######## design 1 ########
Fig. 1: design 1, cell placement
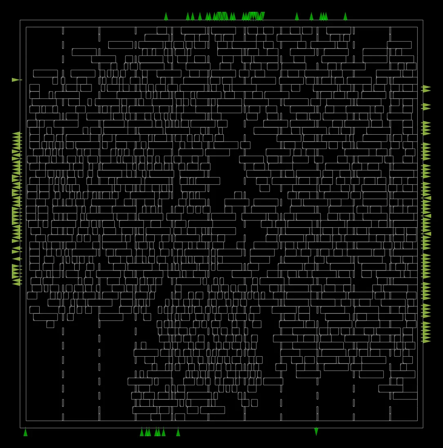
<file path="config.mk">
export PLATFORM = sky130hd
export DESIGN_NAME = vram_text_writer
export DESIGN_NICKNAME = d
export VERILOG_FILES = /design/src/rtl/vga_text_pkg.sv /design/src/rtl/font_rom_8x8.sv /design/src/rtl/vram_text_writer.sv
export SDC_FILE = /design/constraint.sdc
export NUM_CORES = 1
export LEC_CHECK = 0
export CAP_MARGIN = 20
export CELL_PAD_IN_SITES_DETAIL_PLACEMENT = 1
export CELL_PAD_IN_SITES_GLOBAL_PLACEMENT = 1
export CORE_AREA = 2 2 151 153
export CTS_CLUSTER_DIAMETER = 50
export CTS_CLUSTER_SIZE = 16
export DETAILED_ROUTE_END_ITERATION = 16
export DIE_AREA = 0 0 153 155
export HOLD_SLACK_MARGIN = 0.12
export PLACE_DENSITY = 0.86
export SYNTH_ARGS = -nofsm -noshare
export SYNTH_HDL_FRONTEND = slang
export SYNTH_SLANG_ARGS = --single-unit
</file>
<file path="constraint.sdc">
create_clock -name clk -period 9.05 [get_ports clk]
set_input_delay 2.2625 -clock clk [delete_from_list [all_inputs] [get_ports clk]]
set_output_delay 2.2625 -clock clk [all_outputs]
set_load 0.01 [all_outputs]
</file>
<file path="src/rtl/vga_text_pkg.sv">
// Shared types and geometry for the text-mode VRAM writer.
// Contents: screen geometry, command and FSM enums, the 72-bit cell word
// and the flat cell-address helper (row*cols + col).
package vga_text_pkg;

    localparam int unsigned P_COLS        = 80;
    localparam int unsigned P_ROWS        = 60;
    localparam int unsigned P_BANK1_WORDS = 1024;
    localparam int unsigned P_CELLS       = P_COLS * P_ROWS;
    localparam int unsigned P_ADR_W       = 13;
    localparam int unsigned P_COL_W       = 7;
    localparam int unsigned P_ROW_W       = 6;
    localparam int unsigned P_COLOR_W     = 8;
    localparam int unsigned P_GLYPH_W     = 64;
    localparam int unsigned P_CELL_W      = P_COLOR_W + P_GLYPH_W;
    localparam int unsigned P_ROM_ADR_W   = 10;

    typedef enum logic [1:0] {
        CMD_PUT_CHAR   = 2'd0,
        CMD_SET_CURSOR = 2'd1,
        CMD_CLEAR      = 2'd2,
        CMD_NEWLINE    = 2'd3
    } cmd_e;

    typedef enum logic [1:0] {
        ST_IDLE  = 2'd0,
        ST_FETCH = 2'd1,
        ST_WRITE = 2'd2,
        ST_CLEAR = 2'd3
    } state_e;

    typedef struct packed {
        logic [P_COLOR_W-1:0] color;
        logic [P_GLYPH_W-1:0] glyph;
    } cell_t;

    function automatic logic [P_ADR_W-1:0] cell_addr(input logic [P_COL_W-1:0] col,
                                                     input logic [P_ROW_W-1:0] row);
        return P_ADR_W'(row) * P_ADR_W'(P_COLS) + P_ADR_W'(col);
    endfunction

endpackage

</file>
<file path="src/rtl/font_rom_8x8.sv">
// 1024x8 synchronous font ROM, one cycle read latency.
// Ports: clk; i_adr = {ascii[6:0], line[2:0]}; o_data = glyph row, bit 7 leftmost.
// Only the digit codes 0x30-0x39 are populated; every other code reads 0.
module font_rom_8x8
    import vga_text_pkg::*;
(
    input  logic                   clk,
    input  logic [P_ROM_ADR_W-1:0] i_adr,
    output logic [7:0]             o_data
);

    logic [P_GLYPH_W-1:0] glyph;
    logic [7:0]           rom_byte;

    // Whole glyph per code, line 0 in the top byte.
    always_comb begin
        glyph = '0;
        case (i_adr[9:3])
            7'h30:   glyph = 64'h3C666E7666663C00;
            7'h31:   glyph = 64'h1838181818187E00;
            7'h32:   glyph = 64'h3C66060C30607E00;
            7'h33:   glyph = 64'h3C66061C06663C00;
            7'h34:   glyph = 64'h0C1C3C6C7E0C0C00;
            7'h35:   glyph = 64'h7E607C0606663C00;
            7'h36:   glyph = 64'h3C607C6666663C00;
            7'h37:   glyph = 64'h7E060C1830303000;
            7'h38:   glyph = 64'h3C66663C66663C00;
            7'h39:   glyph = 64'h3C66663E060C3800;
            default: glyph = '0;
        endcase
        // Line n sits at bits [63-8n -: 8]; shift by (7-n)*8.
        rom_byte = 8'(glyph >> {~i_adr[2:0], 3'b000});
    end

    always_ff @(posedge clk) begin
        o_data <= rom_byte;
    end

endmodule

</file>
<file path="src/rtl/vram_text_writer.sv">
// Text command front end for the 80x60 two-bank character VRAM.
// Ports: clk/rst (async, active-high); i_valid/o_ready command handshake with
// i_cmd, i_ascii, i_color, i_col, i_row; i_wr_allow gates VRAM writes;
// o_vram_wr_adr/o_vram_wr_data/o_vram_wr_en_1/o_vram_wr_en_2 VRAM write port;
// o_cur_col/o_cur_row cursor; o_err pulses on a rejected SET_CURSOR.
module vram_text_writer
    import vga_text_pkg::*;
(
    input  logic                 clk,
    input  logic                 rst,
    input  logic                 i_valid,
    output logic                 o_ready,
    input  logic [1:0]           i_cmd,
    input  logic [7:0]           i_ascii,
    input  logic [P_COLOR_W-1:0] i_color,
    input  logic [P_COL_W-1:0]   i_col,
    input  logic [P_ROW_W-1:0]   i_row,
    input  logic                 i_wr_allow,
    output logic [P_ADR_W-1:0]   o_vram_wr_adr,
    output logic [P_CELL_W-1:0]  o_vram_wr_data,
    output logic                 o_vram_wr_en_1,
    output logic                 o_vram_wr_en_2,
    output logic [P_COL_W-1:0]   o_cur_col,
    output logic [P_ROW_W-1:0]   o_cur_row,
    output logic                 o_err
);

    state_e                 state_q;
    logic [6:0]             ascii_q;
    logic [P_COLOR_W-1:0]   color_q;
    logic [P_ADR_W-1:0]     cell_adr_q;
    logic [P_ADR_W-1:0]     clr_adr_q;
    logic [3:0]             line_q;
    logic [P_GLYPH_W-1:0]   glyph_q;
    logic [P_COL_W-1:0]     col_q;
    logic [P_ROW_W-1:0]     row_q;
    logic                   err_q;
    logic [P_ADR_W-1:0]     last_adr_q;
    cell_t                  last_data_q;

    logic [P_COL_W-1:0]     col_d;
    logic [P_ROW_W-1:0]     row_d;
    logic [P_ROW_W-1:0]     row_nl_d;
    logic [7:0]             rom_data;
    logic                   wr_fire;
    logic                   wr_bank1;
    logic [P_ADR_W-1:0]     wr_adr;
    cell_t                  wr_data;
    logic                   unused_ascii_msb;

    assign unused_ascii_msb = i_ascii[7];

    font_rom_8x8 u_font_rom (
        .clk    (clk),
        .i_adr  ({ascii_q, line_q[2:0]}),
        .o_data (rom_data)
    );

    // Cursor after a character write, and row after a newline.
    always_comb begin
        row_nl_d = (row_q == P_ROW_W'(P_ROWS - 1)) ? '0 : row_q + 1'b1;
        col_d    = col_q + 1'b1;
        row_d    = row_q;
        if (col_q == P_COL_W'(P_COLS - 1)) begin
            col_d = '0;
            row_d = row_nl_d;
        end
    end

    // Write port: the strobe follows i_wr_allow in the same cycle so the
    // display side's permission is honoured exactly.
    always_comb begin
        wr_adr        = cell_adr_q;
        wr_data.color = color_q;
        wr_data.glyph = glyph_q;
        if (state_q == ST_CLEAR) begin
            wr_adr        = clr_adr_q;
            wr_data.glyph = '0;
        end
        wr_fire  = i_wr_allow && ((state_q == ST_WRITE) || (state_q == ST_CLEAR));
        wr_bank1 = (wr_adr < P_ADR_W'(P_BANK1_WORDS));
    end

    assign o_vram_wr_en_1 = wr_fire &  wr_bank1;
    assign o_vram_wr_en_2 = wr_fire & ~wr_bank1;
    assign o_vram_wr_adr  = wr_fire ? wr_adr : last_adr_q;
    assign o_vram_wr_data = wr_fire ? wr_data : last_data_q;
    assign o_ready        = (state_q == ST_IDLE);
    assign o_cur_col      = col_q;
    assign o_cur_row      = row_q;
    assign o_err          = err_q;

    always_ff @(posedge clk or posedge rst) begin
        if (rst) begin
            state_q     <= ST_IDLE;
            ascii_q     <= '0;
            color_q     <= '0;
            cell_adr_q  <= '0;
            clr_adr_q   <= '0;
            line_q      <= '0;
            glyph_q     <= '0;
            col_q       <= '0;
            row_q       <= '0;
            err_q       <= 1'b0;
            last_adr_q  <= '0;
            last_data_q <= '0;
        end else begin
            err_q <= 1'b0;
            // Remember the last written word so the port holds it between strobes.
            if (wr_fire) begin
                last_adr_q  <= wr_adr;
                last_data_q <= wr_data;
            end
            unique case (state_q)
                ST_IDLE: begin
                    if (i_valid) begin
                        unique case (cmd_e'(i_cmd))
                            CMD_PUT_CHAR: begin
                                ascii_q    <= i_ascii[6:0];
                                color_q    <= i_color;
                                cell_adr_q <= cell_addr(col_q, row_q);
                                line_q     <= '0;
                                state_q    <= ST_FETCH;
                            end
                            CMD_SET_CURSOR: begin
                                if ((i_col < P_COL_W'(P_COLS)) && (i_row < P_ROW_W'(P_ROWS))) begin
                                    col_q <= i_col;
                                    row_q <= i_row;
                                end else begin
                                    err_q <= 1'b1;
                                end
                            end
                            CMD_CLEAR: begin
                                color_q   <= i_color;
                                clr_adr_q <= '0;
                                state_q   <= ST_CLEAR;
                            end
                            CMD_NEWLINE: begin
                                col_q <= '0;
                                row_q <= row_nl_d;
                            end
                        endcase
                    end
                end
                ST_FETCH: begin
                    // ROM data trails the address by one cycle: line n arrives
                    // while line_q == n+1, shifted in top row first.
                    if (line_q != 4'd0) begin
                        glyph_q <= {glyph_q[P_GLYPH_W-9:0], rom_data};
                    end
                    if (line_q == 4'd8) begin
                        state_q <= ST_WRITE;
                    end
                    line_q <= line_q + 1'b1;
                end
                ST_WRITE: begin
                    if (i_wr_allow) begin
                        col_q   <= col_d;
                        row_q   <= row_d;
                        state_q <= ST_IDLE;
                    end
                end
                ST_CLEAR: begin
                    if (i_wr_allow) begin
                        if (clr_adr_q == P_ADR_W'(P_CELLS - 1)) begin
                            col_q   <= '0;
                            row_q   <= '0;
                            state_q <= ST_IDLE;
                        end else begin
                            clr_adr_q <= clr_adr_q + 1'b1;
                        end
                    end
                end
            endcase
        end
    end

endmodule

</file>
==> results.txt <==
Here are the numbers from the latest Yosys + OpenROAD run.

The met2 demand-to-capacity share in global routing is 0.357. The part of the power in registers is 0.380. The number of cell instances after yosys synthesis came out at 822. The number of ordinary and repair buffers in the finished layout came out at 142. The multi-input combinational cells in the finished layout cover a total of 4040 sq um. Of the total synthesized cell area, the portion taken by AND, OR, NAND and NOR gates is 0.122. The non-clock buffer share of cell area came out at 0.123. The largest registers in the layout are last_data_q x72, glyph_q x48. The via count is 6991. The number of distinct standard cells referenced by the synthesized netlist came out at 70.

The pre-antenna-repair detailed-routing pass consisted of 4 iterations. The maximum number of pins on one net before global-route repair is 119. The largest vdd supply drop is 0.173 mV.

The top cell type by instance count after synthesis is sky130_fd_sc_hd__dfrtp_1. The worst hold path terminates at glyph_q[1]. Based on the critical path, the design can be clocked at up to 138 MHz.

The library cell used most frequently in the layout, excluding fill and tap cells, is sky130_fd_sc_hd__dfrtp_1. The final layout contains routed wiring with a total length of 24200 um. The share of post-route cells with drive strength above 1 came out at 0.141. The normalized max-slew margin is 0.322.

The final clock period utilization by the worst path is 0.798. The main logic family after synthesis is AND-OR/OR-AND gates. The share of the synthesized area in the top cell type is 0.522.

The insertion delay at the late pin of the worst-skew pair came out at 0.44 ns. The leakage component of the power came out at 0.00491 uW. Hold is met by 0.471 ns. Setup repair after global routing left no endpoint under its margin.

The flow ran to the end, and the final reports show no timing, DRC or antenna violations. Per the area breakdown, the dominant cell category is registers. Across all register-to-register paths, the minimum setup slack is 5.81 ns. Per the detail_route log, met2 wirelength is 12100 um. Signal routing reaches up to met4.

Per the finish-stage timing summary, setup violations number 0. Per the final report, max-transition violations number 0. The final routed DRC violation total is 0. Per report_power, the Combinational row totals 1750 uW. The cell type group with the largest total delay on the critical path is buffers and inverters. The detailed router put a total of 10900 um of wire on met1.

The detailed router reports a met3 wire length of 912 um. The floorplan step set the die height to 155 um.
About Fig. 1:
utilization of the core after routing: 0.514
non-filler instance count after layout: 1227
register share of the cell area: 0.435


######## design 2 ########
## config.mk

```make
export PLATFORM = sky130hd
export DESIGN_NAME = ps2_key_buffer
export DESIGN_NICKNAME = d
export VERILOG_FILES = /design/src/rtl/ps2_key_buffer.sv
export SDC_FILE = /design/constraint.sdc
export NUM_CORES = 1
export LEC_CHECK = 0
export CORE_MARGIN = 4
export CORE_UTILIZATION = 30
export CTS_BUF_LIST = sky130_fd_sc_hd__clkbuf_8
export CTS_CLUSTER_DIAMETER = 80
export DETAILED_ROUTE_END_ITERATION = 12
export HOLD_SLACK_MARGIN = 0.08
export MAX_ROUTING_LAYER = met4
export PLACE_DENSITY_LB_ADDON = 0.12
export SYNTH_ARGS = -nofsm -noshare
export SYNTH_HDL_FRONTEND = slang
export SYNTH_SLANG_ARGS = --single-unit
```

## constraint.sdc

```tcl
create_clock -name CLK -period 4.4 [get_ports CLK]
set_input_delay 0.88 -clock CLK [delete_from_list [all_inputs] [get_ports CLK]]
set_output_delay 0.88 -clock CLK [all_outputs]
set_load 0.05 [all_outputs]
```

## src/rtl/ps2_key_buffer.sv

```systemverilog
// rtl/ps2_key_buffer.sv - PS/2 keyboard receiver feeding a scan-code FIFO read by the memory subsystem
// Make codes are queued; F0-prefixed break codes and E0 prefixes are discarded.
module ps2_key_buffer #(
    parameter int FIFO_DEPTH     = 8,
    parameter int FILTER_LEN     = 4,
    parameter int TIMEOUT_CYCLES = 2500
) (
    input  logic       CLK,
    input  logic       RST,
    input  logic       ps2_clk,
    input  logic       ps2_data,
    input  logic       clean_key_buffer,
    output logic [7:0] pressed_key,
    output logic       overflow,
    output logic       frame_error
);

    localparam int AW = $clog2(FIFO_DEPTH);
    localparam int CW = AW + 1;
    localparam int FW = $clog2(FILTER_LEN + 1);
    localparam int TW = $clog2(TIMEOUT_CYCLES + 1);

    typedef enum logic [1:0] {
        S_IDLE,
        S_DATA,
        S_PARITY,
        S_STOP
    } state_t;

    logic          r_clk_s1, r_clk_s2, r_dat_s1, r_dat_s2;
    logic          r_filt, r_filt_d;
    logic [FW-1:0] r_filt_cnt;
    state_t        r_state, w_next;
    logic [2:0]    r_bitcnt;
    logic [7:0]    r_shreg;
    logic          r_par_ok;
    logic [TW-1:0] r_tcnt;
    logic          r_break;
    logic [7:0]    r_mem [FIFO_DEPTH];
    logic [AW-1:0] r_rd, r_wr;
    logic [CW-1:0] r_count;

    logic          w_fall, w_good, w_err, w_timeout;
    logic          w_push_req, w_push, w_pop, w_full, w_drop;
    logic [AW-1:0] w_rd_next;
    logic [CW-1:0] w_cnt_next;
    logic [7:0]    w_head_next;

    always_ff @(posedge CLK or posedge RST) begin
        if (RST) begin
            r_clk_s1 <= 1'b1;
            r_clk_s2 <= 1'b1;
            r_dat_s1 <= 1'b1;
            r_dat_s2 <= 1'b1;
        end else begin
            r_clk_s1 <= ps2_clk;
            r_clk_s2 <= r_clk_s1;
            r_dat_s1 <= ps2_data;
            r_dat_s2 <= r_dat_s1;
        end
    end

    // A differing sample run shorter than FILTER_LEN restarts the count and is ignored.
    always_ff @(posedge CLK or posedge RST) begin
        if (RST) begin
            r_filt     <= 1'b1;
            r_filt_d   <= 1'b1;
            r_filt_cnt <= '0;
        end else begin
            r_filt_d <= r_filt;
            if (r_clk_s2 == r_filt) begin
                r_filt_cnt <= '0;
            end else if (r_filt_cnt == FW'(FILTER_LEN - 1)) begin
                r_filt     <= r_clk_s2;
                r_filt_cnt <= '0;
            end else begin
                r_filt_cnt <= r_filt_cnt + 1'b1;
            end
        end
    end

    assign w_fall = r_filt_d & ~r_filt;

    always_comb begin
        w_next    = r_state;
        w_good    = 1'b0;
        w_err     = 1'b0;
        w_timeout = (r_state != S_IDLE) && !w_fall && (r_tcnt == TW'(TIMEOUT_CYCLES - 1));
        if (w_timeout) begin
            w_next = S_IDLE;
            w_err  = 1'b1;
        end else if (w_fall) begin
            case (r_state)
                S_IDLE:   if (!r_dat_s2) w_next = S_DATA;
                S_DATA:   if (r_bitcnt == 3'd7) w_next = S_PARITY;
                S_PARITY: w_next = S_STOP;
                S_STOP: begin
                    w_next = S_IDLE;
                    if (r_dat_s2 && r_par_ok) w_good = 1'b1;
                    else                      w_err  = 1'b1;
                end
                default:  w_next = S_IDLE;
            endcase
        end
    end

    always_ff @(posedge CLK or posedge RST) begin
        if (RST) begin
            r_state  <= S_IDLE;
            r_bitcnt <= '0;
            r_shreg  <= '0;
            r_par_ok <= 1'b0;
            r_tcnt   <= '0;
        end else begin
            r_state <= w_next;
            if (w_fall) begin
                case (r_state)
                    S_IDLE: r_bitcnt <= '0;
                    S_DATA: begin
                        r_shreg  <= {r_dat_s2, r_shreg[7:1]};
                        r_bitcnt <= r_bitcnt + 1'b1;
                    end
                    S_PARITY: r_par_ok <= ^{r_shreg, r_dat_s2};
                    default: ;
                endcase
            end
            if (w_next == S_IDLE || w_fall) r_tcnt <= '0;
            else                            r_tcnt <= r_tcnt + 1'b1;
        end
    end

    always_ff @(posedge CLK or posedge RST) begin
        if (RST) begin
            r_break <= 1'b0;
        end else if (w_err) begin
            r_break <= 1'b0;
        end else if (w_good) begin
            if (r_shreg == 8'hF0)      r_break <= 1'b1;
            else if (r_shreg == 8'hE0) r_break <= r_break;
            else                       r_break <= 1'b0;
        end
    end

    always_comb begin
        w_push_req = w_good && (r_shreg != 8'hF0) && (r_shreg != 8'hE0) && !r_break;
        w_full     = (r_count == CW'(FIFO_DEPTH));
        w_pop      = clean_key_buffer && (r_count != '0);
        w_push     = w_push_req && (!w_full || w_pop);
        w_drop     = w_push_req && w_full && !w_pop;
        w_rd_next  = r_rd + AW'(w_pop);
        w_cnt_next = r_count + CW'(w_push) - CW'(w_pop);
        // The entry being written this cycle is not yet in r_mem, so bypass it onto the head.
        if (w_cnt_next == '0)                       w_head_next = 8'h00;
        else if (w_push && (w_rd_next == r_wr))     w_head_next = r_shreg;
        else                                        w_head_next = r_mem[w_rd_next];
    end

    always_ff @(posedge CLK) begin
        if (w_push) r_mem[r_wr] <= r_shreg;
    end

    always_ff @(posedge CLK or posedge RST) begin
        if (RST) begin
            r_rd        <= '0;
            r_wr        <= '0;
            r_count     <= '0;
            pressed_key <= 8'h00;
            overflow    <= 1'b0;
            frame_error <= 1'b0;
        end else begin
            r_rd        <= w_rd_next;
            if (w_push) r_wr <= r_wr + 1'b1;
            r_count     <= w_cnt_next;
            pressed_key <= w_head_next;
            if (w_drop) overflow <= 1'b1;
            frame_error <= w_err;
        end
    end

endmodule
```

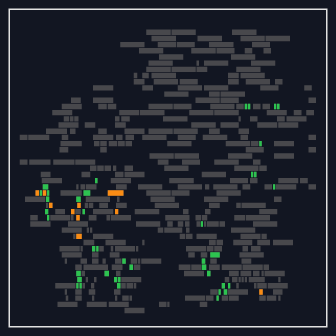
Fig. 2. Logic cells by family (design 2).
aoi and oai cells -> orange  # cells 10
nand cells -> green  # cells 40
Commonest Layout Cell: sky130_fd_sc_hd__edfxtp_1
multi-input gate share of total cell area: 0.280
non-filler instance count after layout: 595

==> results.txt <==
Here are the numbers from the latest Yosys + OpenROAD run.

The run finished with clean final reports. The total setup violations reported at the end of the flow came out at 0. The cell count of the worst reg-to-reg path is 11. The actual slew at the worst max-slew pin came out at 0.821 ns.

The count of hold buffers inserted by post-cts repair came out at 0. The class of the worst hold path is register to register. The detailed placer's ending HPWL came out at 6250 um. The share of post-route cells with drive strength above 1 came out at 0.227.

The top cell type by instance count after synthesis is sky130_fd_sc_hd__edfxtp_1. The post-synthesis share of cell area spent on xor and xnor gates came out at 0.0503. The global routing stage identified its most utilized layer as met2.

The area share of and/or/nand/nor cells after synthesis is 0.0965. The vertical die size is 139 um. TritonCTS built the clock tree. Counting endpoints that fail hold in the final report gives 0. The cell taking the most area after synthesis is sky130_fd_sc_hd__edfxtp_1. The final-stage net count came out at 380.

Of the total synthesized cell area, the portion taken by full adders, half adders and majority gates is 0.0331. The count of final max-slew check failures is 0. The count of state elements after synthesis is 120. The worst min-delay path startpoint is r_clk_s1. The number of ordinary and repair buffers in the finished layout came out at 24. The worst hold path depth came out at 0. The worst setup path is captured at a register. The switching part of the total power is 0.342. The met2 demand-to-capacity share in global routing came out at 0.170. The detailed router placed 2713 vias in this run. For reference, the clock transition at the flip-flops on the worst setup and hold paths is 0.08 ns.

Headroom to the max-slew limit came out at 0.450. Among the non-sequential cells, multiplexers take the most area. By area, registers come first. The count of cells resized by post-cts repair came out at 0.

OpenSTA, run right after detailed placement, puts the worst setup slack at 0.564 ns. The placed instance count came out at 563. The number of distinct standard cells referenced by the synthesized netlist came out at 50.

The placed instances occupy a cell area of 5530 sq um. The power report attributes to the sequential group a share of 0.404. The area used by sequential logic in the layout is 3330 sq um. The number of warnings the tools reported came out at 27.

Among the stages of the critical path, the cell type that occurs most often is sky130_fd_sc_hd__inv_1. The fraction of the mapped netlist area in compound gates came out at 0.0340. The number of H-tree branching levels is 4.
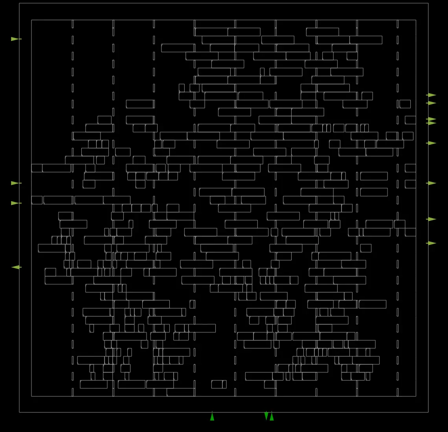
Fig. 3. Cell placement (design 2).
register share of the cell area: 0.560
well-tap cell count: 220
Filler Cells Inserted: 1591


######## design 3 ########
Fig. 4: design 3, cell placement
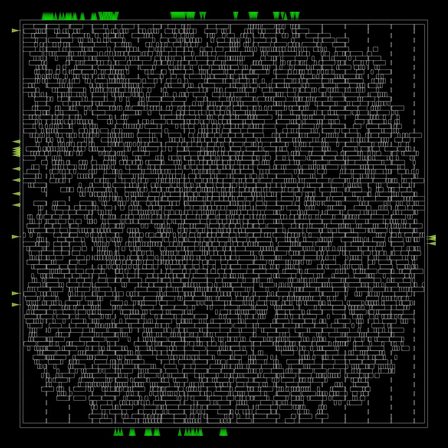
$ cat config.mk
export PLATFORM = sky130hd
export DESIGN_NAME = fp_mul_pipe
export DESIGN_NICKNAME = d
export VERILOG_FILES = /design/src/rtl/fp_mul_pipe.sv
export SDC_FILE = /design/constraint.sdc
export NUM_CORES = 2
export LEC_CHECK = 0
export ABC_AREA = 1
export CORE_MARGIN = 1.5
export CORE_UTILIZATION = 48
export DETAILED_ROUTE_END_ITERATION = 7
export DONT_BUFFER_PORTS = 1
export PLACE_DENSITY_LB_ADDON = 0.1
export SLEW_MARGIN = 20
export SYNTH_ARGS = -nofsm -noshare
export SYNTH_HDL_FRONTEND = slang
export SYNTH_SLANG_ARGS = --single-unit
$ cat constraint.sdc
create_clock -name clk -period 5.89 [get_ports clk]
set_clock_uncertainty 0.1 [all_clocks]
set_input_delay 0.8835 -clock clk [delete_from_list [all_inputs] [get_ports clk]]
set_output_delay 0.8835 -clock clk [all_outputs]
set_load 0.02 [all_outputs]
$ cat src/rtl/fp_mul_pipe.sv
// Three-stage pipelined IEEE-754 multiplier with flush-to-zero, round-to-nearest-even,
// special-operand handling and a stall-all valid/ready stream interface.
module fp_mul_pipe #(
  parameter int EXP_W = 8,
  parameter int MAN_W = 23
) (
  input  logic                   clk,
  input  logic                   rst,
  input  logic                   in_valid,
  output logic                   in_ready,
  input  logic [EXP_W+MAN_W:0]   in_a,
  input  logic [EXP_W+MAN_W:0]   in_b,
  output logic                   out_valid,
  input  logic                   out_ready,
  output logic [EXP_W+MAN_W:0]   out_data,
  output logic [3:0]             out_flags
);

  localparam int W  = 1 + EXP_W + MAN_W;
  localparam int PW = 2 * MAN_W + 2;
  localparam int XW = EXP_W + 2;
  localparam logic signed [XW-1:0] BIAS    = XW'((1 << (EXP_W - 1)) - 1);
  localparam logic signed [XW-1:0] EXP_MAX = XW'((1 << EXP_W) - 1);
  localparam logic signed [XW-1:0] EXP_ONE = XW'(1);
  localparam logic [EXP_W-1:0]     EXP_ONES = '1;
  localparam logic [W-1:0]         QNAN = {1'b0, EXP_ONES, 1'b1, {(MAN_W-1){1'b0}}};

  logic adv;

  logic                 s1_valid_q, s1_valid_d;
  logic                 s1_sign_q, s1_sign_d;
  logic                 s1_special_q, s1_special_d;
  logic                 s1_invalid_q, s1_invalid_d;
  logic [W-1:0]         s1_spec_q, s1_spec_d;
  logic [MAN_W:0]       s1_man_a_q, s1_man_a_d;
  logic [MAN_W:0]       s1_man_b_q, s1_man_b_d;
  logic signed [XW-1:0] s1_exp_q, s1_exp_d;

  logic                 s2_valid_q, s2_valid_d;
  logic                 s2_sign_q, s2_sign_d;
  logic                 s2_special_q, s2_special_d;
  logic                 s2_invalid_q, s2_invalid_d;
  logic [W-1:0]         s2_spec_q, s2_spec_d;
  logic [PW-1:0]        s2_prod_q, s2_prod_d;
  logic signed [XW-1:0] s2_exp_q, s2_exp_d;

  logic                 out_valid_q, out_valid_d;
  logic [W-1:0]         out_data_q, out_data_d;
  logic [3:0]           out_flags_q, out_flags_d;

  logic                 a_sign, b_sign, p_sign;
  logic [EXP_W-1:0]     a_exp, b_exp;
  logic [MAN_W-1:0]     a_frac, b_frac;
  logic                 a_zero, b_zero, a_inf, b_inf, a_nan, b_nan;

  logic                 prod_msb, guard, sticky, round_up, carry, inexact;
  logic [MAN_W-1:0]     frac;
  logic [MAN_W:0]       frac_r;
  logic signed [XW-1:0] exp_n;

  assign adv       = ~out_valid_q | out_ready;
  assign in_ready  = adv;
  assign out_valid = out_valid_q;
  assign out_data  = out_data_q;
  assign out_flags = out_flags_q;

  always_comb begin
    {a_sign, a_exp, a_frac} = in_a;
    {b_sign, b_exp, b_frac} = in_b;
    a_zero = (a_exp == '0);
    b_zero = (b_exp == '0);
    a_inf  = (a_exp == EXP_ONES) && (a_frac == '0);
    b_inf  = (b_exp == EXP_ONES) && (b_frac == '0);
    a_nan  = (a_exp == EXP_ONES) && (a_frac != '0);
    b_nan  = (b_exp == EXP_ONES) && (b_frac != '0);
    p_sign = a_sign ^ b_sign;

    s1_valid_d   = s1_valid_q;
    s1_sign_d    = s1_sign_q;
    s1_special_d = s1_special_q;
    s1_invalid_d = s1_invalid_q;
    s1_spec_d    = s1_spec_q;
    s1_man_a_d   = s1_man_a_q;
    s1_man_b_d   = s1_man_b_q;
    s1_exp_d     = s1_exp_q;
    if (adv) begin
      s1_valid_d   = in_valid;
      s1_sign_d    = p_sign;
      s1_man_a_d   = {1'b1, a_frac};
      s1_man_b_d   = {1'b1, b_frac};
      s1_exp_d     = signed'({2'b00, a_exp}) + signed'({2'b00, b_exp}) - BIAS;
      s1_special_d = 1'b1;
      s1_invalid_d = 1'b0;
      // Denormal operands have exp==0 and are therefore already classed as zero.
      if (a_nan || b_nan || (a_inf && b_zero) || (b_inf && a_zero)) begin
        s1_spec_d    = QNAN;
        s1_invalid_d = 1'b1;
      end else if (a_inf || b_inf) begin
        s1_spec_d = {p_sign, EXP_ONES, {MAN_W{1'b0}}};
      end else if (a_zero || b_zero) begin
        s1_spec_d = {p_sign, {(W-1){1'b0}}};
      end else begin
        s1_special_d = 1'b0;
        s1_spec_d    = '0;
      end
    end
  end

  always_comb begin
    s2_valid_d   = s2_valid_q;
    s2_sign_d    = s2_sign_q;
    s2_special_d = s2_special_q;
    s2_invalid_d = s2_invalid_q;
    s2_spec_d    = s2_spec_q;
    s2_prod_d    = s2_prod_q;
    s2_exp_d     = s2_exp_q;
    if (adv) begin
      s2_valid_d   = s1_valid_q;
      s2_sign_d    = s1_sign_q;
      s2_special_d = s1_special_q;
      s2_invalid_d = s1_invalid_q;
      s2_spec_d    = s1_spec_q;
      s2_prod_d    = PW'(s1_man_a_q) * PW'(s1_man_b_q);
      s2_exp_d     = s1_exp_q;
    end
  end

  always_comb begin
    prod_msb = s2_prod_q[PW-1];
    frac     = prod_msb ? s2_prod_q[PW-2 -: MAN_W] : s2_prod_q[PW-3 -: MAN_W];
    guard    = prod_msb ? s2_prod_q[MAN_W] : s2_prod_q[MAN_W-1];
    sticky   = prod_msb ? (|s2_prod_q[MAN_W-1:0]) : (|s2_prod_q[MAN_W-2:0]);
    round_up = guard & (sticky | frac[0]);
    // A carry out of the fraction leaves it all-zero, i.e. mantissa 1.0 one binade up.
    frac_r   = {1'b0, frac} + (MAN_W+1)'(round_up);
    carry    = frac_r[MAN_W];
    exp_n    = s2_exp_q + XW'(prod_msb) + XW'(carry);
    inexact  = guard | sticky;

    out_valid_d = out_valid_q;
    out_data_d  = out_data_q;
    out_flags_d = out_flags_q;
    if (adv) begin
      out_valid_d = s2_valid_q;
      out_data_d  = '0;
      out_flags_d = '0;
      if (s2_valid_q) begin
        if (s2_special_q) begin
          out_data_d  = s2_spec_q;
          out_flags_d = {s2_invalid_q, 3'b000};
        end else if (exp_n >= EXP_MAX) begin
          out_data_d  = {s2_sign_q, EXP_ONES, {MAN_W{1'b0}}};
          out_flags_d = 4'b0101;
        end else if (exp_n < EXP_ONE) begin
          out_data_d  = {s2_sign_q, {(W-1){1'b0}}};
          out_flags_d = 4'b0011;
        end else begin
          out_data_d  = {s2_sign_q, exp_n[EXP_W-1:0], frac_r[MAN_W-1:0]};
          out_flags_d = {3'b000, inexact};
        end
      end
    end
  end

  always_ff @(posedge clk) begin
    if (rst) begin
      s1_valid_q   <= 1'b0;
      s1_sign_q    <= 1'b0;
      s1_special_q <= 1'b0;
      s1_invalid_q <= 1'b0;
      s1_spec_q    <= '0;
      s1_man_a_q   <= '0;
      s1_man_b_q   <= '0;
      s1_exp_q     <= '0;
      s2_valid_q   <= 1'b0;
      s2_sign_q    <= 1'b0;
      s2_special_q <= 1'b0;
      s2_invalid_q <= 1'b0;
      s2_spec_q    <= '0;
      s2_prod_q    <= '0;
      s2_exp_q     <= '0;
      out_valid_q  <= 1'b0;
      out_data_q   <= '0;
      out_flags_q  <= '0;
    end else begin
      s1_valid_q   <= s1_valid_d;
      s1_sign_q    <= s1_sign_d;
      s1_special_q <= s1_special_d;
      s1_invalid_q <= s1_invalid_d;
      s1_spec_q    <= s1_spec_d;
      s1_man_a_q   <= s1_man_a_d;
      s1_man_b_q   <= s1_man_b_d;
      s1_exp_q     <= s1_exp_d;
      s2_valid_q   <= s2_valid_d;
      s2_sign_q    <= s2_sign_d;
      s2_special_q <= s2_special_d;
      s2_invalid_q <= s2_invalid_d;
      s2_spec_q    <= s2_spec_d;
      s2_prod_q    <= s2_prod_d;
      s2_exp_q     <= s2_exp_d;
      out_valid_q  <= out_valid_d;
      out_data_q   <= out_data_d;
      out_flags_q  <= out_flags_d;
    end
  end

endmodule

==> results.txt <==
Here are the numbers from the latest Yosys + OpenROAD run.

The flow ran to the end, but the final reports show violations. The checks that failed: negative setup slack. Ranked by flip-flop count, first place goes to s2_prod_q. The H-tree generated during clock tree synthesis spans 4 levels.

The first-pass GRT wire length is 132000 um. The areal power density over the cells is 393 nW/um^2. The worst-case setup margin in the final layout is -0.329 ns. The power in the clock group came out at 1200 uW. Looking at hold timing, the worst path starts from s1_exp_q[9]. The largest vdd supply drop is 0.535 mV.

The main logic family after synthesis is adder cells. Leaving out fill and tap cells, the most frequent cells in the layout are 1016 x sky130_fd_sc_hd__inv_1, 870 x sky130_fd_sc_hd__nand2_1, 463 x sky130_fd_sc_hd__fa_1, 233 x sky130_fd_sc_hd__buf_4, 163 x sky130_fd_sc_hd__ha_1. Fill cells in the final layout number 5372. The total setup violations reported at the end of the flow is 28. The mux share of post-synthesis cell area came out at 0.
Notes on Fig. 4 above:
utilization of the core after routing: 0.589
Core Box Area: 57700 sq um


######## design 4 ########
Fig. 5: design 4, clock network drawn from the DEF
Scale bar: 50 um.
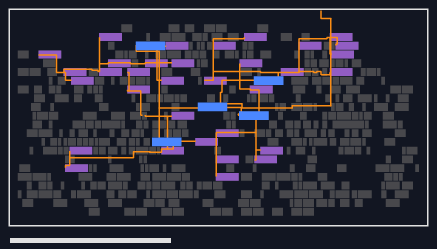
Fig. 6: design 4, signal wires on met2
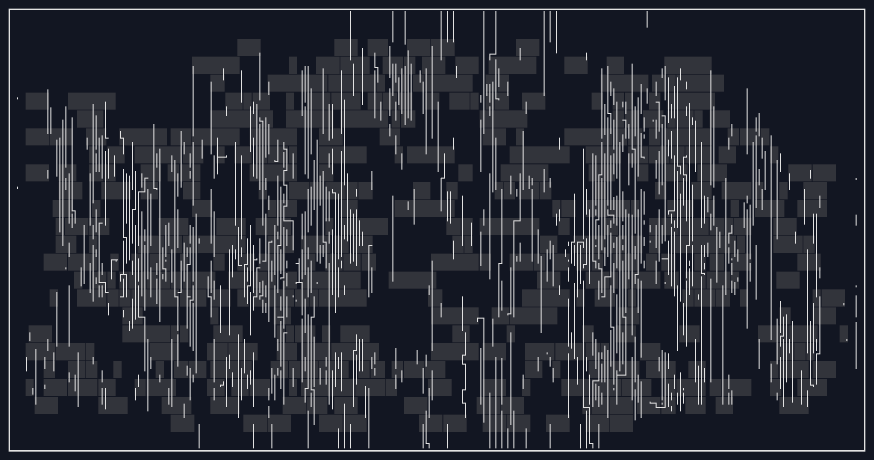
$ cat src/rtl/ball_bouncer.sv
// ball_bouncer: square ball bouncing inside the visible area, one step per video frame.
// Ports:
//   i_clk          system clock (sole clock domain)
//   i_rst          synchronous active-high reset
//   i_vsync        vertical sync from the video sync generator
//   i_visible      current pixel is in the visible area
//   i_hpos/i_vpos  current pixel column/row
//   o_rgb          registered pixel colour {B,G,R}, 1-cycle latency
//   o_ball_x/y     ball top-left position
//   o_bounce       one-cycle pulse per reflection event (corner counts once)
//   o_bounce_count reflection event counter, wraps 255->0
// Macro BALL_COLOR_CYCLE_EN: ball colour starts at 001 and advances on each
// reflection, skipping 000; otherwise the colour is constant white.
module ball_bouncer #(
    parameter int H_VISIBLE = 640,
    parameter int V_VISIBLE = 480,
    parameter int BALL_SIZE = 8,
    parameter int H_SPEED   = 2,
    parameter int V_SPEED   = 2,
    parameter int INIT_X    = 128,
    parameter int INIT_Y    = 128
) (
    input  logic       i_clk,
    input  logic       i_rst,
    input  logic       i_vsync,
    input  logic       i_visible,
    input  logic [9:0] i_hpos,
    input  logic [9:0] i_vpos,
    output logic [2:0] o_rgb,
    output logic [9:0] o_ball_x,
    output logic [9:0] o_ball_y,
    output logic       o_bounce,
    output logic [7:0] o_bounce_count
);
    localparam logic [10:0] X_MAX = 11'(H_VISIBLE - BALL_SIZE);
    localparam logic [10:0] Y_MAX = 11'(V_VISIBLE - BALL_SIZE);
    localparam logic [10:0] HS    = 11'(H_SPEED);
    localparam logic [10:0] VS    = 11'(V_SPEED);
    localparam logic [10:0] SZ    = 11'(BALL_SIZE);

    logic        vsync_q, tick_q, bounce_q, dir_x, dir_y;
    logic        hit_x, hit_y, in_ball;
    logic [10:0] bx, by, x_nxt, y_nxt;
    logic [2:0]  color;

    // 11-bit arithmetic keeps x+speed and x+size from wrapping before compare
    always_comb begin
        bx      = {1'b0, o_ball_x};
        by      = {1'b0, o_ball_y};
        hit_x   = dir_x ? (bx <= HS) : (bx + HS >= X_MAX);
        hit_y   = dir_y ? (by <= VS) : (by + VS >= Y_MAX);
        x_nxt   = hit_x ? (dir_x ? 11'd0 : X_MAX) : (dir_x ? bx - HS : bx + HS);
        y_nxt   = hit_y ? (dir_y ? 11'd0 : Y_MAX) : (dir_y ? by - VS : by + VS);
        in_ball = ({1'b0, i_hpos} >= bx) && ({1'b0, i_hpos} < bx + SZ) &&
                  ({1'b0, i_vpos} >= by) && ({1'b0, i_vpos} < by + SZ);
    end

`ifdef BALL_COLOR_CYCLE_EN
    always_ff @(posedge i_clk) begin
        if (i_rst)
            color <= 3'b001;
        else if (tick_q && (hit_x || hit_y))
            color <= (color == 3'b111) ? 3'b001 : color + 3'd1;
    end
`else
    assign color = 3'b111;
`endif

    // tick_q marks the cycle after the vsync rising edge; the move happens then,
    // and the bounce pulse follows one cycle later via bounce_q.
    always_ff @(posedge i_clk) begin
        if (i_rst) begin
            vsync_q        <= 1'b1;
            tick_q         <= 1'b0;
            bounce_q       <= 1'b0;
            o_bounce       <= 1'b0;
            o_bounce_count <= 8'd0;
            o_ball_x       <= 10'(INIT_X);
            o_ball_y       <= 10'(INIT_Y);
            dir_x          <= 1'b0;
            dir_y          <= 1'b0;
            o_rgb          <= 3'b000;
        end else begin
            vsync_q  <= i_vsync;
            tick_q   <= i_vsync && !vsync_q;
            bounce_q <= tick_q && (hit_x || hit_y);
            o_bounce <= bounce_q;
            o_rgb    <= (i_visible && in_ball) ? color : 3'b000;
            if (tick_q) begin
                o_ball_x       <= x_nxt[9:0];
                o_ball_y       <= y_nxt[9:0];
                dir_x          <= dir_x ^ hit_x;
                dir_y          <= dir_y ^ hit_y;
                o_bounce_count <= o_bounce_count + 8'(hit_x || hit_y);
            end
        end
    end
endmodule

$ cat config.mk
export PLATFORM = sky130hd
export DESIGN_NAME = ball_bouncer
export DESIGN_NICKNAME = d
export VERILOG_FILES = /design/src/rtl/ball_bouncer.sv
export SDC_FILE = /design/constraint.sdc
export NUM_CORES = 1
export LEC_CHECK = 0
export CORE_ASPECT_RATIO = 0.5
export CORE_MARGIN = 2
export CORE_UTILIZATION = 40
export DETAILED_ROUTE_END_ITERATION = 7
export GPL_TIMING_DRIVEN = 1
export RECOVER_POWER = 25
export SETUP_SLACK_MARGIN = 0.1
export SKIP_LAST_GASP = 1
export SLEW_MARGIN = 20
export SYNTH_ARGS = -nofsm -noshare
export SYNTH_HDL_FRONTEND = slang
export SYNTH_SLANG_ARGS = --single-unit
$ cat constraint.sdc
create_clock -name i_clk -period 3.46 [get_ports i_clk]
set_input_delay 1.038 -clock i_clk [delete_from_list [all_inputs] [get_ports i_clk]]
set_output_delay 1.038 -clock i_clk [all_outputs]
set_load 0.03 [all_outputs]
==> results.txt <==
Here are the numbers from the latest Yosys + OpenROAD run.

The area of the chip is 8680 sq um. The worst-case setup margin in the final layout came out at 0.298 ns. Setup repair after global routing left no endpoint under its margin. The first-pass GRT wire length is 14100 um.

The wire length the detailed router placed on met1 came out at 4100 um. The maximum number of pins on one net before global-route repair came out at 35. The aggregate global routing overflow came out at 0. The clock period could shrink to 3.16 ns. Leaving out the clock tree, the finished layout contains an inverter count of 24.

The length of routed met3 wiring came out at 434 um. The hold slack came out at 0.391 ns. The worst-case clock buffer depth came out at 2. The number of filler cells placed in the layout is 738. The post-synth tally of flip-flops with integrated enable came out at 0. The met1 track utilization from global routing is 0.281. The total routing resource utilization after global routing is 0.205.

Looking at the hold checks, the worst path lands on tick_q. The logic share of the area is 0.584. The highest cell delay on the worst timing path came out at 0.58 ns. The number of well taps is 108. The logic area came out at 2230 sq um. Setup total negative slack on the finished layout was measured at 0 ns.

The run finished with clean final reports. Overall power consumption after layout is estimated at 1010 uW. The top cell types in the final layout, fill and taps aside, are 44 x sky130_fd_sc_hd__ha_1, 40 x sky130_fd_sc_hd__clkdlybuf4s50_1, 33 x sky130_fd_sc_hd__dfxtp_1, 28 x sky130_fd_sc_hd__nand2_1, 24 x sky130_fd_sc_hd__inv_1. The report gives the cell count of the worst hold path as 1. Combinational cells consume a total of 187 uW.

Synthesis produced 381 cells. The final instance count without filler cells came out at 532. In the post-synthesis netlist, the biggest area contributors are sky130_fd_sc_hd__dfxtp_1 21%, sky130_fd_sc_hd__ha_1 17%, sky130_fd_sc_hd__nand2_1 3.3%. For this run the top cell type by instance count after synthesis was sky130_fd_sc_hd__ha_1.

The synthesized area per cell came out at 8.31 sq um. The number of I/O pins came out at 56. Tracing the worst setup path back leads to its startpoint at o_ball_x[3].
About Fig. 5:
clock wires -> orange  # length 491 um
flip-flops -> purple  # count 33
clock-net drivers -> blue  # count 5
routed clock nets = 6
Clk pwr share: 0.418
worst-case clock skew: 0.00594 ns
Clock group: 421 uW
clock latency on the worst-skew pair: 0.28 ns

About Fig. 6:
share of all routed wire = 45%
nets with wire on the layer = 408
total number of vias: 3029
Total Routed Length: 8390 um
global-route track usage on met2: 0.346


######## design 5 ########
Fig. 7: design 5, signal wires on met2
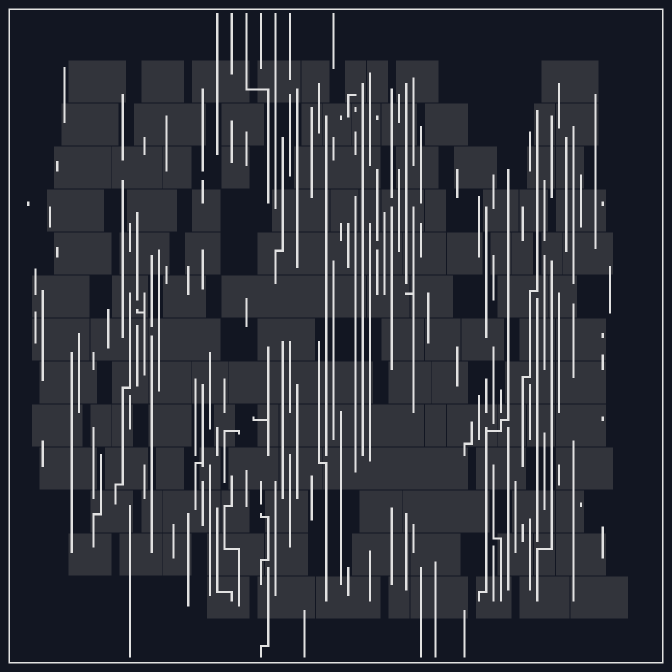
Fig. 8: design 5, placed cells, one color a class
Scale bar: 10 um.
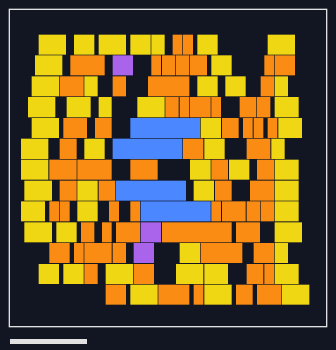
### src/rtl/riscv_ctrl_pkg.sv
// riscv_ctrl_pkg
//   Shared encodings for the multicycle RV32I control unit:
//   - the FSM state enum ctrl_state_t (11 states, 4 bits)
//   - opcode values
//   - ALUOp, ALUControl, ImmSrc, ResultSrc, ALUSrcA and ALUSrcB encodings
//   Optional feature macro used by importers: RV_BNE_EN (bne support).
package riscv_ctrl_pkg;

   typedef enum logic [3:0] {
      FETCH    = 4'd0,
      DECODE   = 4'd1,
      MEMADR   = 4'd2,
      MEMREAD  = 4'd3,
      MEMWB    = 4'd4,
      MEMWRITE = 4'd5,
      EXECUTER = 4'd6,
      EXECUTEI = 4'd7,
      ALUWB    = 4'd8,
      JAL      = 4'd9,
      BEQ      = 4'd10
   } ctrl_state_t;

   // Opcodes (Instr[6:0])
   localparam logic [6:0] OP_LW     = 7'b0000011;
   localparam logic [6:0] OP_SW     = 7'b0100011;
   localparam logic [6:0] OP_RTYPE  = 7'b0110011;
   localparam logic [6:0] OP_IALU   = 7'b0010011;
   localparam logic [6:0] OP_JAL    = 7'b1101111;
   localparam logic [6:0] OP_BRANCH = 7'b1100011;

   // ALUOp: what the FSM asks of the ALU decoder
   localparam logic [1:0] ALUOP_ADD   = 2'b00;
   localparam logic [1:0] ALUOP_SUB   = 2'b01;
   localparam logic [1:0] ALUOP_FUNCT = 2'b10;

   // ALUControl
   localparam logic [2:0] ALU_ADD = 3'b000;
   localparam logic [2:0] ALU_SUB = 3'b001;
   localparam logic [2:0] ALU_AND = 3'b010;
   localparam logic [2:0] ALU_OR  = 3'b011;
   localparam logic [2:0] ALU_SLT = 3'b101;

   // ImmSrc
   localparam logic [1:0] IMM_I = 2'b00;
   localparam logic [1:0] IMM_S = 2'b01;
   localparam logic [1:0] IMM_B = 2'b10;
   localparam logic [1:0] IMM_J = 2'b11;

   // ResultSrc
   localparam logic [1:0] RES_ALUOUT    = 2'b00;
   localparam logic [1:0] RES_DATA      = 2'b01;
   localparam logic [1:0] RES_ALURESULT = 2'b10;

   // ALUSrcA
   localparam logic [1:0] SRCA_PC    = 2'b00;
   localparam logic [1:0] SRCA_OLDPC = 2'b01;
   localparam logic [1:0] SRCA_RD1   = 2'b10;

   // ALUSrcB
   localparam logic [1:0] SRCB_RD2  = 2'b00;
   localparam logic [1:0] SRCB_IMM  = 2'b01;
   localparam logic [1:0] SRCB_FOUR = 2'b10;

endpackage

### src/rtl/alu_decoder.sv
// alu_decoder
//   Combinational ALU decoder. Turns the FSM's ALUOp plus instruction
//   fields into an ALUControl code. Unlisted funct3 values decode to add
//   so the output is never X.
//   Ports:
//     ALUOp      in  2  00 add, 01 sub, 10 decode from funct fields
//     funct3     in  3  Instr[14:12]
//     op5        in  1  Instr[5] (distinguishes R-type from I-ALU)
//     funct7b5   in  1  Instr[30]
//     ALUControl out 3  ALU operation
module alu_decoder
   import riscv_ctrl_pkg::*;
(
   input  logic [1:0] ALUOp,
   input  logic [2:0] funct3,
   input  logic       op5,
   input  logic       funct7b5,
   output logic [2:0] ALUControl
);

   always_comb begin
      ALUControl = ALU_ADD;
      case (ALUOp)
         ALUOP_ADD: ALUControl = ALU_ADD;
         ALUOP_SUB: ALUControl = ALU_SUB;
         ALUOP_FUNCT: begin
            case (funct3)
               // Only R-type has a sub; addi with a negative immediate
               // sets Instr[30] but must still add.
               3'b000:  ALUControl = (op5 & funct7b5) ? ALU_SUB : ALU_ADD;
               3'b010:  ALUControl = ALU_SLT;
               3'b110:  ALUControl = ALU_OR;
               3'b111:  ALUControl = ALU_AND;
               default: ALUControl = ALU_ADD;
            endcase
         end
         default: ALUControl = ALU_ADD;
      endcase
   end

endmodule

### src/rtl/multicycle_ctrl.sv
// multicycle_ctrl
//   Main control unit of the multicycle RV32I core. A Moore FSM walks each
//   instruction through fetch/decode/execute/memory/writeback; outputs are
//   combinational from the state and instruction fields.
//   Optional feature: define RV_BNE_EN to make funct3=001 branches bne.
//   Ports:
//     clk        in  1  core clock, rising edge
//     reset      in  1  asynchronous active-high, forces FETCH
//     op         in  7  Instr[6:0]
//     funct3     in  3  Instr[14:12]
//     funct7b5   in  1  Instr[30]
//     Zero       in  1  ALU zero flag
//     PCWrite    out 1  PC enable
//     AdrSrc     out 1  memory address: 0 PC, 1 ALUOut
//     MemWrite   out 1  data memory write strobe
//     IRWrite    out 1  instruction/OldPC register enable
//     RegWrite   out 1  register file write enable
//     ResultSrc  out 2  00 ALUOut, 01 Data, 10 ALUResult
//     ALUSrcA    out 2  00 PC, 01 OldPC, 10 RD1
//     ALUSrcB    out 2  00 RD2, 01 ImmExt, 10 constant 4
//     ALUControl out 3  ALU operation
//     ImmSrc     out 2  00 I, 01 S, 10 B, 11 J
//     State      out 4  current FSM state (debug)
module multicycle_ctrl
   import riscv_ctrl_pkg::*;
(
   input  logic       clk,
   input  logic       reset,
   input  logic [6:0] op,
   input  logic [2:0] funct3,
   input  logic       funct7b5,
   input  logic       Zero,
   output logic       PCWrite,
   output logic       AdrSrc,
   output logic       MemWrite,
   output logic       IRWrite,
   output logic       RegWrite,
   output logic [1:0] ResultSrc,
   output logic [1:0] ALUSrcA,
   output logic [1:0] ALUSrcB,
   output logic [2:0] ALUControl,
   output logic [1:0] ImmSrc,
   output logic [3:0] State
);

   ctrl_state_t state, state_next;
   logic        pc_update, branch, branch_taken;
   logic        mem_write_s, ir_write_s, reg_write_s;
   logic [1:0]  alu_op;

   always_ff @(posedge clk or posedge reset) begin
      if (reset) state <= FETCH;
      else       state <= state_next;
   end

   always_comb begin
      state_next = FETCH;
      case (state)
         FETCH:  state_next = DECODE;
         DECODE: begin
            case (op)
               OP_LW, OP_SW: state_next = MEMADR;
               OP_RTYPE:     state_next = EXECUTER;
               OP_IALU:      state_next = EXECUTEI;
               OP_JAL:       state_next = JAL;
               OP_BRANCH:    state_next = BEQ;
               default:      state_next = FETCH;
            endcase
         end
         MEMADR:   state_next = (op == OP_LW) ? MEMREAD : MEMWRITE;
         MEMREAD:  state_next = MEMWB;
         MEMWB:    state_next = FETCH;
         MEMWRITE: state_next = FETCH;
         EXECUTER: state_next = ALUWB;
         EXECUTEI: state_next = ALUWB;
         ALUWB:    state_next = FETCH;
         JAL:      state_next = ALUWB;
         BEQ:      state_next = FETCH;
         default:  state_next = FETCH;
      endcase
   end

   // Moore output decode
   always_comb begin
      pc_update   = 1'b0;
      branch      = 1'b0;
      AdrSrc      = 1'b0;
      mem_write_s = 1'b0;
      ir_write_s  = 1'b0;
      reg_write_s = 1'b0;
      ResultSrc   = RES_ALUOUT;
      ALUSrcA     = SRCA_PC;
      ALUSrcB     = SRCB_RD2;
      alu_op      = ALUOP_ADD;
      case (state)
         FETCH: begin
            ir_write_s = 1'b1;
            ALUSrcB    = SRCB_FOUR;
            ResultSrc  = RES_ALURESULT;
            pc_update  = 1'b1;
         end
         DECODE: begin
            // Precompute the branch target into ALUOut
            ALUSrcA = SRCA_OLDPC;
            ALUSrcB = SRCB_IMM;
         end
         MEMADR: begin
            ALUSrcA = SRCA_RD1;
            ALUSrcB = SRCB_IMM;
         end
         MEMREAD:  AdrSrc = 1'b1;
         MEMWB: begin
            ResultSrc   = RES_DATA;
            reg_write_s = 1'b1;
         end
         MEMWRITE: begin
            AdrSrc      = 1'b1;
            mem_write_s = 1'b1;
         end
         EXECUTER: begin
            ALUSrcA = SRCA_RD1;
            alu_op  = ALUOP_FUNCT;
         end
         EXECUTEI: begin
            ALUSrcA = SRCA_RD1;
            ALUSrcB = SRCB_IMM;
            alu_op  = ALUOP_FUNCT;
         end
         ALUWB:    reg_write_s = 1'b1;
         JAL: begin
            // PC <= target (from ALUOut); ALU computes OldPC+4 for rd
            ALUSrcA   = SRCA_OLDPC;
            ALUSrcB   = SRCB_FOUR;
            pc_update = 1'b1;
         end
         BEQ: begin
            ALUSrcA = SRCA_RD1;
            alu_op  = ALUOP_SUB;
            branch  = 1'b1;
         end
         default: ;
      endcase
   end

`ifdef RV_BNE_EN
   assign branch_taken = Zero ^ funct3[0];
`else
   assign branch_taken = Zero;
`endif

   // Write strobes are held off for the whole time reset is high so an
   // abandoned instruction never leaks a partial write.
   assign PCWrite  = ~reset & (pc_update | (branch & branch_taken));
   assign IRWrite  = ~reset & ir_write_s;
   assign RegWrite = ~reset & reg_write_s;
   assign MemWrite = ~reset & mem_write_s;
   assign State    = state;

   always_comb begin
      case (op)
         OP_LW, OP_IALU: ImmSrc = IMM_I;
         OP_SW:          ImmSrc = IMM_S;
         OP_BRANCH:      ImmSrc = IMM_B;
         OP_JAL:         ImmSrc = IMM_J;
         default:        ImmSrc = IMM_I;
      endcase
   end

   alu_decoder u_alu_decoder (
      .ALUOp      (alu_op),
      .funct3     (funct3),
      .op5        (op[5]),
      .funct7b5   (funct7b5),
      .ALUControl (ALUControl)
   );

endmodule

### config.mk
export PLATFORM = sky130hd
export DESIGN_NAME = multicycle_ctrl
export DESIGN_NICKNAME = d
export VERILOG_FILES = /design/src/rtl/riscv_ctrl_pkg.sv /design/src/rtl/alu_decoder.sv /design/src/rtl/multicycle_ctrl.sv
export SDC_FILE = /design/constraint.sdc
export NUM_CORES = 1
export LEC_CHECK = 0
export ABC_AREA = 0
export CORE_UTILIZATION = 36
export CTS_CLUSTER_SIZE = 10
export DETAILED_ROUTE_END_ITERATION = 8
export PLACE_DENSITY_LB_ADDON = 0.12
export SYNTH_ARGS = -nofsm -noshare
export SYNTH_HDL_FRONTEND = slang
export SYNTH_SLANG_ARGS = --single-unit
### constraint.sdc
create_clock -name clk -period 1.9 [get_ports clk]
set_clock_uncertainty 0.15 [all_clocks]
set_input_delay 0.19 -clock clk [delete_from_list [all_inputs] [get_ports clk]]
set_output_delay 0.19 -clock clk [all_outputs]
set_load 0.01 [all_outputs]
==> results.txt <==
Here are the numbers from the latest Yosys + OpenROAD run.

The worst setup slack before clock tree synthesis came out at -0.167 ns. The clock power share is 0.169. The fraction of the mapped netlist area in compound gates came out at 0.142. Per the repair_timing log after CTS, setup buffers inserted total 1. Dividing the final minimum period by the clock period gives 0.989. The launch point of the critical path is State[3]. Broken down by cell family, the worst path's largest delay share belongs to flip-flops. The number of buffers inserted during clock tree synthesis is 3. In the synthesis report, Yosys lists the chip area as 554 sq um.

The cell sequence reported for the critical path is nand3b_1, buf_4, ha_4, nor3b_2, buf_2. Sorting the synthesized cells by area gives the leading types as sky130_fd_sc_hd__dfrtp_1 18%, sky130_fd_sc_hd__xnor2_1 7.9%, sky130_fd_sc_hd__nand2b_1 5.6%. The met3 capacity usage during global routing is 0.0163. The flow ran to the end, and the final reports show no timing, DRC or antenna violations. The share of the synthesized area in the top cell type is 0.181. Once detail routing completed, the nets flagged for antenna violations numbered 0.

The logic area came out at 419 sq um. The kind of start point of the critical path is a register. The length of routed met3 wiring came out at 85 um. The number of DRC markers after the initial detailed-route iteration is 15. The net count of the finished layout is 141.
Notes on Fig. 7 above:
main direction = vertical
longest straight run = 23.5 um
wire length on this layer = 849 um
nets with wire on the layer = 124
share of all routed wire = 52%
global-route track usage on met2: 0.391
Total Routed Length: 1620 um
total number of vias: 717

Notes on Fig. 8 above:
registers -> blue  # cells 4, share of their area 10%
clock-net drivers -> purple  # cells 3, share of their area 2.3%
remaining logic cells -> orange  # cells 65, share of their area 45%
remaining buffers and delay cells -> yellow  # cells 51, share of their area 43%
number of core rows: 13
utilization of the core after routing: 0.737
Core Box Area: 1370 sq um
register share of the cell area: 0.0994


######## design 6 ########
### src/rtl/ram_8x16_arbiter.sv
// Two-requester round-robin arbiter in front of a single-port 8x16 RAM.
// One transaction in flight: IDLE samples requests, ACCESS drives the RAM, DONE pulses ack.
module ram_8x16_arbiter #(
  parameter int ADDR_W = 3,
  parameter int DATA_W = 16
) (
  input  logic              clk,
  input  logic              reset,
  input  logic              req_a,
  input  logic              we_a,
  input  logic [ADDR_W-1:0] addr_a,
  input  logic [DATA_W-1:0] dados_in_a,
  output logic              ack_a,
  output logic [DATA_W-1:0] dados_out_a,
  input  logic              req_b,
  input  logic              we_b,
  input  logic [ADDR_W-1:0] addr_b,
  input  logic [DATA_W-1:0] dados_in_b,
  output logic              ack_b,
  output logic [DATA_W-1:0] dados_out_b,
  output logic              ram_enable,
  output logic              ram_write_enable,
  output logic [ADDR_W-1:0] ram_addr,
  output logic [DATA_W-1:0] ram_dados_in,
  input  logic [DATA_W-1:0] ram_dados_out,
  output logic              busy,
  output logic              grant_b
);

  // state  | meaning
  // IDLE   | sample requests, latch the winner's fields
  // ACCESS | RAM enabled for one cycle; write or read completes at its end
  // DONE   | ack pulse to the winner, then back to IDLE
  typedef enum logic [1:0] {IDLE, ACCESS, DONE} state_t;

  state_t state, state_nxt;
  logic   last_grant;
  logic   lat_we;
  logic   win_b;
  logic   start;

  always_comb begin
    state_nxt        = state;
    start            = 1'b0;
    // Tie goes to whoever did not win last time.
    win_b            = (req_a && req_b) ? ~last_grant : req_b;
    ram_enable       = 1'b0;
    ram_write_enable = 1'b0;
    busy             = 1'b0;
    ack_a            = 1'b0;
    ack_b            = 1'b0;
    case (state)
      IDLE: begin
        if (req_a || req_b) begin
          start     = 1'b1;
          state_nxt = ACCESS;
        end
      end
      ACCESS: begin
        ram_enable       = 1'b1;
        ram_write_enable = lat_we;
        busy             = 1'b1;
        state_nxt        = DONE;
      end
      DONE: begin
        busy      = 1'b1;
        ack_a     = ~grant_b;
        ack_b     = grant_b;
        state_nxt = IDLE;
      end
      default: state_nxt = IDLE;
    endcase
  end

  always_ff @(posedge clk or posedge reset) begin
    if (reset) begin
      state        <= IDLE;
      last_grant   <= 1'b1;
      grant_b      <= 1'b0;
      lat_we       <= 1'b0;
      ram_addr     <= '0;
      ram_dados_in <= '0;
      dados_out_a  <= '0;
      dados_out_b  <= '0;
    end else begin
      state <= state_nxt;
      if (start) begin
        last_grant   <= win_b;
        grant_b      <= win_b;
        lat_we       <= win_b ? we_b : we_a;
        ram_addr     <= win_b ? addr_b : addr_a;
        ram_dados_in <= win_b ? dados_in_b : dados_in_a;
      end
      if (state == ACCESS && !lat_we) begin
        if (grant_b) dados_out_b <= ram_dados_out;
        else         dados_out_a <= ram_dados_out;
      end
    end
  end

endmodule

### config.mk
export PLATFORM = sky130hd
export DESIGN_NAME = ram_8x16_arbiter
export DESIGN_NICKNAME = d
export VERILOG_FILES = /design/src/rtl/ram_8x16_arbiter.sv
export SDC_FILE = /design/constraint.sdc
export NUM_CORES = 1
export LEC_CHECK = 0
export CORE_MARGIN = 2
export CORE_UTILIZATION = 40
export DETAILED_ROUTE_END_ITERATION = 16
export PLACE_DENSITY_LB_ADDON = 0.05
export SYNTH_ARGS = -nofsm -noshare
export SYNTH_HDL_FRONTEND = slang
export SYNTH_SLANG_ARGS = --single-unit
### constraint.sdc
create_clock -name clk -period 2.45 [get_ports clk]
set_input_delay 0.3675 -clock clk [delete_from_list [all_inputs] [get_ports clk]]
set_output_delay 0.3675 -clock clk [all_outputs]
set_load 0.01 [all_outputs]
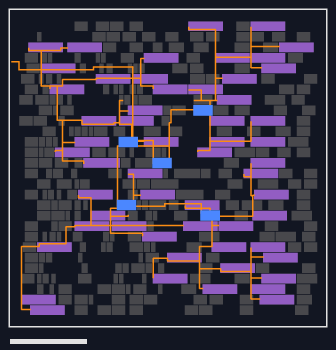
Fig. 9. Clock network drawn from the DEF (design 6).
Scale bar: 20 um.
clock wires -> orange  # length 602 um
clock-net drivers -> blue  # count 5
flip-flops -> purple  # count 56
routed clock nets = 6
worst-case clock skew: 0.00927 ns
Clk pwr share: 0.112
clock latency on the worst-skew pair: 0.30 ns
Clock group: 513 uW

==> results.txt <==
Here are the numbers from the latest Yosys + OpenROAD run.

The flow ran to the end, and the final reports show no timing, DRC or antenna violations. The number of diodes came out at 0. The cell count of the worst reg-to-reg path is 5. The yosys warning tally came out at 0. The worst setup path is of the register to output pin kind. met3 track demand over resource after global routing is 0.0560. The mux share of post-synthesis cell area came out at 0.169.

The tree built by TritonCTS fans out to 56 sinks. The depth of the critical timing path with buffers and inverters included is 4. Traced cell by cell, the critical path runs through inv_1, ha_1, and2_2, clkdlybuf4s50_1. The via count is 1927. The largest vdd supply drop came out at 0.608 mV.

The most used flip-flop cell is sky130_fd_sc_hd__dfrtp_1. Static timing analysis puts the maximum clock frequency at 460 MHz. The placed instance count is 390. In this run, the synthesized area fraction spent on AND-OR/OR-AND gates is recorded as 0.107.

The share of async-settable or async-resettable flops after synthesis is 1.00. The count of cells resized by post-cts repair came out at 0. The switching part of the total power came out at 0.330. The maximum number of pins on one net before global-route repair came out at 26. The detailed placer's ending HPWL is 4370 um. The highest fanout seen on the critical path came out at 4.

Per the synthesis report, the simple-gate share of the synthesized area is 0.0896. The power of the combinational group is 2400 uW. The first-pass GRT wire length is 9050 um. The worst register-to-register path begins at state[1]. The area recorded from the Yosys report for this design is 2420 sq um. The combinational share of power is 0.523.

The share of the core filled by cells before placement is 0.411. The slack of the worst reg-to-reg path came out at 0.66 ns. The final routed DRC violation total is 0. By area, the combinational part of the netlist is dominated by multiplexers. The largest cell class by area is registers. The clock buffer count in the final layout came out at 7.

The number of signal-net inverters in the final layout is 3. The layer flagged by global routing as most heavily used is met2. According to the finish report, the design has a final net count of 386. The total power after layout came out at 4580 uW. In this run, post-CTS hold repair placed 0 buffers. The clock network area share came out at 0.0249.

The number of filler cells placed in the layout is 496. The worst-case setup margin in the final layout came out at 0.275 ns. The share of total power dissipated in sequential elements is 0.365.

Per the detail_route log, met3 wirelength is 461 um.

######## design 7 ########
Fig. 10: design 7, placed cells, one color a class
Scale bar: 20 um.
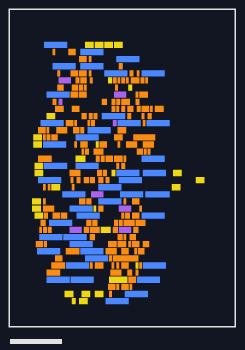
Fig. 11: design 7, cell placement
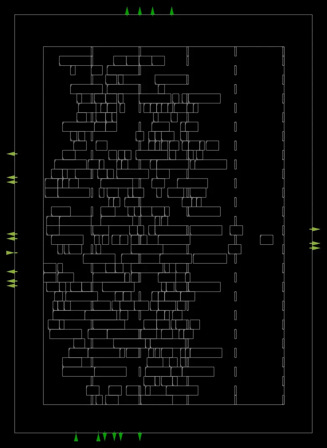
Fig. 12: design 7, clock network drawn from the DEF
Scale bar: 20 um.
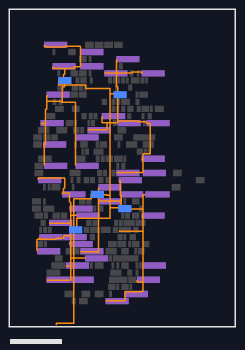
### config.mk
export PLATFORM = sky130hd
export DESIGN_NAME = hub75_scan_ctrl
export DESIGN_NICKNAME = d
export VERILOG_FILES = /design/src/rtl/hub75_pkg.sv /design/src/rtl/hub75_oe_timer.sv /design/src/rtl/hub75_scan_ctrl.sv
export SDC_FILE = /design/constraint.sdc
export NUM_CORES = 1
export LEC_CHECK = 0
export CAP_MARGIN = 20
export CORE_ASPECT_RATIO = 1.5
export CORE_MARGIN = 8
export CORE_UTILIZATION = 31
export CTS_BUF_LIST = sky130_fd_sc_hd__clkbuf_8 sky130_fd_sc_hd__clkbuf_16
export CTS_CLUSTER_SIZE = 24
export DETAILED_ROUTE_END_ITERATION = 10
export GPL_TIMING_DRIVEN = 0
export SYNTH_ARGS = -nofsm -noshare
export SYNTH_HDL_FRONTEND = slang
export SYNTH_HIERARCHICAL = 1
export SYNTH_SLANG_ARGS = --single-unit
### constraint.sdc
create_clock -name clk -period 2.65 [get_ports clk]
set_input_delay 0.795 -clock clk [delete_from_list [all_inputs] [get_ports clk]]
set_output_delay 0.795 -clock clk [all_outputs]
set_load 0.01 [all_outputs]
### src/rtl/hub75_pkg.sv
// hub75_pkg: shared constants, state codes and on-time scaling for the HUB75 scan controller
package hub75_pkg;
  localparam int PANEL_COLS = 60;
  localparam int PANEL_ROWS = 16;
  localparam int COL_W = 7;
  localparam int ROW_W = 4;
  localparam int CNT_W = 12;
  localparam logic [2:0] S_IDLE  = 3'd0;
  localparam logic [2:0] S_SHIFT = 3'd1;
  localparam logic [2:0] S_WAIT  = 3'd2;
  localparam logic [2:0] S_BLANK = 3'd3;
  localparam logic [2:0] S_LATCH = 3'd4;
  function automatic logic [CNT_W-1:0] scale_on(input logic [CNT_W-1:0] on, input logic [3:0] b);
    logic [CNT_W+3:0] p;
    p = {4'd0, on} * {{(CNT_W){1'b0}}, b};
    return p[CNT_W+3:4];
  endfunction
endpackage

### src/rtl/hub75_oe_timer.sv
// hub75_oe_timer: per-line on-time counter driving the registered active-low output enable (SCAN_BRIGHTNESS_EN adds bright scaling)
module hub75_oe_timer
  import hub75_pkg::*;
#(
  parameter int ON_TIME = 100
) (
  input  logic       clk,
  input  logic       rst_n,
`ifdef SCAN_BRIGHTNESS_EN
  input  logic       sample,
  input  logic [3:0] bright,
`endif
  input  logic       clr,
  input  logic       valid_nx,
  output logic       done,
  output logic       oe_n
);
  localparam logic [CNT_W-1:0] ON = CNT_W'(ON_TIME);
  logic [CNT_W-1:0] cnt, cnt_nx, eff_nx;
  assign cnt_nx = clr ? '0 : (cnt < ON ? cnt + 1'b1 : cnt);
  assign done = cnt == ON;
`ifdef SCAN_BRIGHTNESS_EN
  logic [CNT_W-1:0] eff;
  assign eff_nx = sample ? scale_on(ON, bright) : eff;
  // brightness captured at latch time so it only affects the following line
  always_ff @(posedge clk or negedge rst_n)
    if (!rst_n) eff <= '0;
    else eff <= eff_nx;
`else
  assign eff_nx = ON;
`endif
  // counter saturates at ON_TIME; oe_n is precomputed from next-cycle values so it stays registered
  always_ff @(posedge clk or negedge rst_n)
    if (!rst_n) begin
      cnt  <= '0;
      oe_n <= 1'b1;
    end else begin
      cnt  <= cnt_nx;
      oe_n <= !(valid_nx && cnt_nx < eff_nx);
    end
endmodule

### src/rtl/hub75_scan_ctrl.sv
// hub75_scan_ctrl: overlapped-scan sequencer for a HUB75 panel (optional SCAN_BRIGHTNESS_EN adds bright input)
module hub75_scan_ctrl
  import hub75_pkg::*;
#(
  parameter int COLS      = PANEL_COLS,
  parameter int ROWS      = PANEL_ROWS,
  parameter int ON_TIME   = 100,
  parameter int BLANK_CYC = 2
) (
  input  logic             clk,
  input  logic             rst_n,
  input  logic             en,
`ifdef SCAN_BRIGHTNESS_EN
  input  logic [3:0]       bright,
`endif
  output logic [COL_W-1:0] col,
  output logic [ROW_W-1:0] row,
  output logic             sclk,
  output logic             lat,
  output logic             oe_n,
  output logic [ROW_W-1:0] addr,
  output logic             frame_done
);
  localparam logic [7:0] BLANK_LAST = 8'(BLANK_CYC - 1);
  logic [2:0] state, state_nx;
  logic [COL_W-1:0] col_nx;
  logic [ROW_W-1:0] row_nx;
  logic [7:0] bcnt, bcnt_nx;
  logic phase, phase_nx, valid, valid_nx, clr, done, last_col, last_row;
  assign last_col = col == COL_W'(COLS - 1);
  assign last_row = row == ROW_W'(ROWS - 1);
  hub75_oe_timer #(.ON_TIME(ON_TIME)) u_oe (
    .clk      (clk),
    .rst_n    (rst_n),
`ifdef SCAN_BRIGHTNESS_EN
    .sample   (state == S_LATCH),
    .bright   (bright),
`endif
    .clr      (clr),
    .valid_nx (valid_nx),
    .done     (done),
    .oe_n     (oe_n)
  );
  // line sequencing: shift pixels, wait out the on-time, blank, latch
  always_comb begin
    state_nx = state;
    col_nx   = col;
    row_nx   = row;
    phase_nx = phase;
    valid_nx = valid;
    bcnt_nx  = bcnt;
    clr      = 1'b0;
    case (state)
      S_IDLE: begin
        valid_nx = 1'b0;
        state_nx = en ? S_SHIFT : S_IDLE;
        col_nx   = '0;
        phase_nx = 1'b0;
        clr      = en;
      end
      S_SHIFT: begin
        phase_nx = !phase;
        if (phase) begin
          col_nx   = last_col ? '0 : col + 1'b1;
          state_nx = last_col ? S_WAIT : S_SHIFT;
        end
      end
      S_WAIT: begin
        state_nx = done ? S_BLANK : S_WAIT;
        bcnt_nx  = '0;
      end
      S_BLANK: begin
        bcnt_nx  = bcnt + 1'b1;
        state_nx = bcnt == BLANK_LAST ? S_LATCH : S_BLANK;
      end
      S_LATCH: begin
        valid_nx = 1'b1;
        row_nx   = last_row ? '0 : row + 1'b1;
        state_nx = en ? S_SHIFT : S_IDLE;
        col_nx   = '0;
        phase_nx = 1'b0;
        clr      = en;
      end
      default: state_nx = S_IDLE;
    endcase
  end
  // state and panel outputs; outputs derive from next-state so they align with the state they describe
  always_ff @(posedge clk or negedge rst_n)
    if (!rst_n) begin
      state      <= S_IDLE;
      col        <= '0;
      row        <= '0;
      phase      <= 1'b0;
      valid      <= 1'b0;
      bcnt       <= '0;
      sclk       <= 1'b0;
      lat        <= 1'b0;
      addr       <= '0;
      frame_done <= 1'b0;
    end else begin
      state      <= state_nx;
      col        <= col_nx;
      row        <= row_nx;
      phase      <= phase_nx;
      valid      <= valid_nx;
      bcnt       <= bcnt_nx;
      sclk       <= state_nx == S_SHIFT && phase_nx;
      lat        <= state_nx == S_LATCH;
      addr       <= state_nx == S_LATCH ? row : addr;
      frame_done <= state_nx == S_LATCH && last_row;
    end
endmodule
==> results.txt <==
Here are the numbers from the latest Yosys + OpenROAD run.

The fraction of the mapped netlist area in compound gates is 0.123. The number of optimization iterations in the first detailed-route pass is 6. The number of signal-net inverters in the final layout is 5.

The global-route layer with the greatest usage is met2. The largest vdd supply drop came out at 0.278 mV. The worst setup path is captured at a register. In this run the power spent charging and discharging nets is 249 uW.

The signal arrival time at the worst endpoint is 2.56 ns. The total routing resource utilization after global routing is 0.0959. The post-detailed-route wirelength per cell is 13.2 um.

The highest-delay cell along the critical path is sky130_fd_sc_hd__clkdlybuf4s50_1. Logged for this run, the post-placement worst setup slack is -0.00642 ns. The met1 track utilization from global routing came out at 0.108. The worst setup path is launched from a primary input. Clock tree synthesis selected as its root buffer the cell sky130_fd_sc_hd__clkbuf_8. The number of DRC markers after the initial detailed-route iteration came out at 83. The area share of and/or/nand/nor cells after synthesis came out at 0.237. The post-synthesis share of cell area spent on xor and xnor gates is 0.0425. The flow ran to the end, and the final reports show no timing, DRC or antenna violations. The area of the chip is 10400 sq um. The largest single stage delay on the critical path is 0.47 ns. Switching power as a fraction of the total was reported as 0.220. The clock transition at the register clock pins on the worst setup and hold paths after CTS is 0.09 ns.

The number of setup buffers added after CTS came out at 0. The number of cell instances after yosys synthesis is 216. The first-pass GRT wire length is 8030 um. Per the final layout report, the fraction of cells sized above drive strength 1 comes to 0.134. Global routing finished with a remaining overflow of 0.

The final-stage net count is 254. The normalized max-slew margin came out at 0.690.
About Fig. 10:
clock drivers and dummy loads -> purple  # cells 8, share of their area 3.6%
remaining logic cells -> orange  # cells 164, share of their area 43%
remaining buffers and delay cells -> yellow  # cells 30, share of their area 11%
registers -> blue  # cells 44, share of their area 43%
register share of the cell area: 0.407
utilization of the core after routing: 0.378
Core Box Area: 7180 sq um
number of core rows: 38

About Fig. 11:
Filler Cells Inserted: 728
well-tap cell count: 100
non-filler instance count after layout: 346
final sequential cell count: 44

About Fig. 12:
clock wires -> orange  # length 621 um
flip-flops -> purple  # count 44
clock-net drivers -> blue  # count 5
routed clock nets = 6
worst-case clock skew: 0.00576 ns
Clk pwr share: 0.392
clock latency on the worst-skew pair: 0.30 ns
Clock group: 444 uW


######## design 8 ########
Fig. 13: design 8, clock network drawn from the DEF
Scale bar: 20 um.
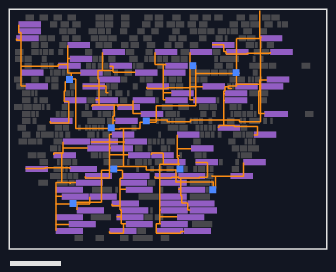
Fig. 14: design 8, logic cells by family
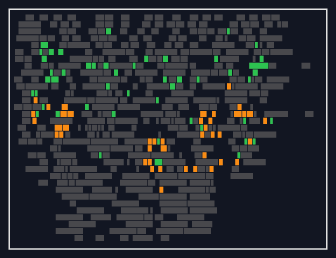
Fig. 15: design 8, placed cells, one color a class
Scale bar: 20 um.
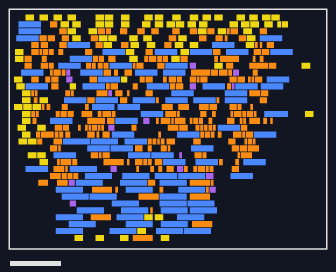
`src/rtl/sccpu_io_bridge.sv`:
```
// Data-bus bridge for sccpu: the I/O region (addr[31:28]==IO_BASE) maps a UART
// transmitter with TX FIFO plus a free-running cycle counter; all else goes to RAM.
module sccpu_io_bridge #(
    parameter logic [3:0]  IO_BASE      = 4'hF,
    parameter int unsigned FIFO_DEPTH   = 4,
    parameter int unsigned CLKS_PER_BIT = 16,
    parameter logic [31:0] CYCLE_RESET  = '0
) (
    input  logic        clk,
    input  logic        clrn,
    input  logic        wmem,
    input  logic [31:0] addr,
    input  logic [31:0] wdata,
    input  logic [31:0] ram_rdata,
    output logic        ram_we,
    output logic [31:0] rdata,
    output logic        tx,
    output logic        tx_busy
);

    localparam int unsigned PW = (FIFO_DEPTH > 1) ? $clog2(FIFO_DEPTH) : 1;
    localparam int unsigned CW = $clog2(FIFO_DEPTH + 1);
    localparam int unsigned TW = $clog2(CLKS_PER_BIT);
    localparam logic [TW-1:0] T_LOAD = TW'(CLKS_PER_BIT - 1);
    localparam logic [CW-1:0] C_FULL = CW'(FIFO_DEPTH);

    typedef enum logic [1:0] {S_IDLE, S_START, S_DATA, S_STOP} state_t;

    logic [7:0]    r_mem [FIFO_DEPTH];
    logic [PW-1:0] r_wr_ptr, r_rd_ptr;
    logic [CW-1:0] r_count;
    logic          r_ovf;
    logic [31:0]   r_cycle;

    state_t        r_state, w_state_nx;
    logic [TW-1:0] r_timer, w_timer_nx;
    logic [2:0]    r_bit_idx, w_bit_idx_nx;
    logic [7:0]    r_shift, w_shift_nx;
    logic          r_tx, w_tx_nx;

    logic w_io_sel, w_push_req, w_stat_wr, w_push, w_pop, w_full, w_empty;
    logic w_unused;

    assign w_io_sel   = (addr[31:28] == IO_BASE);
    assign w_push_req = wmem & w_io_sel & (addr[3:0] == 4'h0);
    assign w_stat_wr  = wmem & w_io_sel & (addr[3:0] == 4'h4);
    assign w_full     = (r_count == C_FULL);
    assign w_empty    = (r_count == '0);
    // Fullness is judged before this edge's pop, so a push into a full FIFO drops.
    assign w_push     = w_push_req & ~w_full;

    assign ram_we  = wmem & ~w_io_sel;
    assign tx      = r_tx;
    assign tx_busy = (r_state != S_IDLE);
    assign w_unused = ^{addr[27:4], wdata[31:8]};

    always_comb begin
        rdata = '0;
        if (!w_io_sel) begin
            rdata = ram_rdata;
        end else begin
            case (addr[3:0])
                4'h4:    rdata = {28'b0, r_ovf, w_full, w_empty, tx_busy};
                4'h8:    rdata = r_cycle;
                default: rdata = '0;
            endcase
        end
    end

    always_ff @(posedge clk) begin
        if (w_push) begin
            r_mem[r_wr_ptr] <= wdata[7:0];
        end
    end

    always_ff @(posedge clk or negedge clrn) begin
        if (!clrn) begin
            r_wr_ptr <= '0;
            r_rd_ptr <= '0;
            r_count  <= '0;
            r_ovf    <= 1'b0;
            r_cycle  <= CYCLE_RESET;
        end else begin
            r_cycle <= r_cycle + 32'd1;
            if (w_push) r_wr_ptr <= r_wr_ptr + 1'b1;
            if (w_pop)  r_rd_ptr <= r_rd_ptr + 1'b1;
            case ({w_push, w_pop})
                2'b10:   r_count <= r_count + 1'b1;
                2'b01:   r_count <= r_count - 1'b1;
                default: r_count <= r_count;
            endcase
            if (w_push_req && w_full) begin
                r_ovf <= 1'b1;
            end else if (w_stat_wr && wdata[3]) begin
                r_ovf <= 1'b0;
            end
        end
    end

    always_ff @(posedge clk or negedge clrn) begin
        if (!clrn) begin
            r_state   <= S_IDLE;
            r_timer   <= '0;
            r_bit_idx <= '0;
            r_shift   <= '0;
            r_tx      <= 1'b1;
        end else begin
            r_state   <= w_state_nx;
            r_timer   <= w_timer_nx;
            r_bit_idx <= w_bit_idx_nx;
            r_shift   <= w_shift_nx;
            r_tx      <= w_tx_nx;
        end
    end

    always_comb begin
        w_state_nx   = r_state;
        w_timer_nx   = r_timer;
        w_bit_idx_nx = r_bit_idx;
        w_shift_nx   = r_shift;
        w_tx_nx      = r_tx;
        w_pop        = 1'b0;
        case (r_state)
            S_IDLE: begin
                w_tx_nx = 1'b1;
                if (!w_empty) begin
                    w_pop      = 1'b1;
                    w_shift_nx = r_mem[r_rd_ptr];
                    w_timer_nx = T_LOAD;
                    w_state_nx = S_START;
                    w_tx_nx    = 1'b0;
                end
            end
            S_START: begin
                if (r_timer == '0) begin
                    w_state_nx   = S_DATA;
                    w_timer_nx   = T_LOAD;
                    w_bit_idx_nx = '0;
                    w_tx_nx      = r_shift[0];
                end else begin
                    w_timer_nx = r_timer - 1'b1;
                end
            end
            S_DATA: begin
                if (r_timer == '0) begin
                    w_timer_nx = T_LOAD;
                    if (r_bit_idx == 3'd7) begin
                        w_state_nx = S_STOP;
                        w_tx_nx    = 1'b1;
                    end else begin
                        w_bit_idx_nx = r_bit_idx + 3'd1;
                        w_shift_nx   = {1'b0, r_shift[7:1]};
                        w_tx_nx      = r_shift[1];
                    end
                end else begin
                    w_timer_nx = r_timer - 1'b1;
                end
            end
            S_STOP: begin
                if (r_timer == '0) begin
                    w_state_nx = S_IDLE;
                    w_tx_nx    = 1'b1;
                end else begin
                    w_timer_nx = r_timer - 1'b1;
                end
            end
            default: begin
                w_state_nx = S_IDLE;
                w_tx_nx    = 1'b1;
            end
        endcase
    end

endmodule
```
`config.mk`:
```
export PLATFORM = sky130hd
export DESIGN_NAME = sccpu_io_bridge
export DESIGN_NICKNAME = d
export VERILOG_FILES = /design/src/rtl/sccpu_io_bridge.sv
export SDC_FILE = /design/constraint.sdc
export NUM_CORES = 1
export LEC_CHECK = 0
export ABC_CLOCK_PERIOD_IN_PS = 4900
export CORE_ASPECT_RATIO = 0.75
export CORE_UTILIZATION = 40
export CTS_BUF_LIST = sky130_fd_sc_hd__clkbuf_4
export DETAILED_ROUTE_END_ITERATION = 16
export PLACE_DENSITY = 0.7
export SLEW_MARGIN = 20
export SYNTH_ARGS = -nofsm -noshare
export SYNTH_HDL_FRONTEND = slang
export SYNTH_SLANG_ARGS = --single-unit
```
`constraint.sdc`:
```
create_clock -name clk -period 4.9 [get_ports clk]
set_clock_uncertainty 0.1 [all_clocks]
set_input_delay 0.735 -clock clk [delete_from_list [all_inputs] [get_ports clk]]
set_output_delay 0.735 -clock clk [all_outputs]
set_load 0.01 [all_outputs]
```
==> results.txt <==
Here are the numbers from the latest Yosys + OpenROAD run.

The flow ran to the end, but the final reports show violations. The final reports fail on design-rule violations. The cell-internal power came out at 1390 uW.

Per the synthesis report, the adder-cell share of the synthesized area is 0.0459. The power report attributes to the combinational group a share of 0.364. The Yosys chip area is 4520 sq um. The total routing resource utilization after global routing came out at 0.166. The number of ordinary and repair buffers in the finished layout came out at 88. Per the TritonCTS log, the buffer count is 9. The detailed router put a total of 4520 um of wire on met1. The number of clock sinks came out at 90. The worst register-to-register path depth is 10. The critical path is of the primary input to output pin type.

The non-clock buffer share of cell area came out at 0.155. The group drawing the most power is registers. Per the detail_route log, met3 wirelength is 299 um. The DRC violation total left in the routed layout is recorded as 2. The post-detailed-route wirelength per cell came out at 15.3 um. Summed over all failing endpoints, the final setup total negative slack is 0 ns. The count of nets left with antenna violations after detail routing is 0. Entering global routing, the biggest net connects 59 pins.

Sorting the synthesized cells by how often they occur yields 57 x sky130_fd_sc_hd__dfrtp_1, 32 x sky130_fd_sc_hd__a22o_1, 32 x sky130_fd_sc_hd__edfxtp_1. The arrival time of data at the worst endpoint is listed as 2.96 ns. Setup repair after global routing left no endpoint under its margin. The area share of and/or/nand/nor cells after synthesis is 0.128. Measured against its own limit, the worst slew margin works out to 0.503. The largest vdd supply drop came out at 0.181 mV. The number of distinct standard cells referenced by the synthesized netlist came out at 44. Of the post-synthesis cell area, the dominant cell type holds 0.315. Post-route period utilization is reported as 0.774. The worst-case setup margin in the final layout came out at 1.11 ns. The power dissipated by switching net loads is 720 uW. The main logic family after synthesis is AND-OR/OR-AND gates.

Yosys printed 0 warnings. Ranked by total cell area, the synthesized netlist is headed by sky130_fd_sc_hd__dfrtp_1 32%, sky130_fd_sc_hd__edfxtp_1 21%, sky130_fd_sc_hd__a22o_1 6.2%.
About Fig. 13:
clock wires -> orange  # length 1050 um
flip-flops -> purple  # count 90
clock-net drivers -> blue  # count 9
routed clock nets = 10
Clock group: 347 uW
Clk pwr share: 0.164
clock latency on the worst-skew pair: 0.44 ns

About Fig. 14:
aoi and oai cells -> orange  # cells 42
nand cells -> green  # cells 49
non-filler instance count after layout: 602
multi-input gate share of total cell area: 0.349
Commonest Layout Cell: sky130_fd_sc_hd__clkdlybuf4s50_1

About Fig. 15:
remaining buffers and delay cells -> yellow  # cells 88, share of their area 16%
remaining logic cells -> orange  # cells 268, share of their area 38%
registers -> blue  # cells 90, share of their area 44%
clock drivers and dummy loads -> purple  # cells 16, share of their area 2.0%
utilization of the core after routing: 0.510
number of core rows: 33


######## design 9 ########
Fig. 16: design 9, cell placement
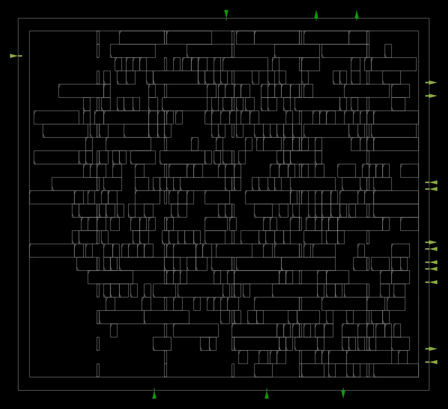
$ cat src/rtl/delay_line_ctrl.sv
// Runtime-programmable delay line: circular buffer of tagged samples, reconfigured
// through IDLE/FLUSH/RUN sequencing. Define DELAY_OCC_EN to add the occ occupancy port.
module delay_line_ctrl #(
  parameter int unsigned LENGTH    = 3,
  parameter int unsigned MAX_DELAY = 8,
  localparam int unsigned CW       = $clog2(MAX_DELAY + 1)
) (
  input  logic              clk,
  input  logic              rst_n,
  input  logic [CW-1:0]     cfg_delay,
  input  logic              cfg_valid,
  output logic              cfg_ready,
  output logic              cfg_err,
  input  logic              in_valid,
  input  logic [LENGTH-1:0] x,
  output logic              out_valid,
  output logic [LENGTH-1:0] y,
  output logic              busy
`ifdef DELAY_OCC_EN
  ,
  output logic [CW-1:0]     occ
`endif
);

  localparam int unsigned PW = $clog2(MAX_DELAY);

  typedef enum logic [1:0] {IDLE, FLUSH, RUN} state_t;

  state_t          state;
  logic [CW-1:0]   cur_delay;
  logic [CW-1:0]   flush_cnt;
  logic [PW-1:0]   wp;
  logic [PW-1:0]   wp_next;
  logic [PW-1:0]   rd;
  logic [CW:0]     rd_sum;
  logic [LENGTH:0] mem [MAX_DELAY];
  logic            cfg_legal;
  logic            cfg_acc;
  logic            cfg_load;

  assign cfg_ready = (state != FLUSH);
  assign busy      = (state == FLUSH);

  always_comb begin
    cfg_legal = (cfg_delay != '0) && (cfg_delay <= CW'(MAX_DELAY));
    cfg_acc   = cfg_valid && cfg_ready;
    cfg_load  = cfg_acc && cfg_legal;
    // read slot lags the write pointer by cur_delay, modulo the buffer depth
    rd_sum = (CW+1)'(wp) + (CW+1)'(MAX_DELAY) - (CW+1)'(cur_delay);
    if (rd_sum >= (CW+1)'(MAX_DELAY))
      rd_sum = rd_sum - (CW+1)'(MAX_DELAY);
    rd      = PW'(rd_sum);
    wp_next = (wp == PW'(MAX_DELAY - 1)) ? '0 : wp + PW'(1);
  end

  always_ff @(posedge clk or negedge rst_n) begin
    if (!rst_n) begin
      state     <= IDLE;
      cur_delay <= '0;
      flush_cnt <= '0;
      wp        <= '0;
      y         <= '0;
      out_valid <= 1'b0;
      cfg_err   <= 1'b0;
      for (int unsigned i = 0; i < MAX_DELAY; i++)
        mem[i] <= '0;
    end else begin
      cfg_err   <= cfg_acc && !cfg_legal;
      out_valid <= 1'b0;
      y         <= '0;
      if (cfg_load) begin
        cur_delay <= cfg_delay;
        flush_cnt <= cfg_delay;
        state     <= FLUSH;
      end else begin
        unique case (state)
          FLUSH: begin
            // clearing D consecutive slots from wp covers exactly the slots read in the first D RUN cycles
            mem[wp][LENGTH] <= 1'b0;
            wp              <= wp_next;
            flush_cnt       <= flush_cnt - CW'(1);
            if (flush_cnt == CW'(1))
              state <= RUN;
          end
          RUN: begin
            mem[wp]   <= {in_valid, x};
            wp        <= wp_next;
            out_valid <= mem[rd][LENGTH];
            y         <= mem[rd][LENGTH] ? mem[rd][LENGTH-1:0] : '0;
          end
          default: ;
        endcase
      end
    end
  end

`ifdef DELAY_OCC_EN
  logic occ_inc;
  logic occ_dec;

  always_comb begin
    occ_inc = (state == RUN) && !cfg_load && in_valid;
    occ_dec = (state == RUN) && !cfg_load && mem[rd][LENGTH];
  end

  always_ff @(posedge clk or negedge rst_n) begin
    if (!rst_n)
      occ <= '0;
    else if (cfg_load)
      occ <= '0;
    else if (occ_inc && !occ_dec)
      occ <= occ + CW'(1);
    else if (occ_dec && !occ_inc)
      occ <= occ - CW'(1);
  end
`endif

endmodule

$ cat config.mk
export PLATFORM = sky130hd
export DESIGN_NAME = delay_line_ctrl
export DESIGN_NICKNAME = d
export VERILOG_FILES = /design/src/rtl/delay_line_ctrl.sv
export SDC_FILE = /design/constraint.sdc
export NUM_CORES = 1
export LEC_CHECK = 0
export ABC_AREA = 1
export CORE_ASPECT_RATIO = 0.9
export CORE_MARGIN = 2
export CORE_UTILIZATION = 50
export DETAILED_ROUTE_END_ITERATION = 7
export PLACE_DENSITY = 0.69
export SKIP_LAST_GASP = 1
export SLEW_MARGIN = 20
export SYNTH_ARGS = -nofsm -noshare
export SYNTH_HDL_FRONTEND = slang
export SYNTH_SLANG_ARGS = --single-unit
$ cat constraint.sdc
create_clock -name clk -period 3.6 [get_ports clk]
set_input_delay 0.72 -clock clk [delete_from_list [all_inputs] [get_ports clk]]
set_output_delay 0.72 -clock clk [all_outputs]
set_load 0.02 [all_outputs]
==> results.txt <==
Here are the numbers from the latest Yosys + OpenROAD run.

The count of final max-slew check failures came out at 0. The run finished with clean final reports. The tree is rooted in a sky130_fd_sc_hd__clkbuf_8.

Looking at the group totals, the largest power group turns out to be combinational logic. The highest fanout seen on the critical path is 8. The Yosys chip area is 2880 sq um. The kind of critical path is register to output pin.

The cell-internal power is 1420 uW. The non-clock buffer share of cell area is 0.0567. Signal routing reaches up to met4. The worst-case clock buffer depth is 2. The most used flip-flop cell is sky130_fd_sc_hd__dfrtp_1.

The share of the synthesized area in the top cell type is 0.425. The post-synthesis cell area came out at 2880 sq um. Yosys shows that the main logic family after synthesis is simple AND/OR/NAND/NOR gates. The number of signal-net inverters in the final layout is 50. The routed wire length came out at 6700 um. The logic share of the area is 0.433. The number of buffers inserted by port buffering came out at 17. The finished design was reported to have a net count of 422.
Notes on Fig. 16 above:
utilization of the core after routing: 0.564
non-filler instance count after layout: 473
final sequential cell count: 49
Filler Cells Inserted: 528
Core Box Area: 5630 sq um


######## design 10 ########
$ cat src/rtl/thrust_debounce_pkg.sv
// Shared game definitions: thrust-button FSM state encodings and helpers
// that downstream player-control logic can decode.
package thrust_debounce_pkg;

    localparam int unsigned STATE_WIDTH = 2;

    typedef logic [STATE_WIDTH-1:0] btn_state_t;

    localparam btn_state_t ST_IDLE        = 2'd0;
    localparam btn_state_t ST_ARM_PRESS   = 2'd1;
    localparam btn_state_t ST_HELD        = 2'd2;
    localparam btn_state_t ST_ARM_RELEASE = 2'd3;

    // The debounced level is high while the button is accepted as pressed.
    function automatic logic state_is_down(input btn_state_t st);
        return (st == ST_HELD) || (st == ST_ARM_RELEASE);
    endfunction

endpackage

$ cat src/rtl/sync_2ff.sv
// Two-flop synchronizer for a single asynchronous input bit.
module sync_2ff (
    input  logic clk,
    input  logic rst,
    input  logic d,
    output logic q
);

    logic meta_q;

    always_ff @(posedge clk) begin
        if (rst) begin
            meta_q <= 1'b0;
            q      <= 1'b0;
        end else begin
            meta_q <= d;
            q      <= meta_q;
        end
    end

endmodule

$ cat src/rtl/thrust_debounce.sv
// Thrust button debouncer: synchronizes, debounces, emits press/release
// pulses and a saturating held-cycle count.
module thrust_debounce
    import thrust_debounce_pkg::*;
#(
    parameter int unsigned DEBOUNCE_CYCLES = 4,
    parameter int unsigned CNT_WIDTH       = 16,
    parameter int unsigned HOLD_WIDTH      = 8
) (
    input  logic                  clk,
    input  logic                  rst,
    input  logic                  btn_in,
    output logic                  btn_level,
    output logic                  btn_press,
    output logic                  btn_release,
    output logic [HOLD_WIDTH-1:0] hold_cycles
);

    localparam logic [CNT_WIDTH-1:0]  CNT_LAST = CNT_WIDTH'(DEBOUNCE_CYCLES - 1);
    localparam logic [HOLD_WIDTH-1:0] HOLD_MAX = {HOLD_WIDTH{1'b1}};

    logic                  s;
    btn_state_t            state_q, state_d;
    logic [CNT_WIDTH-1:0]  cnt_q, cnt_d;
    logic                  level_q, level_d;
    logic                  press_q, press_d;
    logic                  release_q, release_d;
    logic [HOLD_WIDTH-1:0] hold_q, hold_d;

    sync_2ff u_sync (
        .clk (clk),
        .rst (rst),
        .d   (btn_in),
        .q   (s)
    );

    always_ff @(posedge clk) begin
        if (rst) begin
            state_q   <= ST_IDLE;
            cnt_q     <= '0;
            level_q   <= 1'b0;
            press_q   <= 1'b0;
            release_q <= 1'b0;
            hold_q    <= '0;
        end else begin
            state_q   <= state_d;
            cnt_q     <= cnt_d;
            level_q   <= level_d;
            press_q   <= press_d;
            release_q <= release_d;
            hold_q    <= hold_d;
        end
    end

    // Next state: an ARM state needs DEBOUNCE_CYCLES further stable samples.
    always_comb begin
        state_d = state_q;
        cnt_d   = cnt_q;
        case (state_q)
            ST_IDLE: begin
                if (s) begin
                    state_d = ST_ARM_PRESS;
                    cnt_d   = '0;
                end
            end
            ST_ARM_PRESS: begin
                if (!s) begin
                    state_d = ST_IDLE;
                    cnt_d   = '0;
                end else if (cnt_q == CNT_LAST) begin
                    state_d = ST_HELD;
                    cnt_d   = '0;
                end else begin
                    cnt_d = cnt_q + CNT_WIDTH'(1);
                end
            end
            ST_HELD: begin
                if (!s) begin
                    state_d = ST_ARM_RELEASE;
                    cnt_d   = '0;
                end
            end
            ST_ARM_RELEASE: begin
                if (s) begin
                    state_d = ST_HELD;
                    cnt_d   = '0;
                end else if (cnt_q == CNT_LAST) begin
                    state_d = ST_IDLE;
                    cnt_d   = '0;
                end else begin
                    cnt_d = cnt_q + CNT_WIDTH'(1);
                end
            end
            default: begin
                state_d = ST_IDLE;
                cnt_d   = '0;
            end
        endcase
    end

    // Outputs are registered from the transition being taken this cycle.
    always_comb begin
        level_d   = state_is_down(state_d);
        press_d   = (state_q == ST_ARM_PRESS) && (state_d == ST_HELD);
        release_d = (state_q == ST_ARM_RELEASE) && (state_d == ST_IDLE);
        hold_d    = hold_q;
        if (press_d) begin
            hold_d = '0;
        end else if (state_is_down(state_q) && (hold_q != HOLD_MAX)) begin
            hold_d = hold_q + HOLD_WIDTH'(1);
        end
    end

    assign btn_level   = level_q;
    assign btn_press   = press_q;
    assign btn_release = release_q;
    assign hold_cycles = hold_q;

endmodule
$ cat config.mk
export PLATFORM = sky130hd
export DESIGN_NAME = thrust_debounce
export DESIGN_NICKNAME = d
export VERILOG_FILES = /design/src/rtl/thrust_debounce_pkg.sv /design/src/rtl/sync_2ff.sv /design/src/rtl/thrust_debounce.sv
export SDC_FILE = /design/constraint.sdc
export NUM_CORES = 1
export LEC_CHECK = 0
export CAP_MARGIN = 10
export CORE_AREA = 3 3 58 60
export CTS_CLUSTER_DIAMETER = 100
export DETAILED_ROUTE_END_ITERATION = 12
export DIE_AREA = 0 0 61 63
export PLACE_DENSITY = 0.75
export SLEW_MARGIN = 20
export SYNTH_ARGS = -nofsm -noshare
export SYNTH_HDL_FRONTEND = slang
export SYNTH_SLANG_ARGS = --single-unit
$ cat constraint.sdc
create_clock -name clk -period 1.8 [get_ports clk]
set_input_delay 0.45 -clock clk [delete_from_list [all_inputs] [get_ports clk]]
set_output_delay 0.45 -clock clk [all_outputs]
set_load 0.1 [all_outputs]
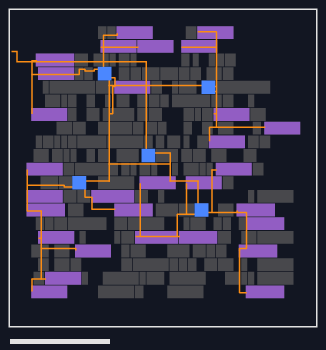
Fig. 17. Clock network drawn from the DEF (design 10).
Scale bar: 20 um.
clock wires -> orange  # length 364 um
clock-net drivers -> blue  # count 5
flip-flops -> purple  # count 30
routed clock nets = 6
clock latency on the worst-skew pair: 0.33 ns
Clk pwr share: 0.436

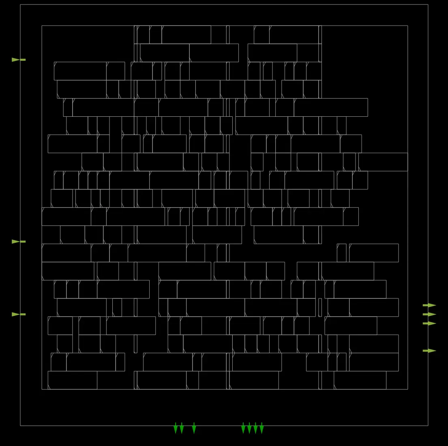
Fig. 18. Cell placement (design 10).
register share of the cell area: 0.307
non-filler instance count after layout: 232

==> results.txt <==
Here are the numbers from the latest Yosys + OpenROAD run.

The area taken by multi-input combinational cells is reported as 936 sq um. The area of the chip came out at 3840 sq um. The shortest period the worst path allows is 1.66 ns.

The script computed a power per unit cell area of 622 nW/um^2. Before CTS, the worst setup slack after placement is 0.0797 ns. The power in the clock group came out at 545 uW. The post-synthesis share of cell area spent on full adders, half adders and majority gates came out at 0.0157. The number of buffers inserted by port buffering is 13. The post-synthesis share of cell area spent on xor and xnor gates came out at 0.0495. OpenROAD emitted warnings numbering 26. Ranking logic cells in the layout by count gives the top entries 20 x sky130_fd_sc_hd__dfxtp_1, 14 x sky130_fd_sc_hd__nand2_1, 13 x sky130_fd_sc_hd__nor2_1, 13 x sky130_fd_sc_hd__nand3_1, 12 x sky130_fd_sc_hd__buf_12. The flow ran to the end, and the final reports show no timing, DRC or antenna violations. The count of hold buffers inserted by post-cts repair came out at 0. In this run the worst path has a maximum fanout of 8. The number of distinct standard cells referenced by the synthesized netlist is 49.

Of the post-synthesis cell area, the dominant cell type holds 0.377. The initial antenna violation count came out at 0. On the critical path the data arrives at 1.87 ns. The power dissipated by switching net loads came out at 248 uW.

The end-of-flow core utilization came out at 0.676. In the post-synthesis netlist, the biggest area contributors are sky130_fd_sc_hd__dfxtp_1 38%, sky130_fd_sc_hd__nand3_1 4.1%, sky130_fd_sc_hd__a31oi_1 3.9%.

######## design 11 ########
$ cat src/rtl/reg_fifo.sv
`default_nettype none
// +--------------------------------------------------------------------------+
// | reg_fifo : register-based FIFO with full/empty flags, count and flush.    |
// | Revision : 1.0                                                            |
// +--------------------------------------------------------------------------+
module reg_fifo #(
  parameter int width = 1,
  parameter int depth = 2,
  localparam int cw = $clog2(depth + 1)
) (
  input  logic             clk,
  input  logic             rst_n,
  input  logic             enq_en,
  input  logic [width-1:0] enq_data,
  output logic             not_full,
  input  logic             deq_en,
  output logic [width-1:0] deq_data,
  output logic             not_empty,
  output logic [cw-1:0]    count,
  input  logic             clr
);

  localparam int pw = (depth > 1) ? $clog2(depth) : 1;

  logic [width-1:0] mem_q [depth];
  logic [pw-1:0]    head_q, head_d;
  logic [pw-1:0]    tail_q, tail_d;
  logic [cw-1:0]    count_q, count_d;
  logic             not_empty_q, not_empty_d;
  logic             not_full_q, not_full_d;
  logic             deq_acc;
  logic             enq_acc;

  always_comb begin
    deq_acc = deq_en & not_empty_q;
    // A full FIFO still accepts a write when the head leaves in the same cycle.
    enq_acc = enq_en & (not_full_q | deq_acc);
    head_d  = head_q;
    tail_d  = tail_q;
    count_d = count_q;
    if (clr) begin
      head_d  = '0;
      tail_d  = '0;
      count_d = '0;
    end else begin
      if (enq_acc) tail_d = (tail_q == pw'(depth - 1)) ? '0 : tail_q + pw'(1);
      if (deq_acc) head_d = (head_q == pw'(depth - 1)) ? '0 : head_q + pw'(1);
      if (enq_acc && !deq_acc)      count_d = count_q + cw'(1);
      else if (deq_acc && !enq_acc) count_d = count_q - cw'(1);
    end
    not_empty_d = (count_d != '0);
    not_full_d  = (count_d != cw'(depth));
  end

  always_ff @(posedge clk or negedge rst_n) begin
    if (!rst_n) begin
      head_q      <= '0;
      tail_q      <= '0;
      count_q     <= '0;
      not_empty_q <= 1'b0;
      not_full_q  <= 1'b1;
    end else begin
      head_q      <= head_d;
      tail_q      <= tail_d;
      count_q     <= count_d;
      not_empty_q <= not_empty_d;
      not_full_q  <= not_full_d;
    end
  end

  // Storage is deliberately left out of reset; validity comes from count.
  always_ff @(posedge clk) begin
    if (enq_acc && !clr) mem_q[tail_q] <= enq_data;
  end

  assign deq_data  = not_empty_q ? mem_q[head_q] : '0;
  assign not_empty = not_empty_q;
  assign not_full  = not_full_q;
  assign count     = count_q;

endmodule
`default_nettype wire

$ cat config.mk
export PLATFORM = sky130hd
export DESIGN_NAME = reg_fifo
export DESIGN_NICKNAME = d
export VERILOG_FILES = /design/src/rtl/reg_fifo.sv
export SDC_FILE = /design/constraint.sdc
export NUM_CORES = 1
export LEC_CHECK = 0
export CAP_MARGIN = 40
export CORE_AREA = 2 2 39 41
export CTS_CLUSTER_SIZE = 28
export DETAILED_ROUTE_END_ITERATION = 10
export DIE_AREA = 0 0 41 43
export MAX_ROUTING_LAYER = met4
export PLACE_DENSITY = 0.6
export SYNTH_ARGS = -nofsm -noshare
export SYNTH_HDL_FRONTEND = slang
export SYNTH_SLANG_ARGS = --single-unit
$ cat constraint.sdc
create_clock -name clk -period 1.4 [get_ports clk]
set_input_delay 0.21 -clock clk [delete_from_list [all_inputs] [get_ports clk]]
set_output_delay 0.21 -clock clk [all_outputs]
set_load 0.05 [all_outputs]
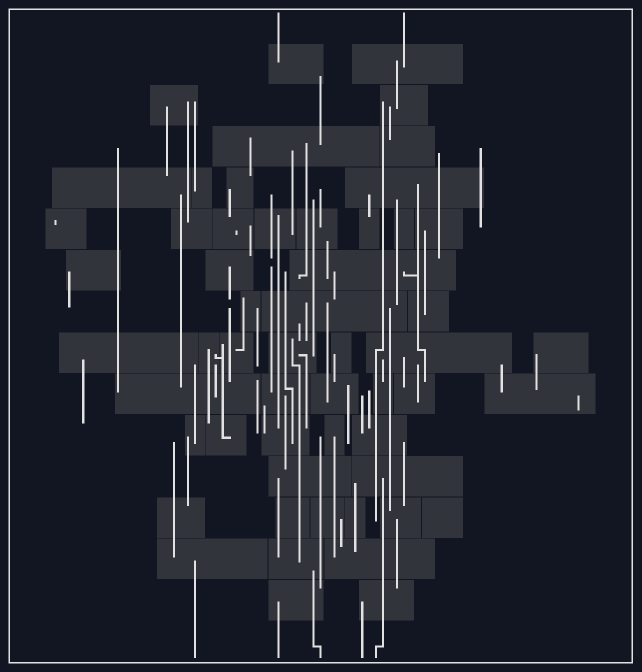
Fig. 19. Signal wires on met2 (design 11).
nets with wire on the layer = 53
longest straight run = 16.3 um
main direction = vertical
total number of vias: 345
Total Routed Length: 823 um

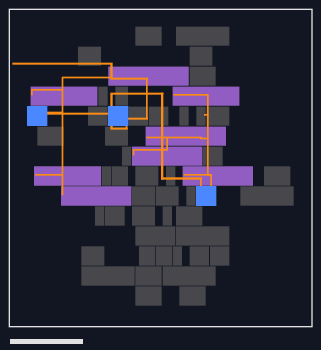
Fig. 20. Clock network drawn from the DEF (design 11).
Scale bar: 10 um.
flip-flops -> purple  # count 8
clock wires -> orange  # length 147 um
clock-net drivers -> blue  # count 3
routed clock nets = 4
Clock group: 196 uW
clock latency on the worst-skew pair: 0.27 ns
Clk pwr share: 0.231
worst-case clock skew: 0.00863 ns

==> results.txt <==
Here are the numbers from the latest Yosys + OpenROAD run.

Of the cells placed in the final design, the portion with a size suffix greater than 1 is 0.364. The number of global-route vias before repair was 300. The flow reports an fmax of 761 MHz. The flow ran to the end, and the final reports show no timing, DRC or antenna violations. The cell-internal power came out at 551 uW.

The number of well taps came out at 16. After floorplanning, the core was sized to cover 1380 sq um. Per the synth stats, the flop cell with the highest instance count is sky130_fd_sc_hd__dfrtp_1. The number of buffers inserted during clock tree synthesis came out at 3.

The power of the combinational group came out at 325 uW. The cell count of the worst reg-to-reg path is 5. Leaving out fill and tap cells, the most frequent cells in the layout are 7 x sky130_fd_sc_hd__nor2_1, 5 x sky130_fd_sc_hd__clkdlybuf4s50_1, 5 x sky130_fd_sc_hd__buf_12, 4 x sky130_fd_sc_hd__buf_4. The hold slack came out at 0.186 ns. The actual slew at the worst max-slew pin is 0.285 ns. Per the GRT congestion report, total overflow comes to 0.

Walking the worst path, the cells encountered are mux2i_1, nor2b_2, buf_12. Summed over all nets, the half-perimeter wirelength after detailed placement is 635 um. The worst-case setup margin in the final layout came out at 0.0868 ns. The number of sequential cells in the layout came out at 8. The site row count came out at 14.

The clock network area share came out at 0.0408. The first routing iteration left 4 violations. The post-synthesis share of cell area spent on xor and xnor gates came out at 0.101.
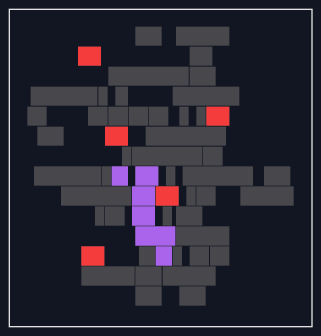
Fig. 21. Logic cells by family (design 11).
xor and xnor cells -> red  # cells 5
aoi and oai cells -> purple  # cells 6
multi-input gate share of total cell area: 0.317
Commonest Layout Cell: sky130_fd_sc_hd__nor2_1


######## design 12 ########
===== config.mk =====
export PLATFORM = sky130hd
export DESIGN_NAME = vm_rr_arbiter4_flat
export DESIGN_NICKNAME = d
export VERILOG_FILES = /design/src/rtl/vm_rr_arbiter4_if.sv /design/src/rtl/vm_rr_arbiter4.sv /design/src/flat_wrapper.sv
export SDC_FILE = /design/constraint.sdc
export NUM_CORES = 1
export LEC_CHECK = 0
export ABC_AREA = 1
export CAP_MARGIN = 20
export CORE_MARGIN = 1.5
export CORE_UTILIZATION = 43
export CTS_CLUSTER_DIAMETER = 30
export CTS_CLUSTER_SIZE = 8
export DETAILED_ROUTE_END_ITERATION = 12
export HOLD_SLACK_MARGIN = 0.05
export PLACE_DENSITY = 0.73
export SYNTH_ARGS = -nofsm -noshare
export SYNTH_HDL_FRONTEND = slang
export SYNTH_SLANG_ARGS = --single-unit

===== constraint.sdc =====
create_clock -name clk -period 1.44 [get_ports clk]
set_input_delay 0.288 -clock clk [delete_from_list [all_inputs] [get_ports clk]]
set_output_delay 0.288 -clock clk [all_outputs]
set_load 0.005 [all_outputs]

===== src/rtl/vm_rr_arbiter4_if.sv =====
// Request/grant bundle between requester logic and vm_rr_arbiter4.
// The master is the requester side; the slave is the arbiter driving the decoder selects.
interface vm_rr_arbiter4_if;
    logic [3:0] req;
    logic       sel0;
    logic       sel1;
    logic [3:0] gnt;
    logic       gnt_valid;
    logic       timeout;

    modport master (
        output req,
        input  sel0,
        input  sel1,
        input  gnt,
        input  gnt_valid,
        input  timeout
    );

    modport slave (
        input  req,
        output sel0,
        output sel1,
        output gnt,
        output gnt_valid,
        output timeout
    );
endinterface


===== src/rtl/vm_rr_arbiter4.sv =====
// Four-way round-robin arbiter driving the sel1:sel0 inputs of a 2-to-4 VM decoder.
// Define TIMEOUT_EN to force release of an owner after MAX_HOLD grant cycles.
module vm_rr_arbiter4 #(
    parameter int unsigned MAX_HOLD = 16,
    parameter int unsigned CNT_W    = 5
) (
    input logic             clk,
    input logic             rst_n,
    vm_rr_arbiter4_if.slave bus
);

    typedef enum logic [0:0] {StIdle, StBusy} state_e;

    if (MAX_HOLD < 2 || (2 ** CNT_W) <= MAX_HOLD) begin : g_bad_cfg
        $error("vm_rr_arbiter4: MAX_HOLD must be in 2..2^CNT_W-1");
    end

    state_e     r_state;
    logic [1:0] r_owner;
    logic [1:0] r_last;
    logic [3:0] r_gnt;
    logic       r_valid;
    logic       r_timeout;

    logic [1:0] w_pick;
    logic       w_any;
    logic       w_hold;
    logic       w_expire;

    assign w_any  = |bus.req;
    assign w_hold = bus.req[r_owner];

    // Scan downward so the requester closest after r_last wins; r_last itself is last resort.
    always_comb begin
        w_pick = r_last;
        for (int i = 3; i >= 1; i--) begin
            if (bus.req[r_last + 2'(i)]) begin
                w_pick = r_last + 2'(i);
            end
        end
    end

`ifdef TIMEOUT_EN
    logic [CNT_W-1:0] r_cnt;

    // r_cnt is zero on the grant edge, so MAX_HOLD-1 marks the last allowed grant cycle.
    always_ff @(posedge clk or negedge rst_n) begin
        if (!rst_n) begin
            r_cnt <= '0;
        end else if (r_state == StIdle) begin
            r_cnt <= '0;
        end else begin
            r_cnt <= r_cnt + CNT_W'(1);
        end
    end

    assign w_expire = (r_cnt == CNT_W'(MAX_HOLD - 1));
`else
    assign w_expire = 1'b0;
`endif

    always_ff @(posedge clk or negedge rst_n) begin
        if (!rst_n) begin
            r_state   <= StIdle;
            r_owner   <= 2'd0;
            r_last    <= 2'd3;
            r_gnt     <= 4'b0000;
            r_valid   <= 1'b0;
            r_timeout <= 1'b0;
        end else begin
            r_timeout <= 1'b0;
            unique case (r_state)
                StIdle: begin
                    if (w_any) begin
                        r_owner <= w_pick;
                        r_gnt   <= 4'b0001 << w_pick;
                        r_valid <= 1'b1;
                        r_state <= StBusy;
                    end
                end
                StBusy: begin
                    if (!w_hold || w_expire) begin
                        r_gnt     <= 4'b0000;
                        r_valid   <= 1'b0;
                        r_last    <= r_owner;
                        r_timeout <= w_hold;
                        r_state   <= StIdle;
                    end
                end
                default: r_state <= StIdle;
            endcase
        end
    end

    assign bus.sel0      = r_owner[0];
    assign bus.sel1      = r_owner[1];
    assign bus.gnt       = r_gnt;
    assign bus.gnt_valid = r_valid;
    assign bus.timeout   = r_timeout;

endmodule


===== src/flat_wrapper.sv =====
// flat-port wrapper written by rule: the top's interface ports become plain ports
module vm_rr_arbiter4_flat 
#(
    parameter int unsigned MAX_HOLD = 16,
    parameter int unsigned CNT_W    = 5
)
  (clk, rst_n, bus_req, bus_sel0, bus_sel1, bus_gnt, bus_gnt_valid, bus_timeout);
  vm_rr_arbiter4_if bus_i ();
  input logic clk;
  input logic rst_n;
  input wire logic [$bits(bus_i.req)-1:0] bus_req;
  output wire logic [$bits(bus_i.sel0)-1:0] bus_sel0;
  output wire logic [$bits(bus_i.sel1)-1:0] bus_sel1;
  output wire logic [$bits(bus_i.gnt)-1:0] bus_gnt;
  output wire logic [$bits(bus_i.gnt_valid)-1:0] bus_gnt_valid;
  output wire logic [$bits(bus_i.timeout)-1:0] bus_timeout;
  assign bus_i.req = bus_req;
  assign bus_sel0 = bus_i.sel0;
  assign bus_sel1 = bus_i.sel1;
  assign bus_gnt = bus_i.gnt;
  assign bus_gnt_valid = bus_i.gnt_valid;
  assign bus_timeout = bus_i.timeout;
  vm_rr_arbiter4 #(.MAX_HOLD(MAX_HOLD), .CNT_W(CNT_W)) u_core (.clk(clk), .rst_n(rst_n), .bus(bus_i));
endmodule

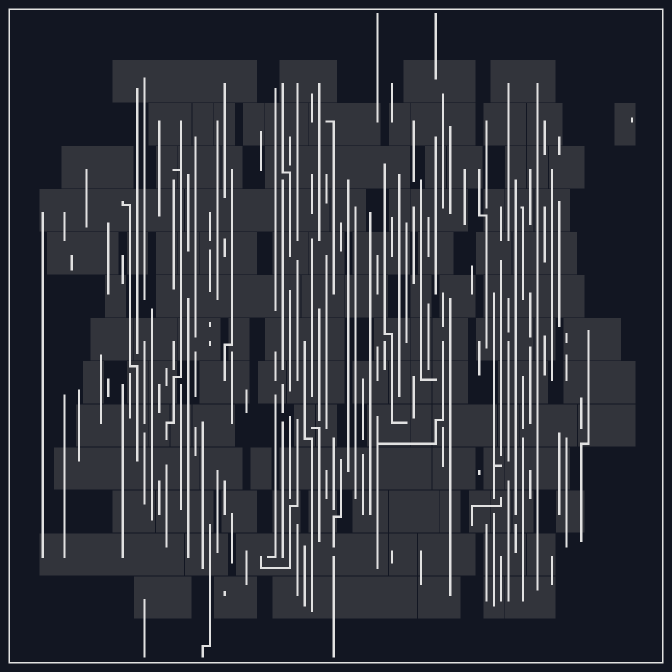
Fig. 22. Signal wires on met2 (design 12).
nets with wire on the layer = 109
share of all routed wire = 52%
main direction = vertical
longest straight run = 32.0 um
wire length on this layer = 987 um
Total Routed Length: 1880 um
total number of vias: 688
global-route track usage on met2: 0.430

==> results.txt <==
Here are the numbers from the latest Yosys + OpenROAD run.

The run finished, with violations left. The final reports fail on negative setup slack. The power of the combinational group is 1660 uW.

Sequential cells consume a total of 492 uW. The layout overhead on the synthesized area came out at 59.8%. The kind of critical path is register to register. The worst-case setup margin in the final layout is -0.150 ns. The maximum number of pins on one net before global-route repair is 11. The yosys warning tally is 0.

The end-of-flow core utilization is 0.752. The total setup violations reported at the end of the flow is 5. The count of state elements after synthesis came out at 10. The capture point of the critical path was reported as u_core.bus.gnt[1].

The number of H-tree branching levels came out at 1. In the finished design, the share of the clock period the worst path needs comes to 1.10.

######## design 13 ########
==> src/rtl/id_ex_pipe.sv <==
// id_ex_pipe: decode-to-execute pipeline register with load-use
// hazard detection, bubble insertion and a saturating bubble count.
module id_ex_pipe #(
  parameter int DATA_W = 16,
  parameter int REG_W  = 3,
  parameter int CNT_W  = 16
) (
  input  logic              clk,
  input  logic              rst,
  input  logic              id_valid,
  input  logic [REG_W-1:0]  id_src,
  input  logic [REG_W-1:0]  id_dest,
  input  logic              id_uses_dest,
  input  logic [DATA_W-1:0] id_src_val,
  input  logic [DATA_W-1:0] id_dest_val,
  input  logic [DATA_W-1:0] id_imm,
  input  logic [3:0]        id_alu_op,
  input  logic              id_wb,
  input  logic              id_mem_read,
  input  logic              id_mem_write,
  input  logic              flush,
  input  logic              ex_stall,
  output logic              ex_valid,
  output logic [REG_W-1:0]  ex_src,
  output logic [REG_W-1:0]  ex_dest,
  output logic [DATA_W-1:0] ex_src_val,
  output logic [DATA_W-1:0] ex_dest_val,
  output logic [DATA_W-1:0] ex_imm,
  output logic [3:0]        ex_alu_op,
  output logic              ex_wb,
  output logic              ex_mem_read,
  output logic              ex_mem_write,
  output logic              id_stall,
  output logic              load_use_hz,
  output logic [CNT_W-1:0]  bubble_cnt
);

  typedef struct packed {
    logic              valid;
    logic [REG_W-1:0]  src;
    logic [REG_W-1:0]  dest;
    logic [DATA_W-1:0] src_val;
    logic [DATA_W-1:0] dest_val;
    logic [DATA_W-1:0] imm;
    logic [3:0]        alu_op;
    logic              wb;
    logic              mem_read;
    logic              mem_write;
  } id_ex_t;

  id_ex_t           dec;
  id_ex_t           ex_q;
  id_ex_t           ex_d;
  logic [CNT_W-1:0] cnt_q;
  logic [CNT_W-1:0] cnt_d;
  logic             src_hit;
  logic             dest_hit;
  logic             do_flush;
  logic             do_hold;
  logic             do_bub;

  // Control bits are gated so an invalid slot can never write back.
  always_comb begin
    dec           = '0;
    dec.valid     = id_valid;
    dec.src       = id_src;
    dec.dest      = id_dest;
    dec.src_val   = id_src_val;
    dec.dest_val  = id_dest_val;
    dec.imm       = id_imm;
    dec.alu_op    = id_alu_op;
    dec.wb        = id_wb & id_valid;
    dec.mem_read  = id_mem_read & id_valid;
    dec.mem_write = id_mem_write & id_valid;
  end

  assign src_hit  = id_src == ex_q.dest;
  assign dest_hit = id_uses_dest
                  & (id_dest == ex_q.dest);

  assign load_use_hz = ex_q.valid
                     & ex_q.mem_read
                     & ex_q.wb
                     & id_valid
                     & (src_hit | dest_hit);

  assign id_stall = ~flush
                  & (ex_stall | load_use_hz);

  // One-hot action selects; flush outranks stall outranks hazard.
  assign do_flush = flush;
  assign do_hold  = ~flush & ex_stall;
  assign do_bub   = ~flush & ~ex_stall
                  & load_use_hz;

  always_comb begin
    ex_d  = ex_q;
    cnt_d = cnt_q;
    unique case (1'b1)
      do_flush: ex_d = '0;
      do_hold:  ex_d = ex_q;
      do_bub: begin
        ex_d = '0;
        if (cnt_q != '1)
          cnt_d = cnt_q + CNT_W'(1);
      end
      default:  ex_d = dec;
    endcase
  end

  always_ff @(posedge clk or posedge rst) begin
    if (rst) begin
      ex_q  <= '0;
      cnt_q <= '0;
    end else begin
      ex_q  <= ex_d;
      cnt_q <= cnt_d;
    end
  end

  assign ex_valid     = ex_q.valid;
  assign ex_src       = ex_q.src;
  assign ex_dest      = ex_q.dest;
  assign ex_src_val   = ex_q.src_val;
  assign ex_dest_val  = ex_q.dest_val;
  assign ex_imm       = ex_q.imm;
  assign ex_alu_op    = ex_q.alu_op;
  assign ex_wb        = ex_q.wb;
  assign ex_mem_read  = ex_q.mem_read;
  assign ex_mem_write = ex_q.mem_write;
  assign bubble_cnt   = cnt_q;

endmodule
==> config.mk <==
export PLATFORM = sky130hd
export DESIGN_NAME = id_ex_pipe
export DESIGN_NICKNAME = d
export VERILOG_FILES = /design/src/rtl/id_ex_pipe.sv
export SDC_FILE = /design/constraint.sdc
export NUM_CORES = 1
export LEC_CHECK = 0
export CORE_ASPECT_RATIO = 1.75
export CORE_MARGIN = 8
export CORE_UTILIZATION = 43
export CTS_CLUSTER_DIAMETER = 150
export DETAILED_ROUTE_END_ITERATION = 10
export PLACE_DENSITY = 0.84
export SYNTH_ARGS = -nofsm -noshare
export SYNTH_HDL_FRONTEND = slang
export SYNTH_SLANG_ARGS = --single-unit
==> constraint.sdc <==
create_clock -name clk -period 3.85 [get_ports clk]
set_clock_uncertainty 0.2 [all_clocks]
set_input_delay 0.5775 -clock clk [delete_from_list [all_inputs] [get_ports clk]]
set_output_delay 0.5775 -clock clk [all_outputs]
set_load 0.005 [all_outputs]
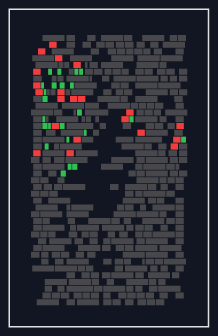
Fig. 23. Logic cells by family (design 13).
xor and xnor cells -> red  # cells 21
nand cells -> green  # cells 23
non-filler instance count after layout: 455
multi-input gate share of total cell area: 0.205
Commonest Layout Cell: sky130_fd_sc_hd__clkdlybuf4s50_1

==> results.txt <==
Here are the numbers from the latest Yosys + OpenROAD run.

The run finished with clean final reports. The largest vdd supply drop is 0.275 mV. The worst-case setup margin in the final layout is 0.530 ns.

Measured on the finished design, the core utilization comes to 0.717. The highest cell delay on the worst timing path came out at 0.52 ns. The cell area that synthesis handed to floorplanning was 3020 sq um. The global routing report lists met3 layer usage as 0.0566.

The number of DRC markers after the initial detailed-route iteration came out at 121. In the floorplan report the effective utilization is 0.440. Per the skew report, the later register of the worst-skew pair sees a clock latency of 0.33 ns. In the power breakdown, the biggest contributor is the clock network. For reference, the top cells by count after synthesis are 78 x sky130_fd_sc_hd__dfrtp_1, 59 x sky130_fd_sc_hd__a22o_1, 20 x sky130_fd_sc_hd__xnor2_1. STA reports a reg2reg setup slack of 1.55 ns.

STA classifies the critical path endpoint as an output pin. The area used by sequential logic in the layout is 1950 sq um. For reference, the top cells by area after synthesis are sky130_fd_sc_hd__dfrtp_1 65%, sky130_fd_sc_hd__a22o_1 17%, sky130_fd_sc_hd__xnor2_1 5.8%. The horizontal extent of the die is 79.3 um. The Yosys chip area is 3020 sq um. Wire segments on met3 add up to 595 um in the final route. The last timing report of the flow puts the setup violation total at 0.

Per the synthesis report, the XOR/XNOR share of the synthesized area is 0.0609. The number of maximum-capacitance violations is 0. The TritonCTS clock tree is yes.

Measured on the final layout, buffering overhead outside the clock network stands at 0.306. For this run, the register share of the synthesized area comes to 0.647. Once the clock tree was built, the resizer swapped 0 gates to a different size. Setup repair after global routing left no endpoint under its margin. The depth of the critical timing path with buffers and inverters included came out at 7. In the post-synthesis netlist, the cell with the most instances is sky130_fd_sc_hd__dfrtp_1. The worst hold path terminates at bubble_cnt[11]. Note that the worst hold path type here is register to register. The mux share of post-synthesis cell area came out at 0.00373. The power dissipated by switching net loads came out at 430 uW. During synthesis, Yosys emitted a total of 0 warnings. The placeable core region is 6860 sq um. Of all the cell area in the finished design, the clock network holds 0.0690. The site row count is 40.

The number of buffers inserted by port buffering is 146. The met1 track utilization from global routing is 0.201. The class occupying the most area after layout is reported as registers. The share of post-route cells with drive strength above 1 is 0.0647.

In this run the cell area measured after placement is 4570 sq um. The final-report hold violation count is 0. The net count after synthesis is 287.


==> notes/layouts.md <==
Pictures saved along the way, in no particular order.

Placed cells, one color a class.
Plate I
Scale bar: 20 um.
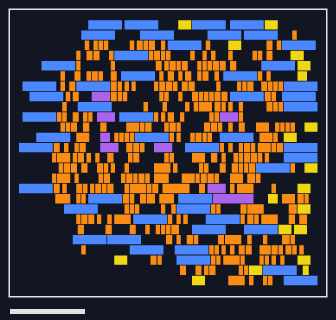
Plate II
Scale bar: 10 um.
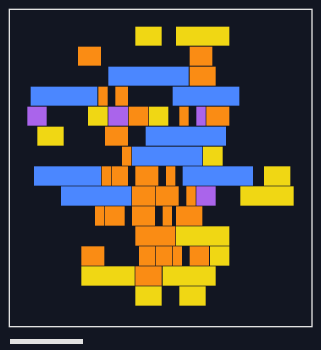
Plate III
Scale bar: 50 um.
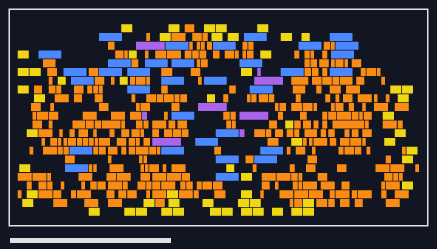
Plate IV
Scale bar: 20 um.
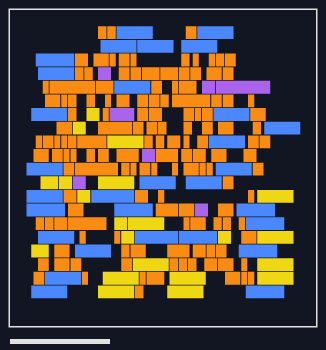
Plate V
Scale bar: 50 um.
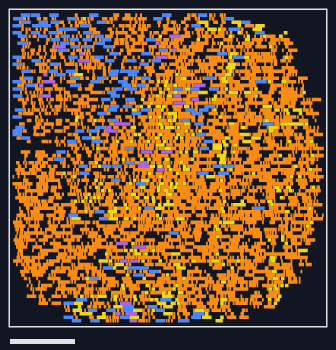
Plate VI
Scale bar: 10 um.
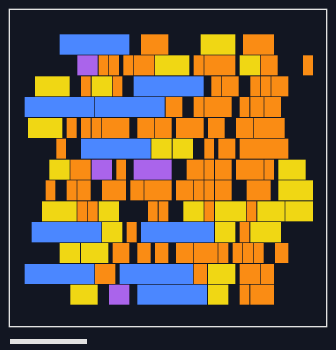
- largest die: Plate V
- fewest cells: Plate II
Plate V: design 3
Plate VI: design 12
Plate III: design 4
Plate IV: design 10
Plate II: design 11
Plate I: design 9


==> notes/layouts.md <==
Pictures saved along the way, in no particular order.

Clock network drawn from the DEF.
(a)
Scale bar: 50 um.
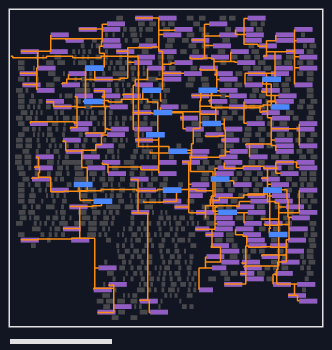
(b)
Scale bar: 20 um.
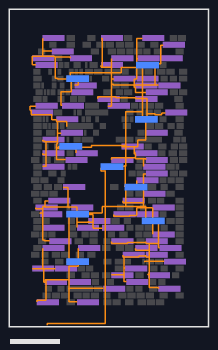
(c)
Scale bar: 10 um.
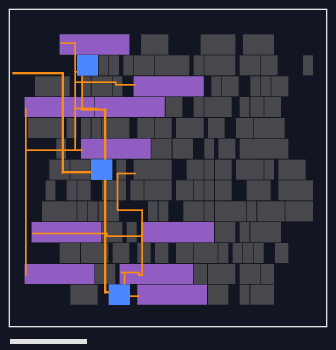
(d)
Scale bar: 20 um.
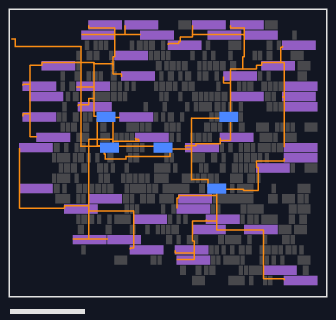
(e)
Scale bar: 50 um.
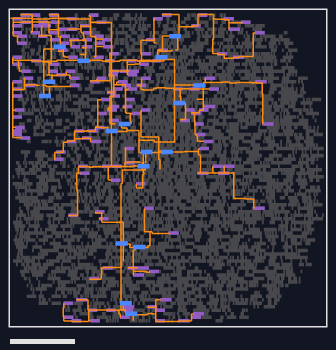
(f)
Scale bar: 50 um.
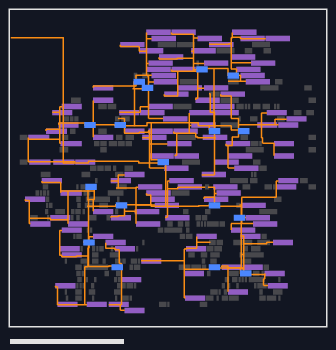
Design 3 is (e).
Design 2 is (f).
Design 13 is (b).
Design 1 is (a).
Design 9 is (d).
Design 12 is (c).
Of these, most sequential cells: (a)

Key to (b):
clock wires -> orange  # length 941 um
flip-flops -> purple  # count 78
clock-net drivers -> blue  # count 9
routed clock nets = 10

Power is estimated from default activity; no workload was simulated.
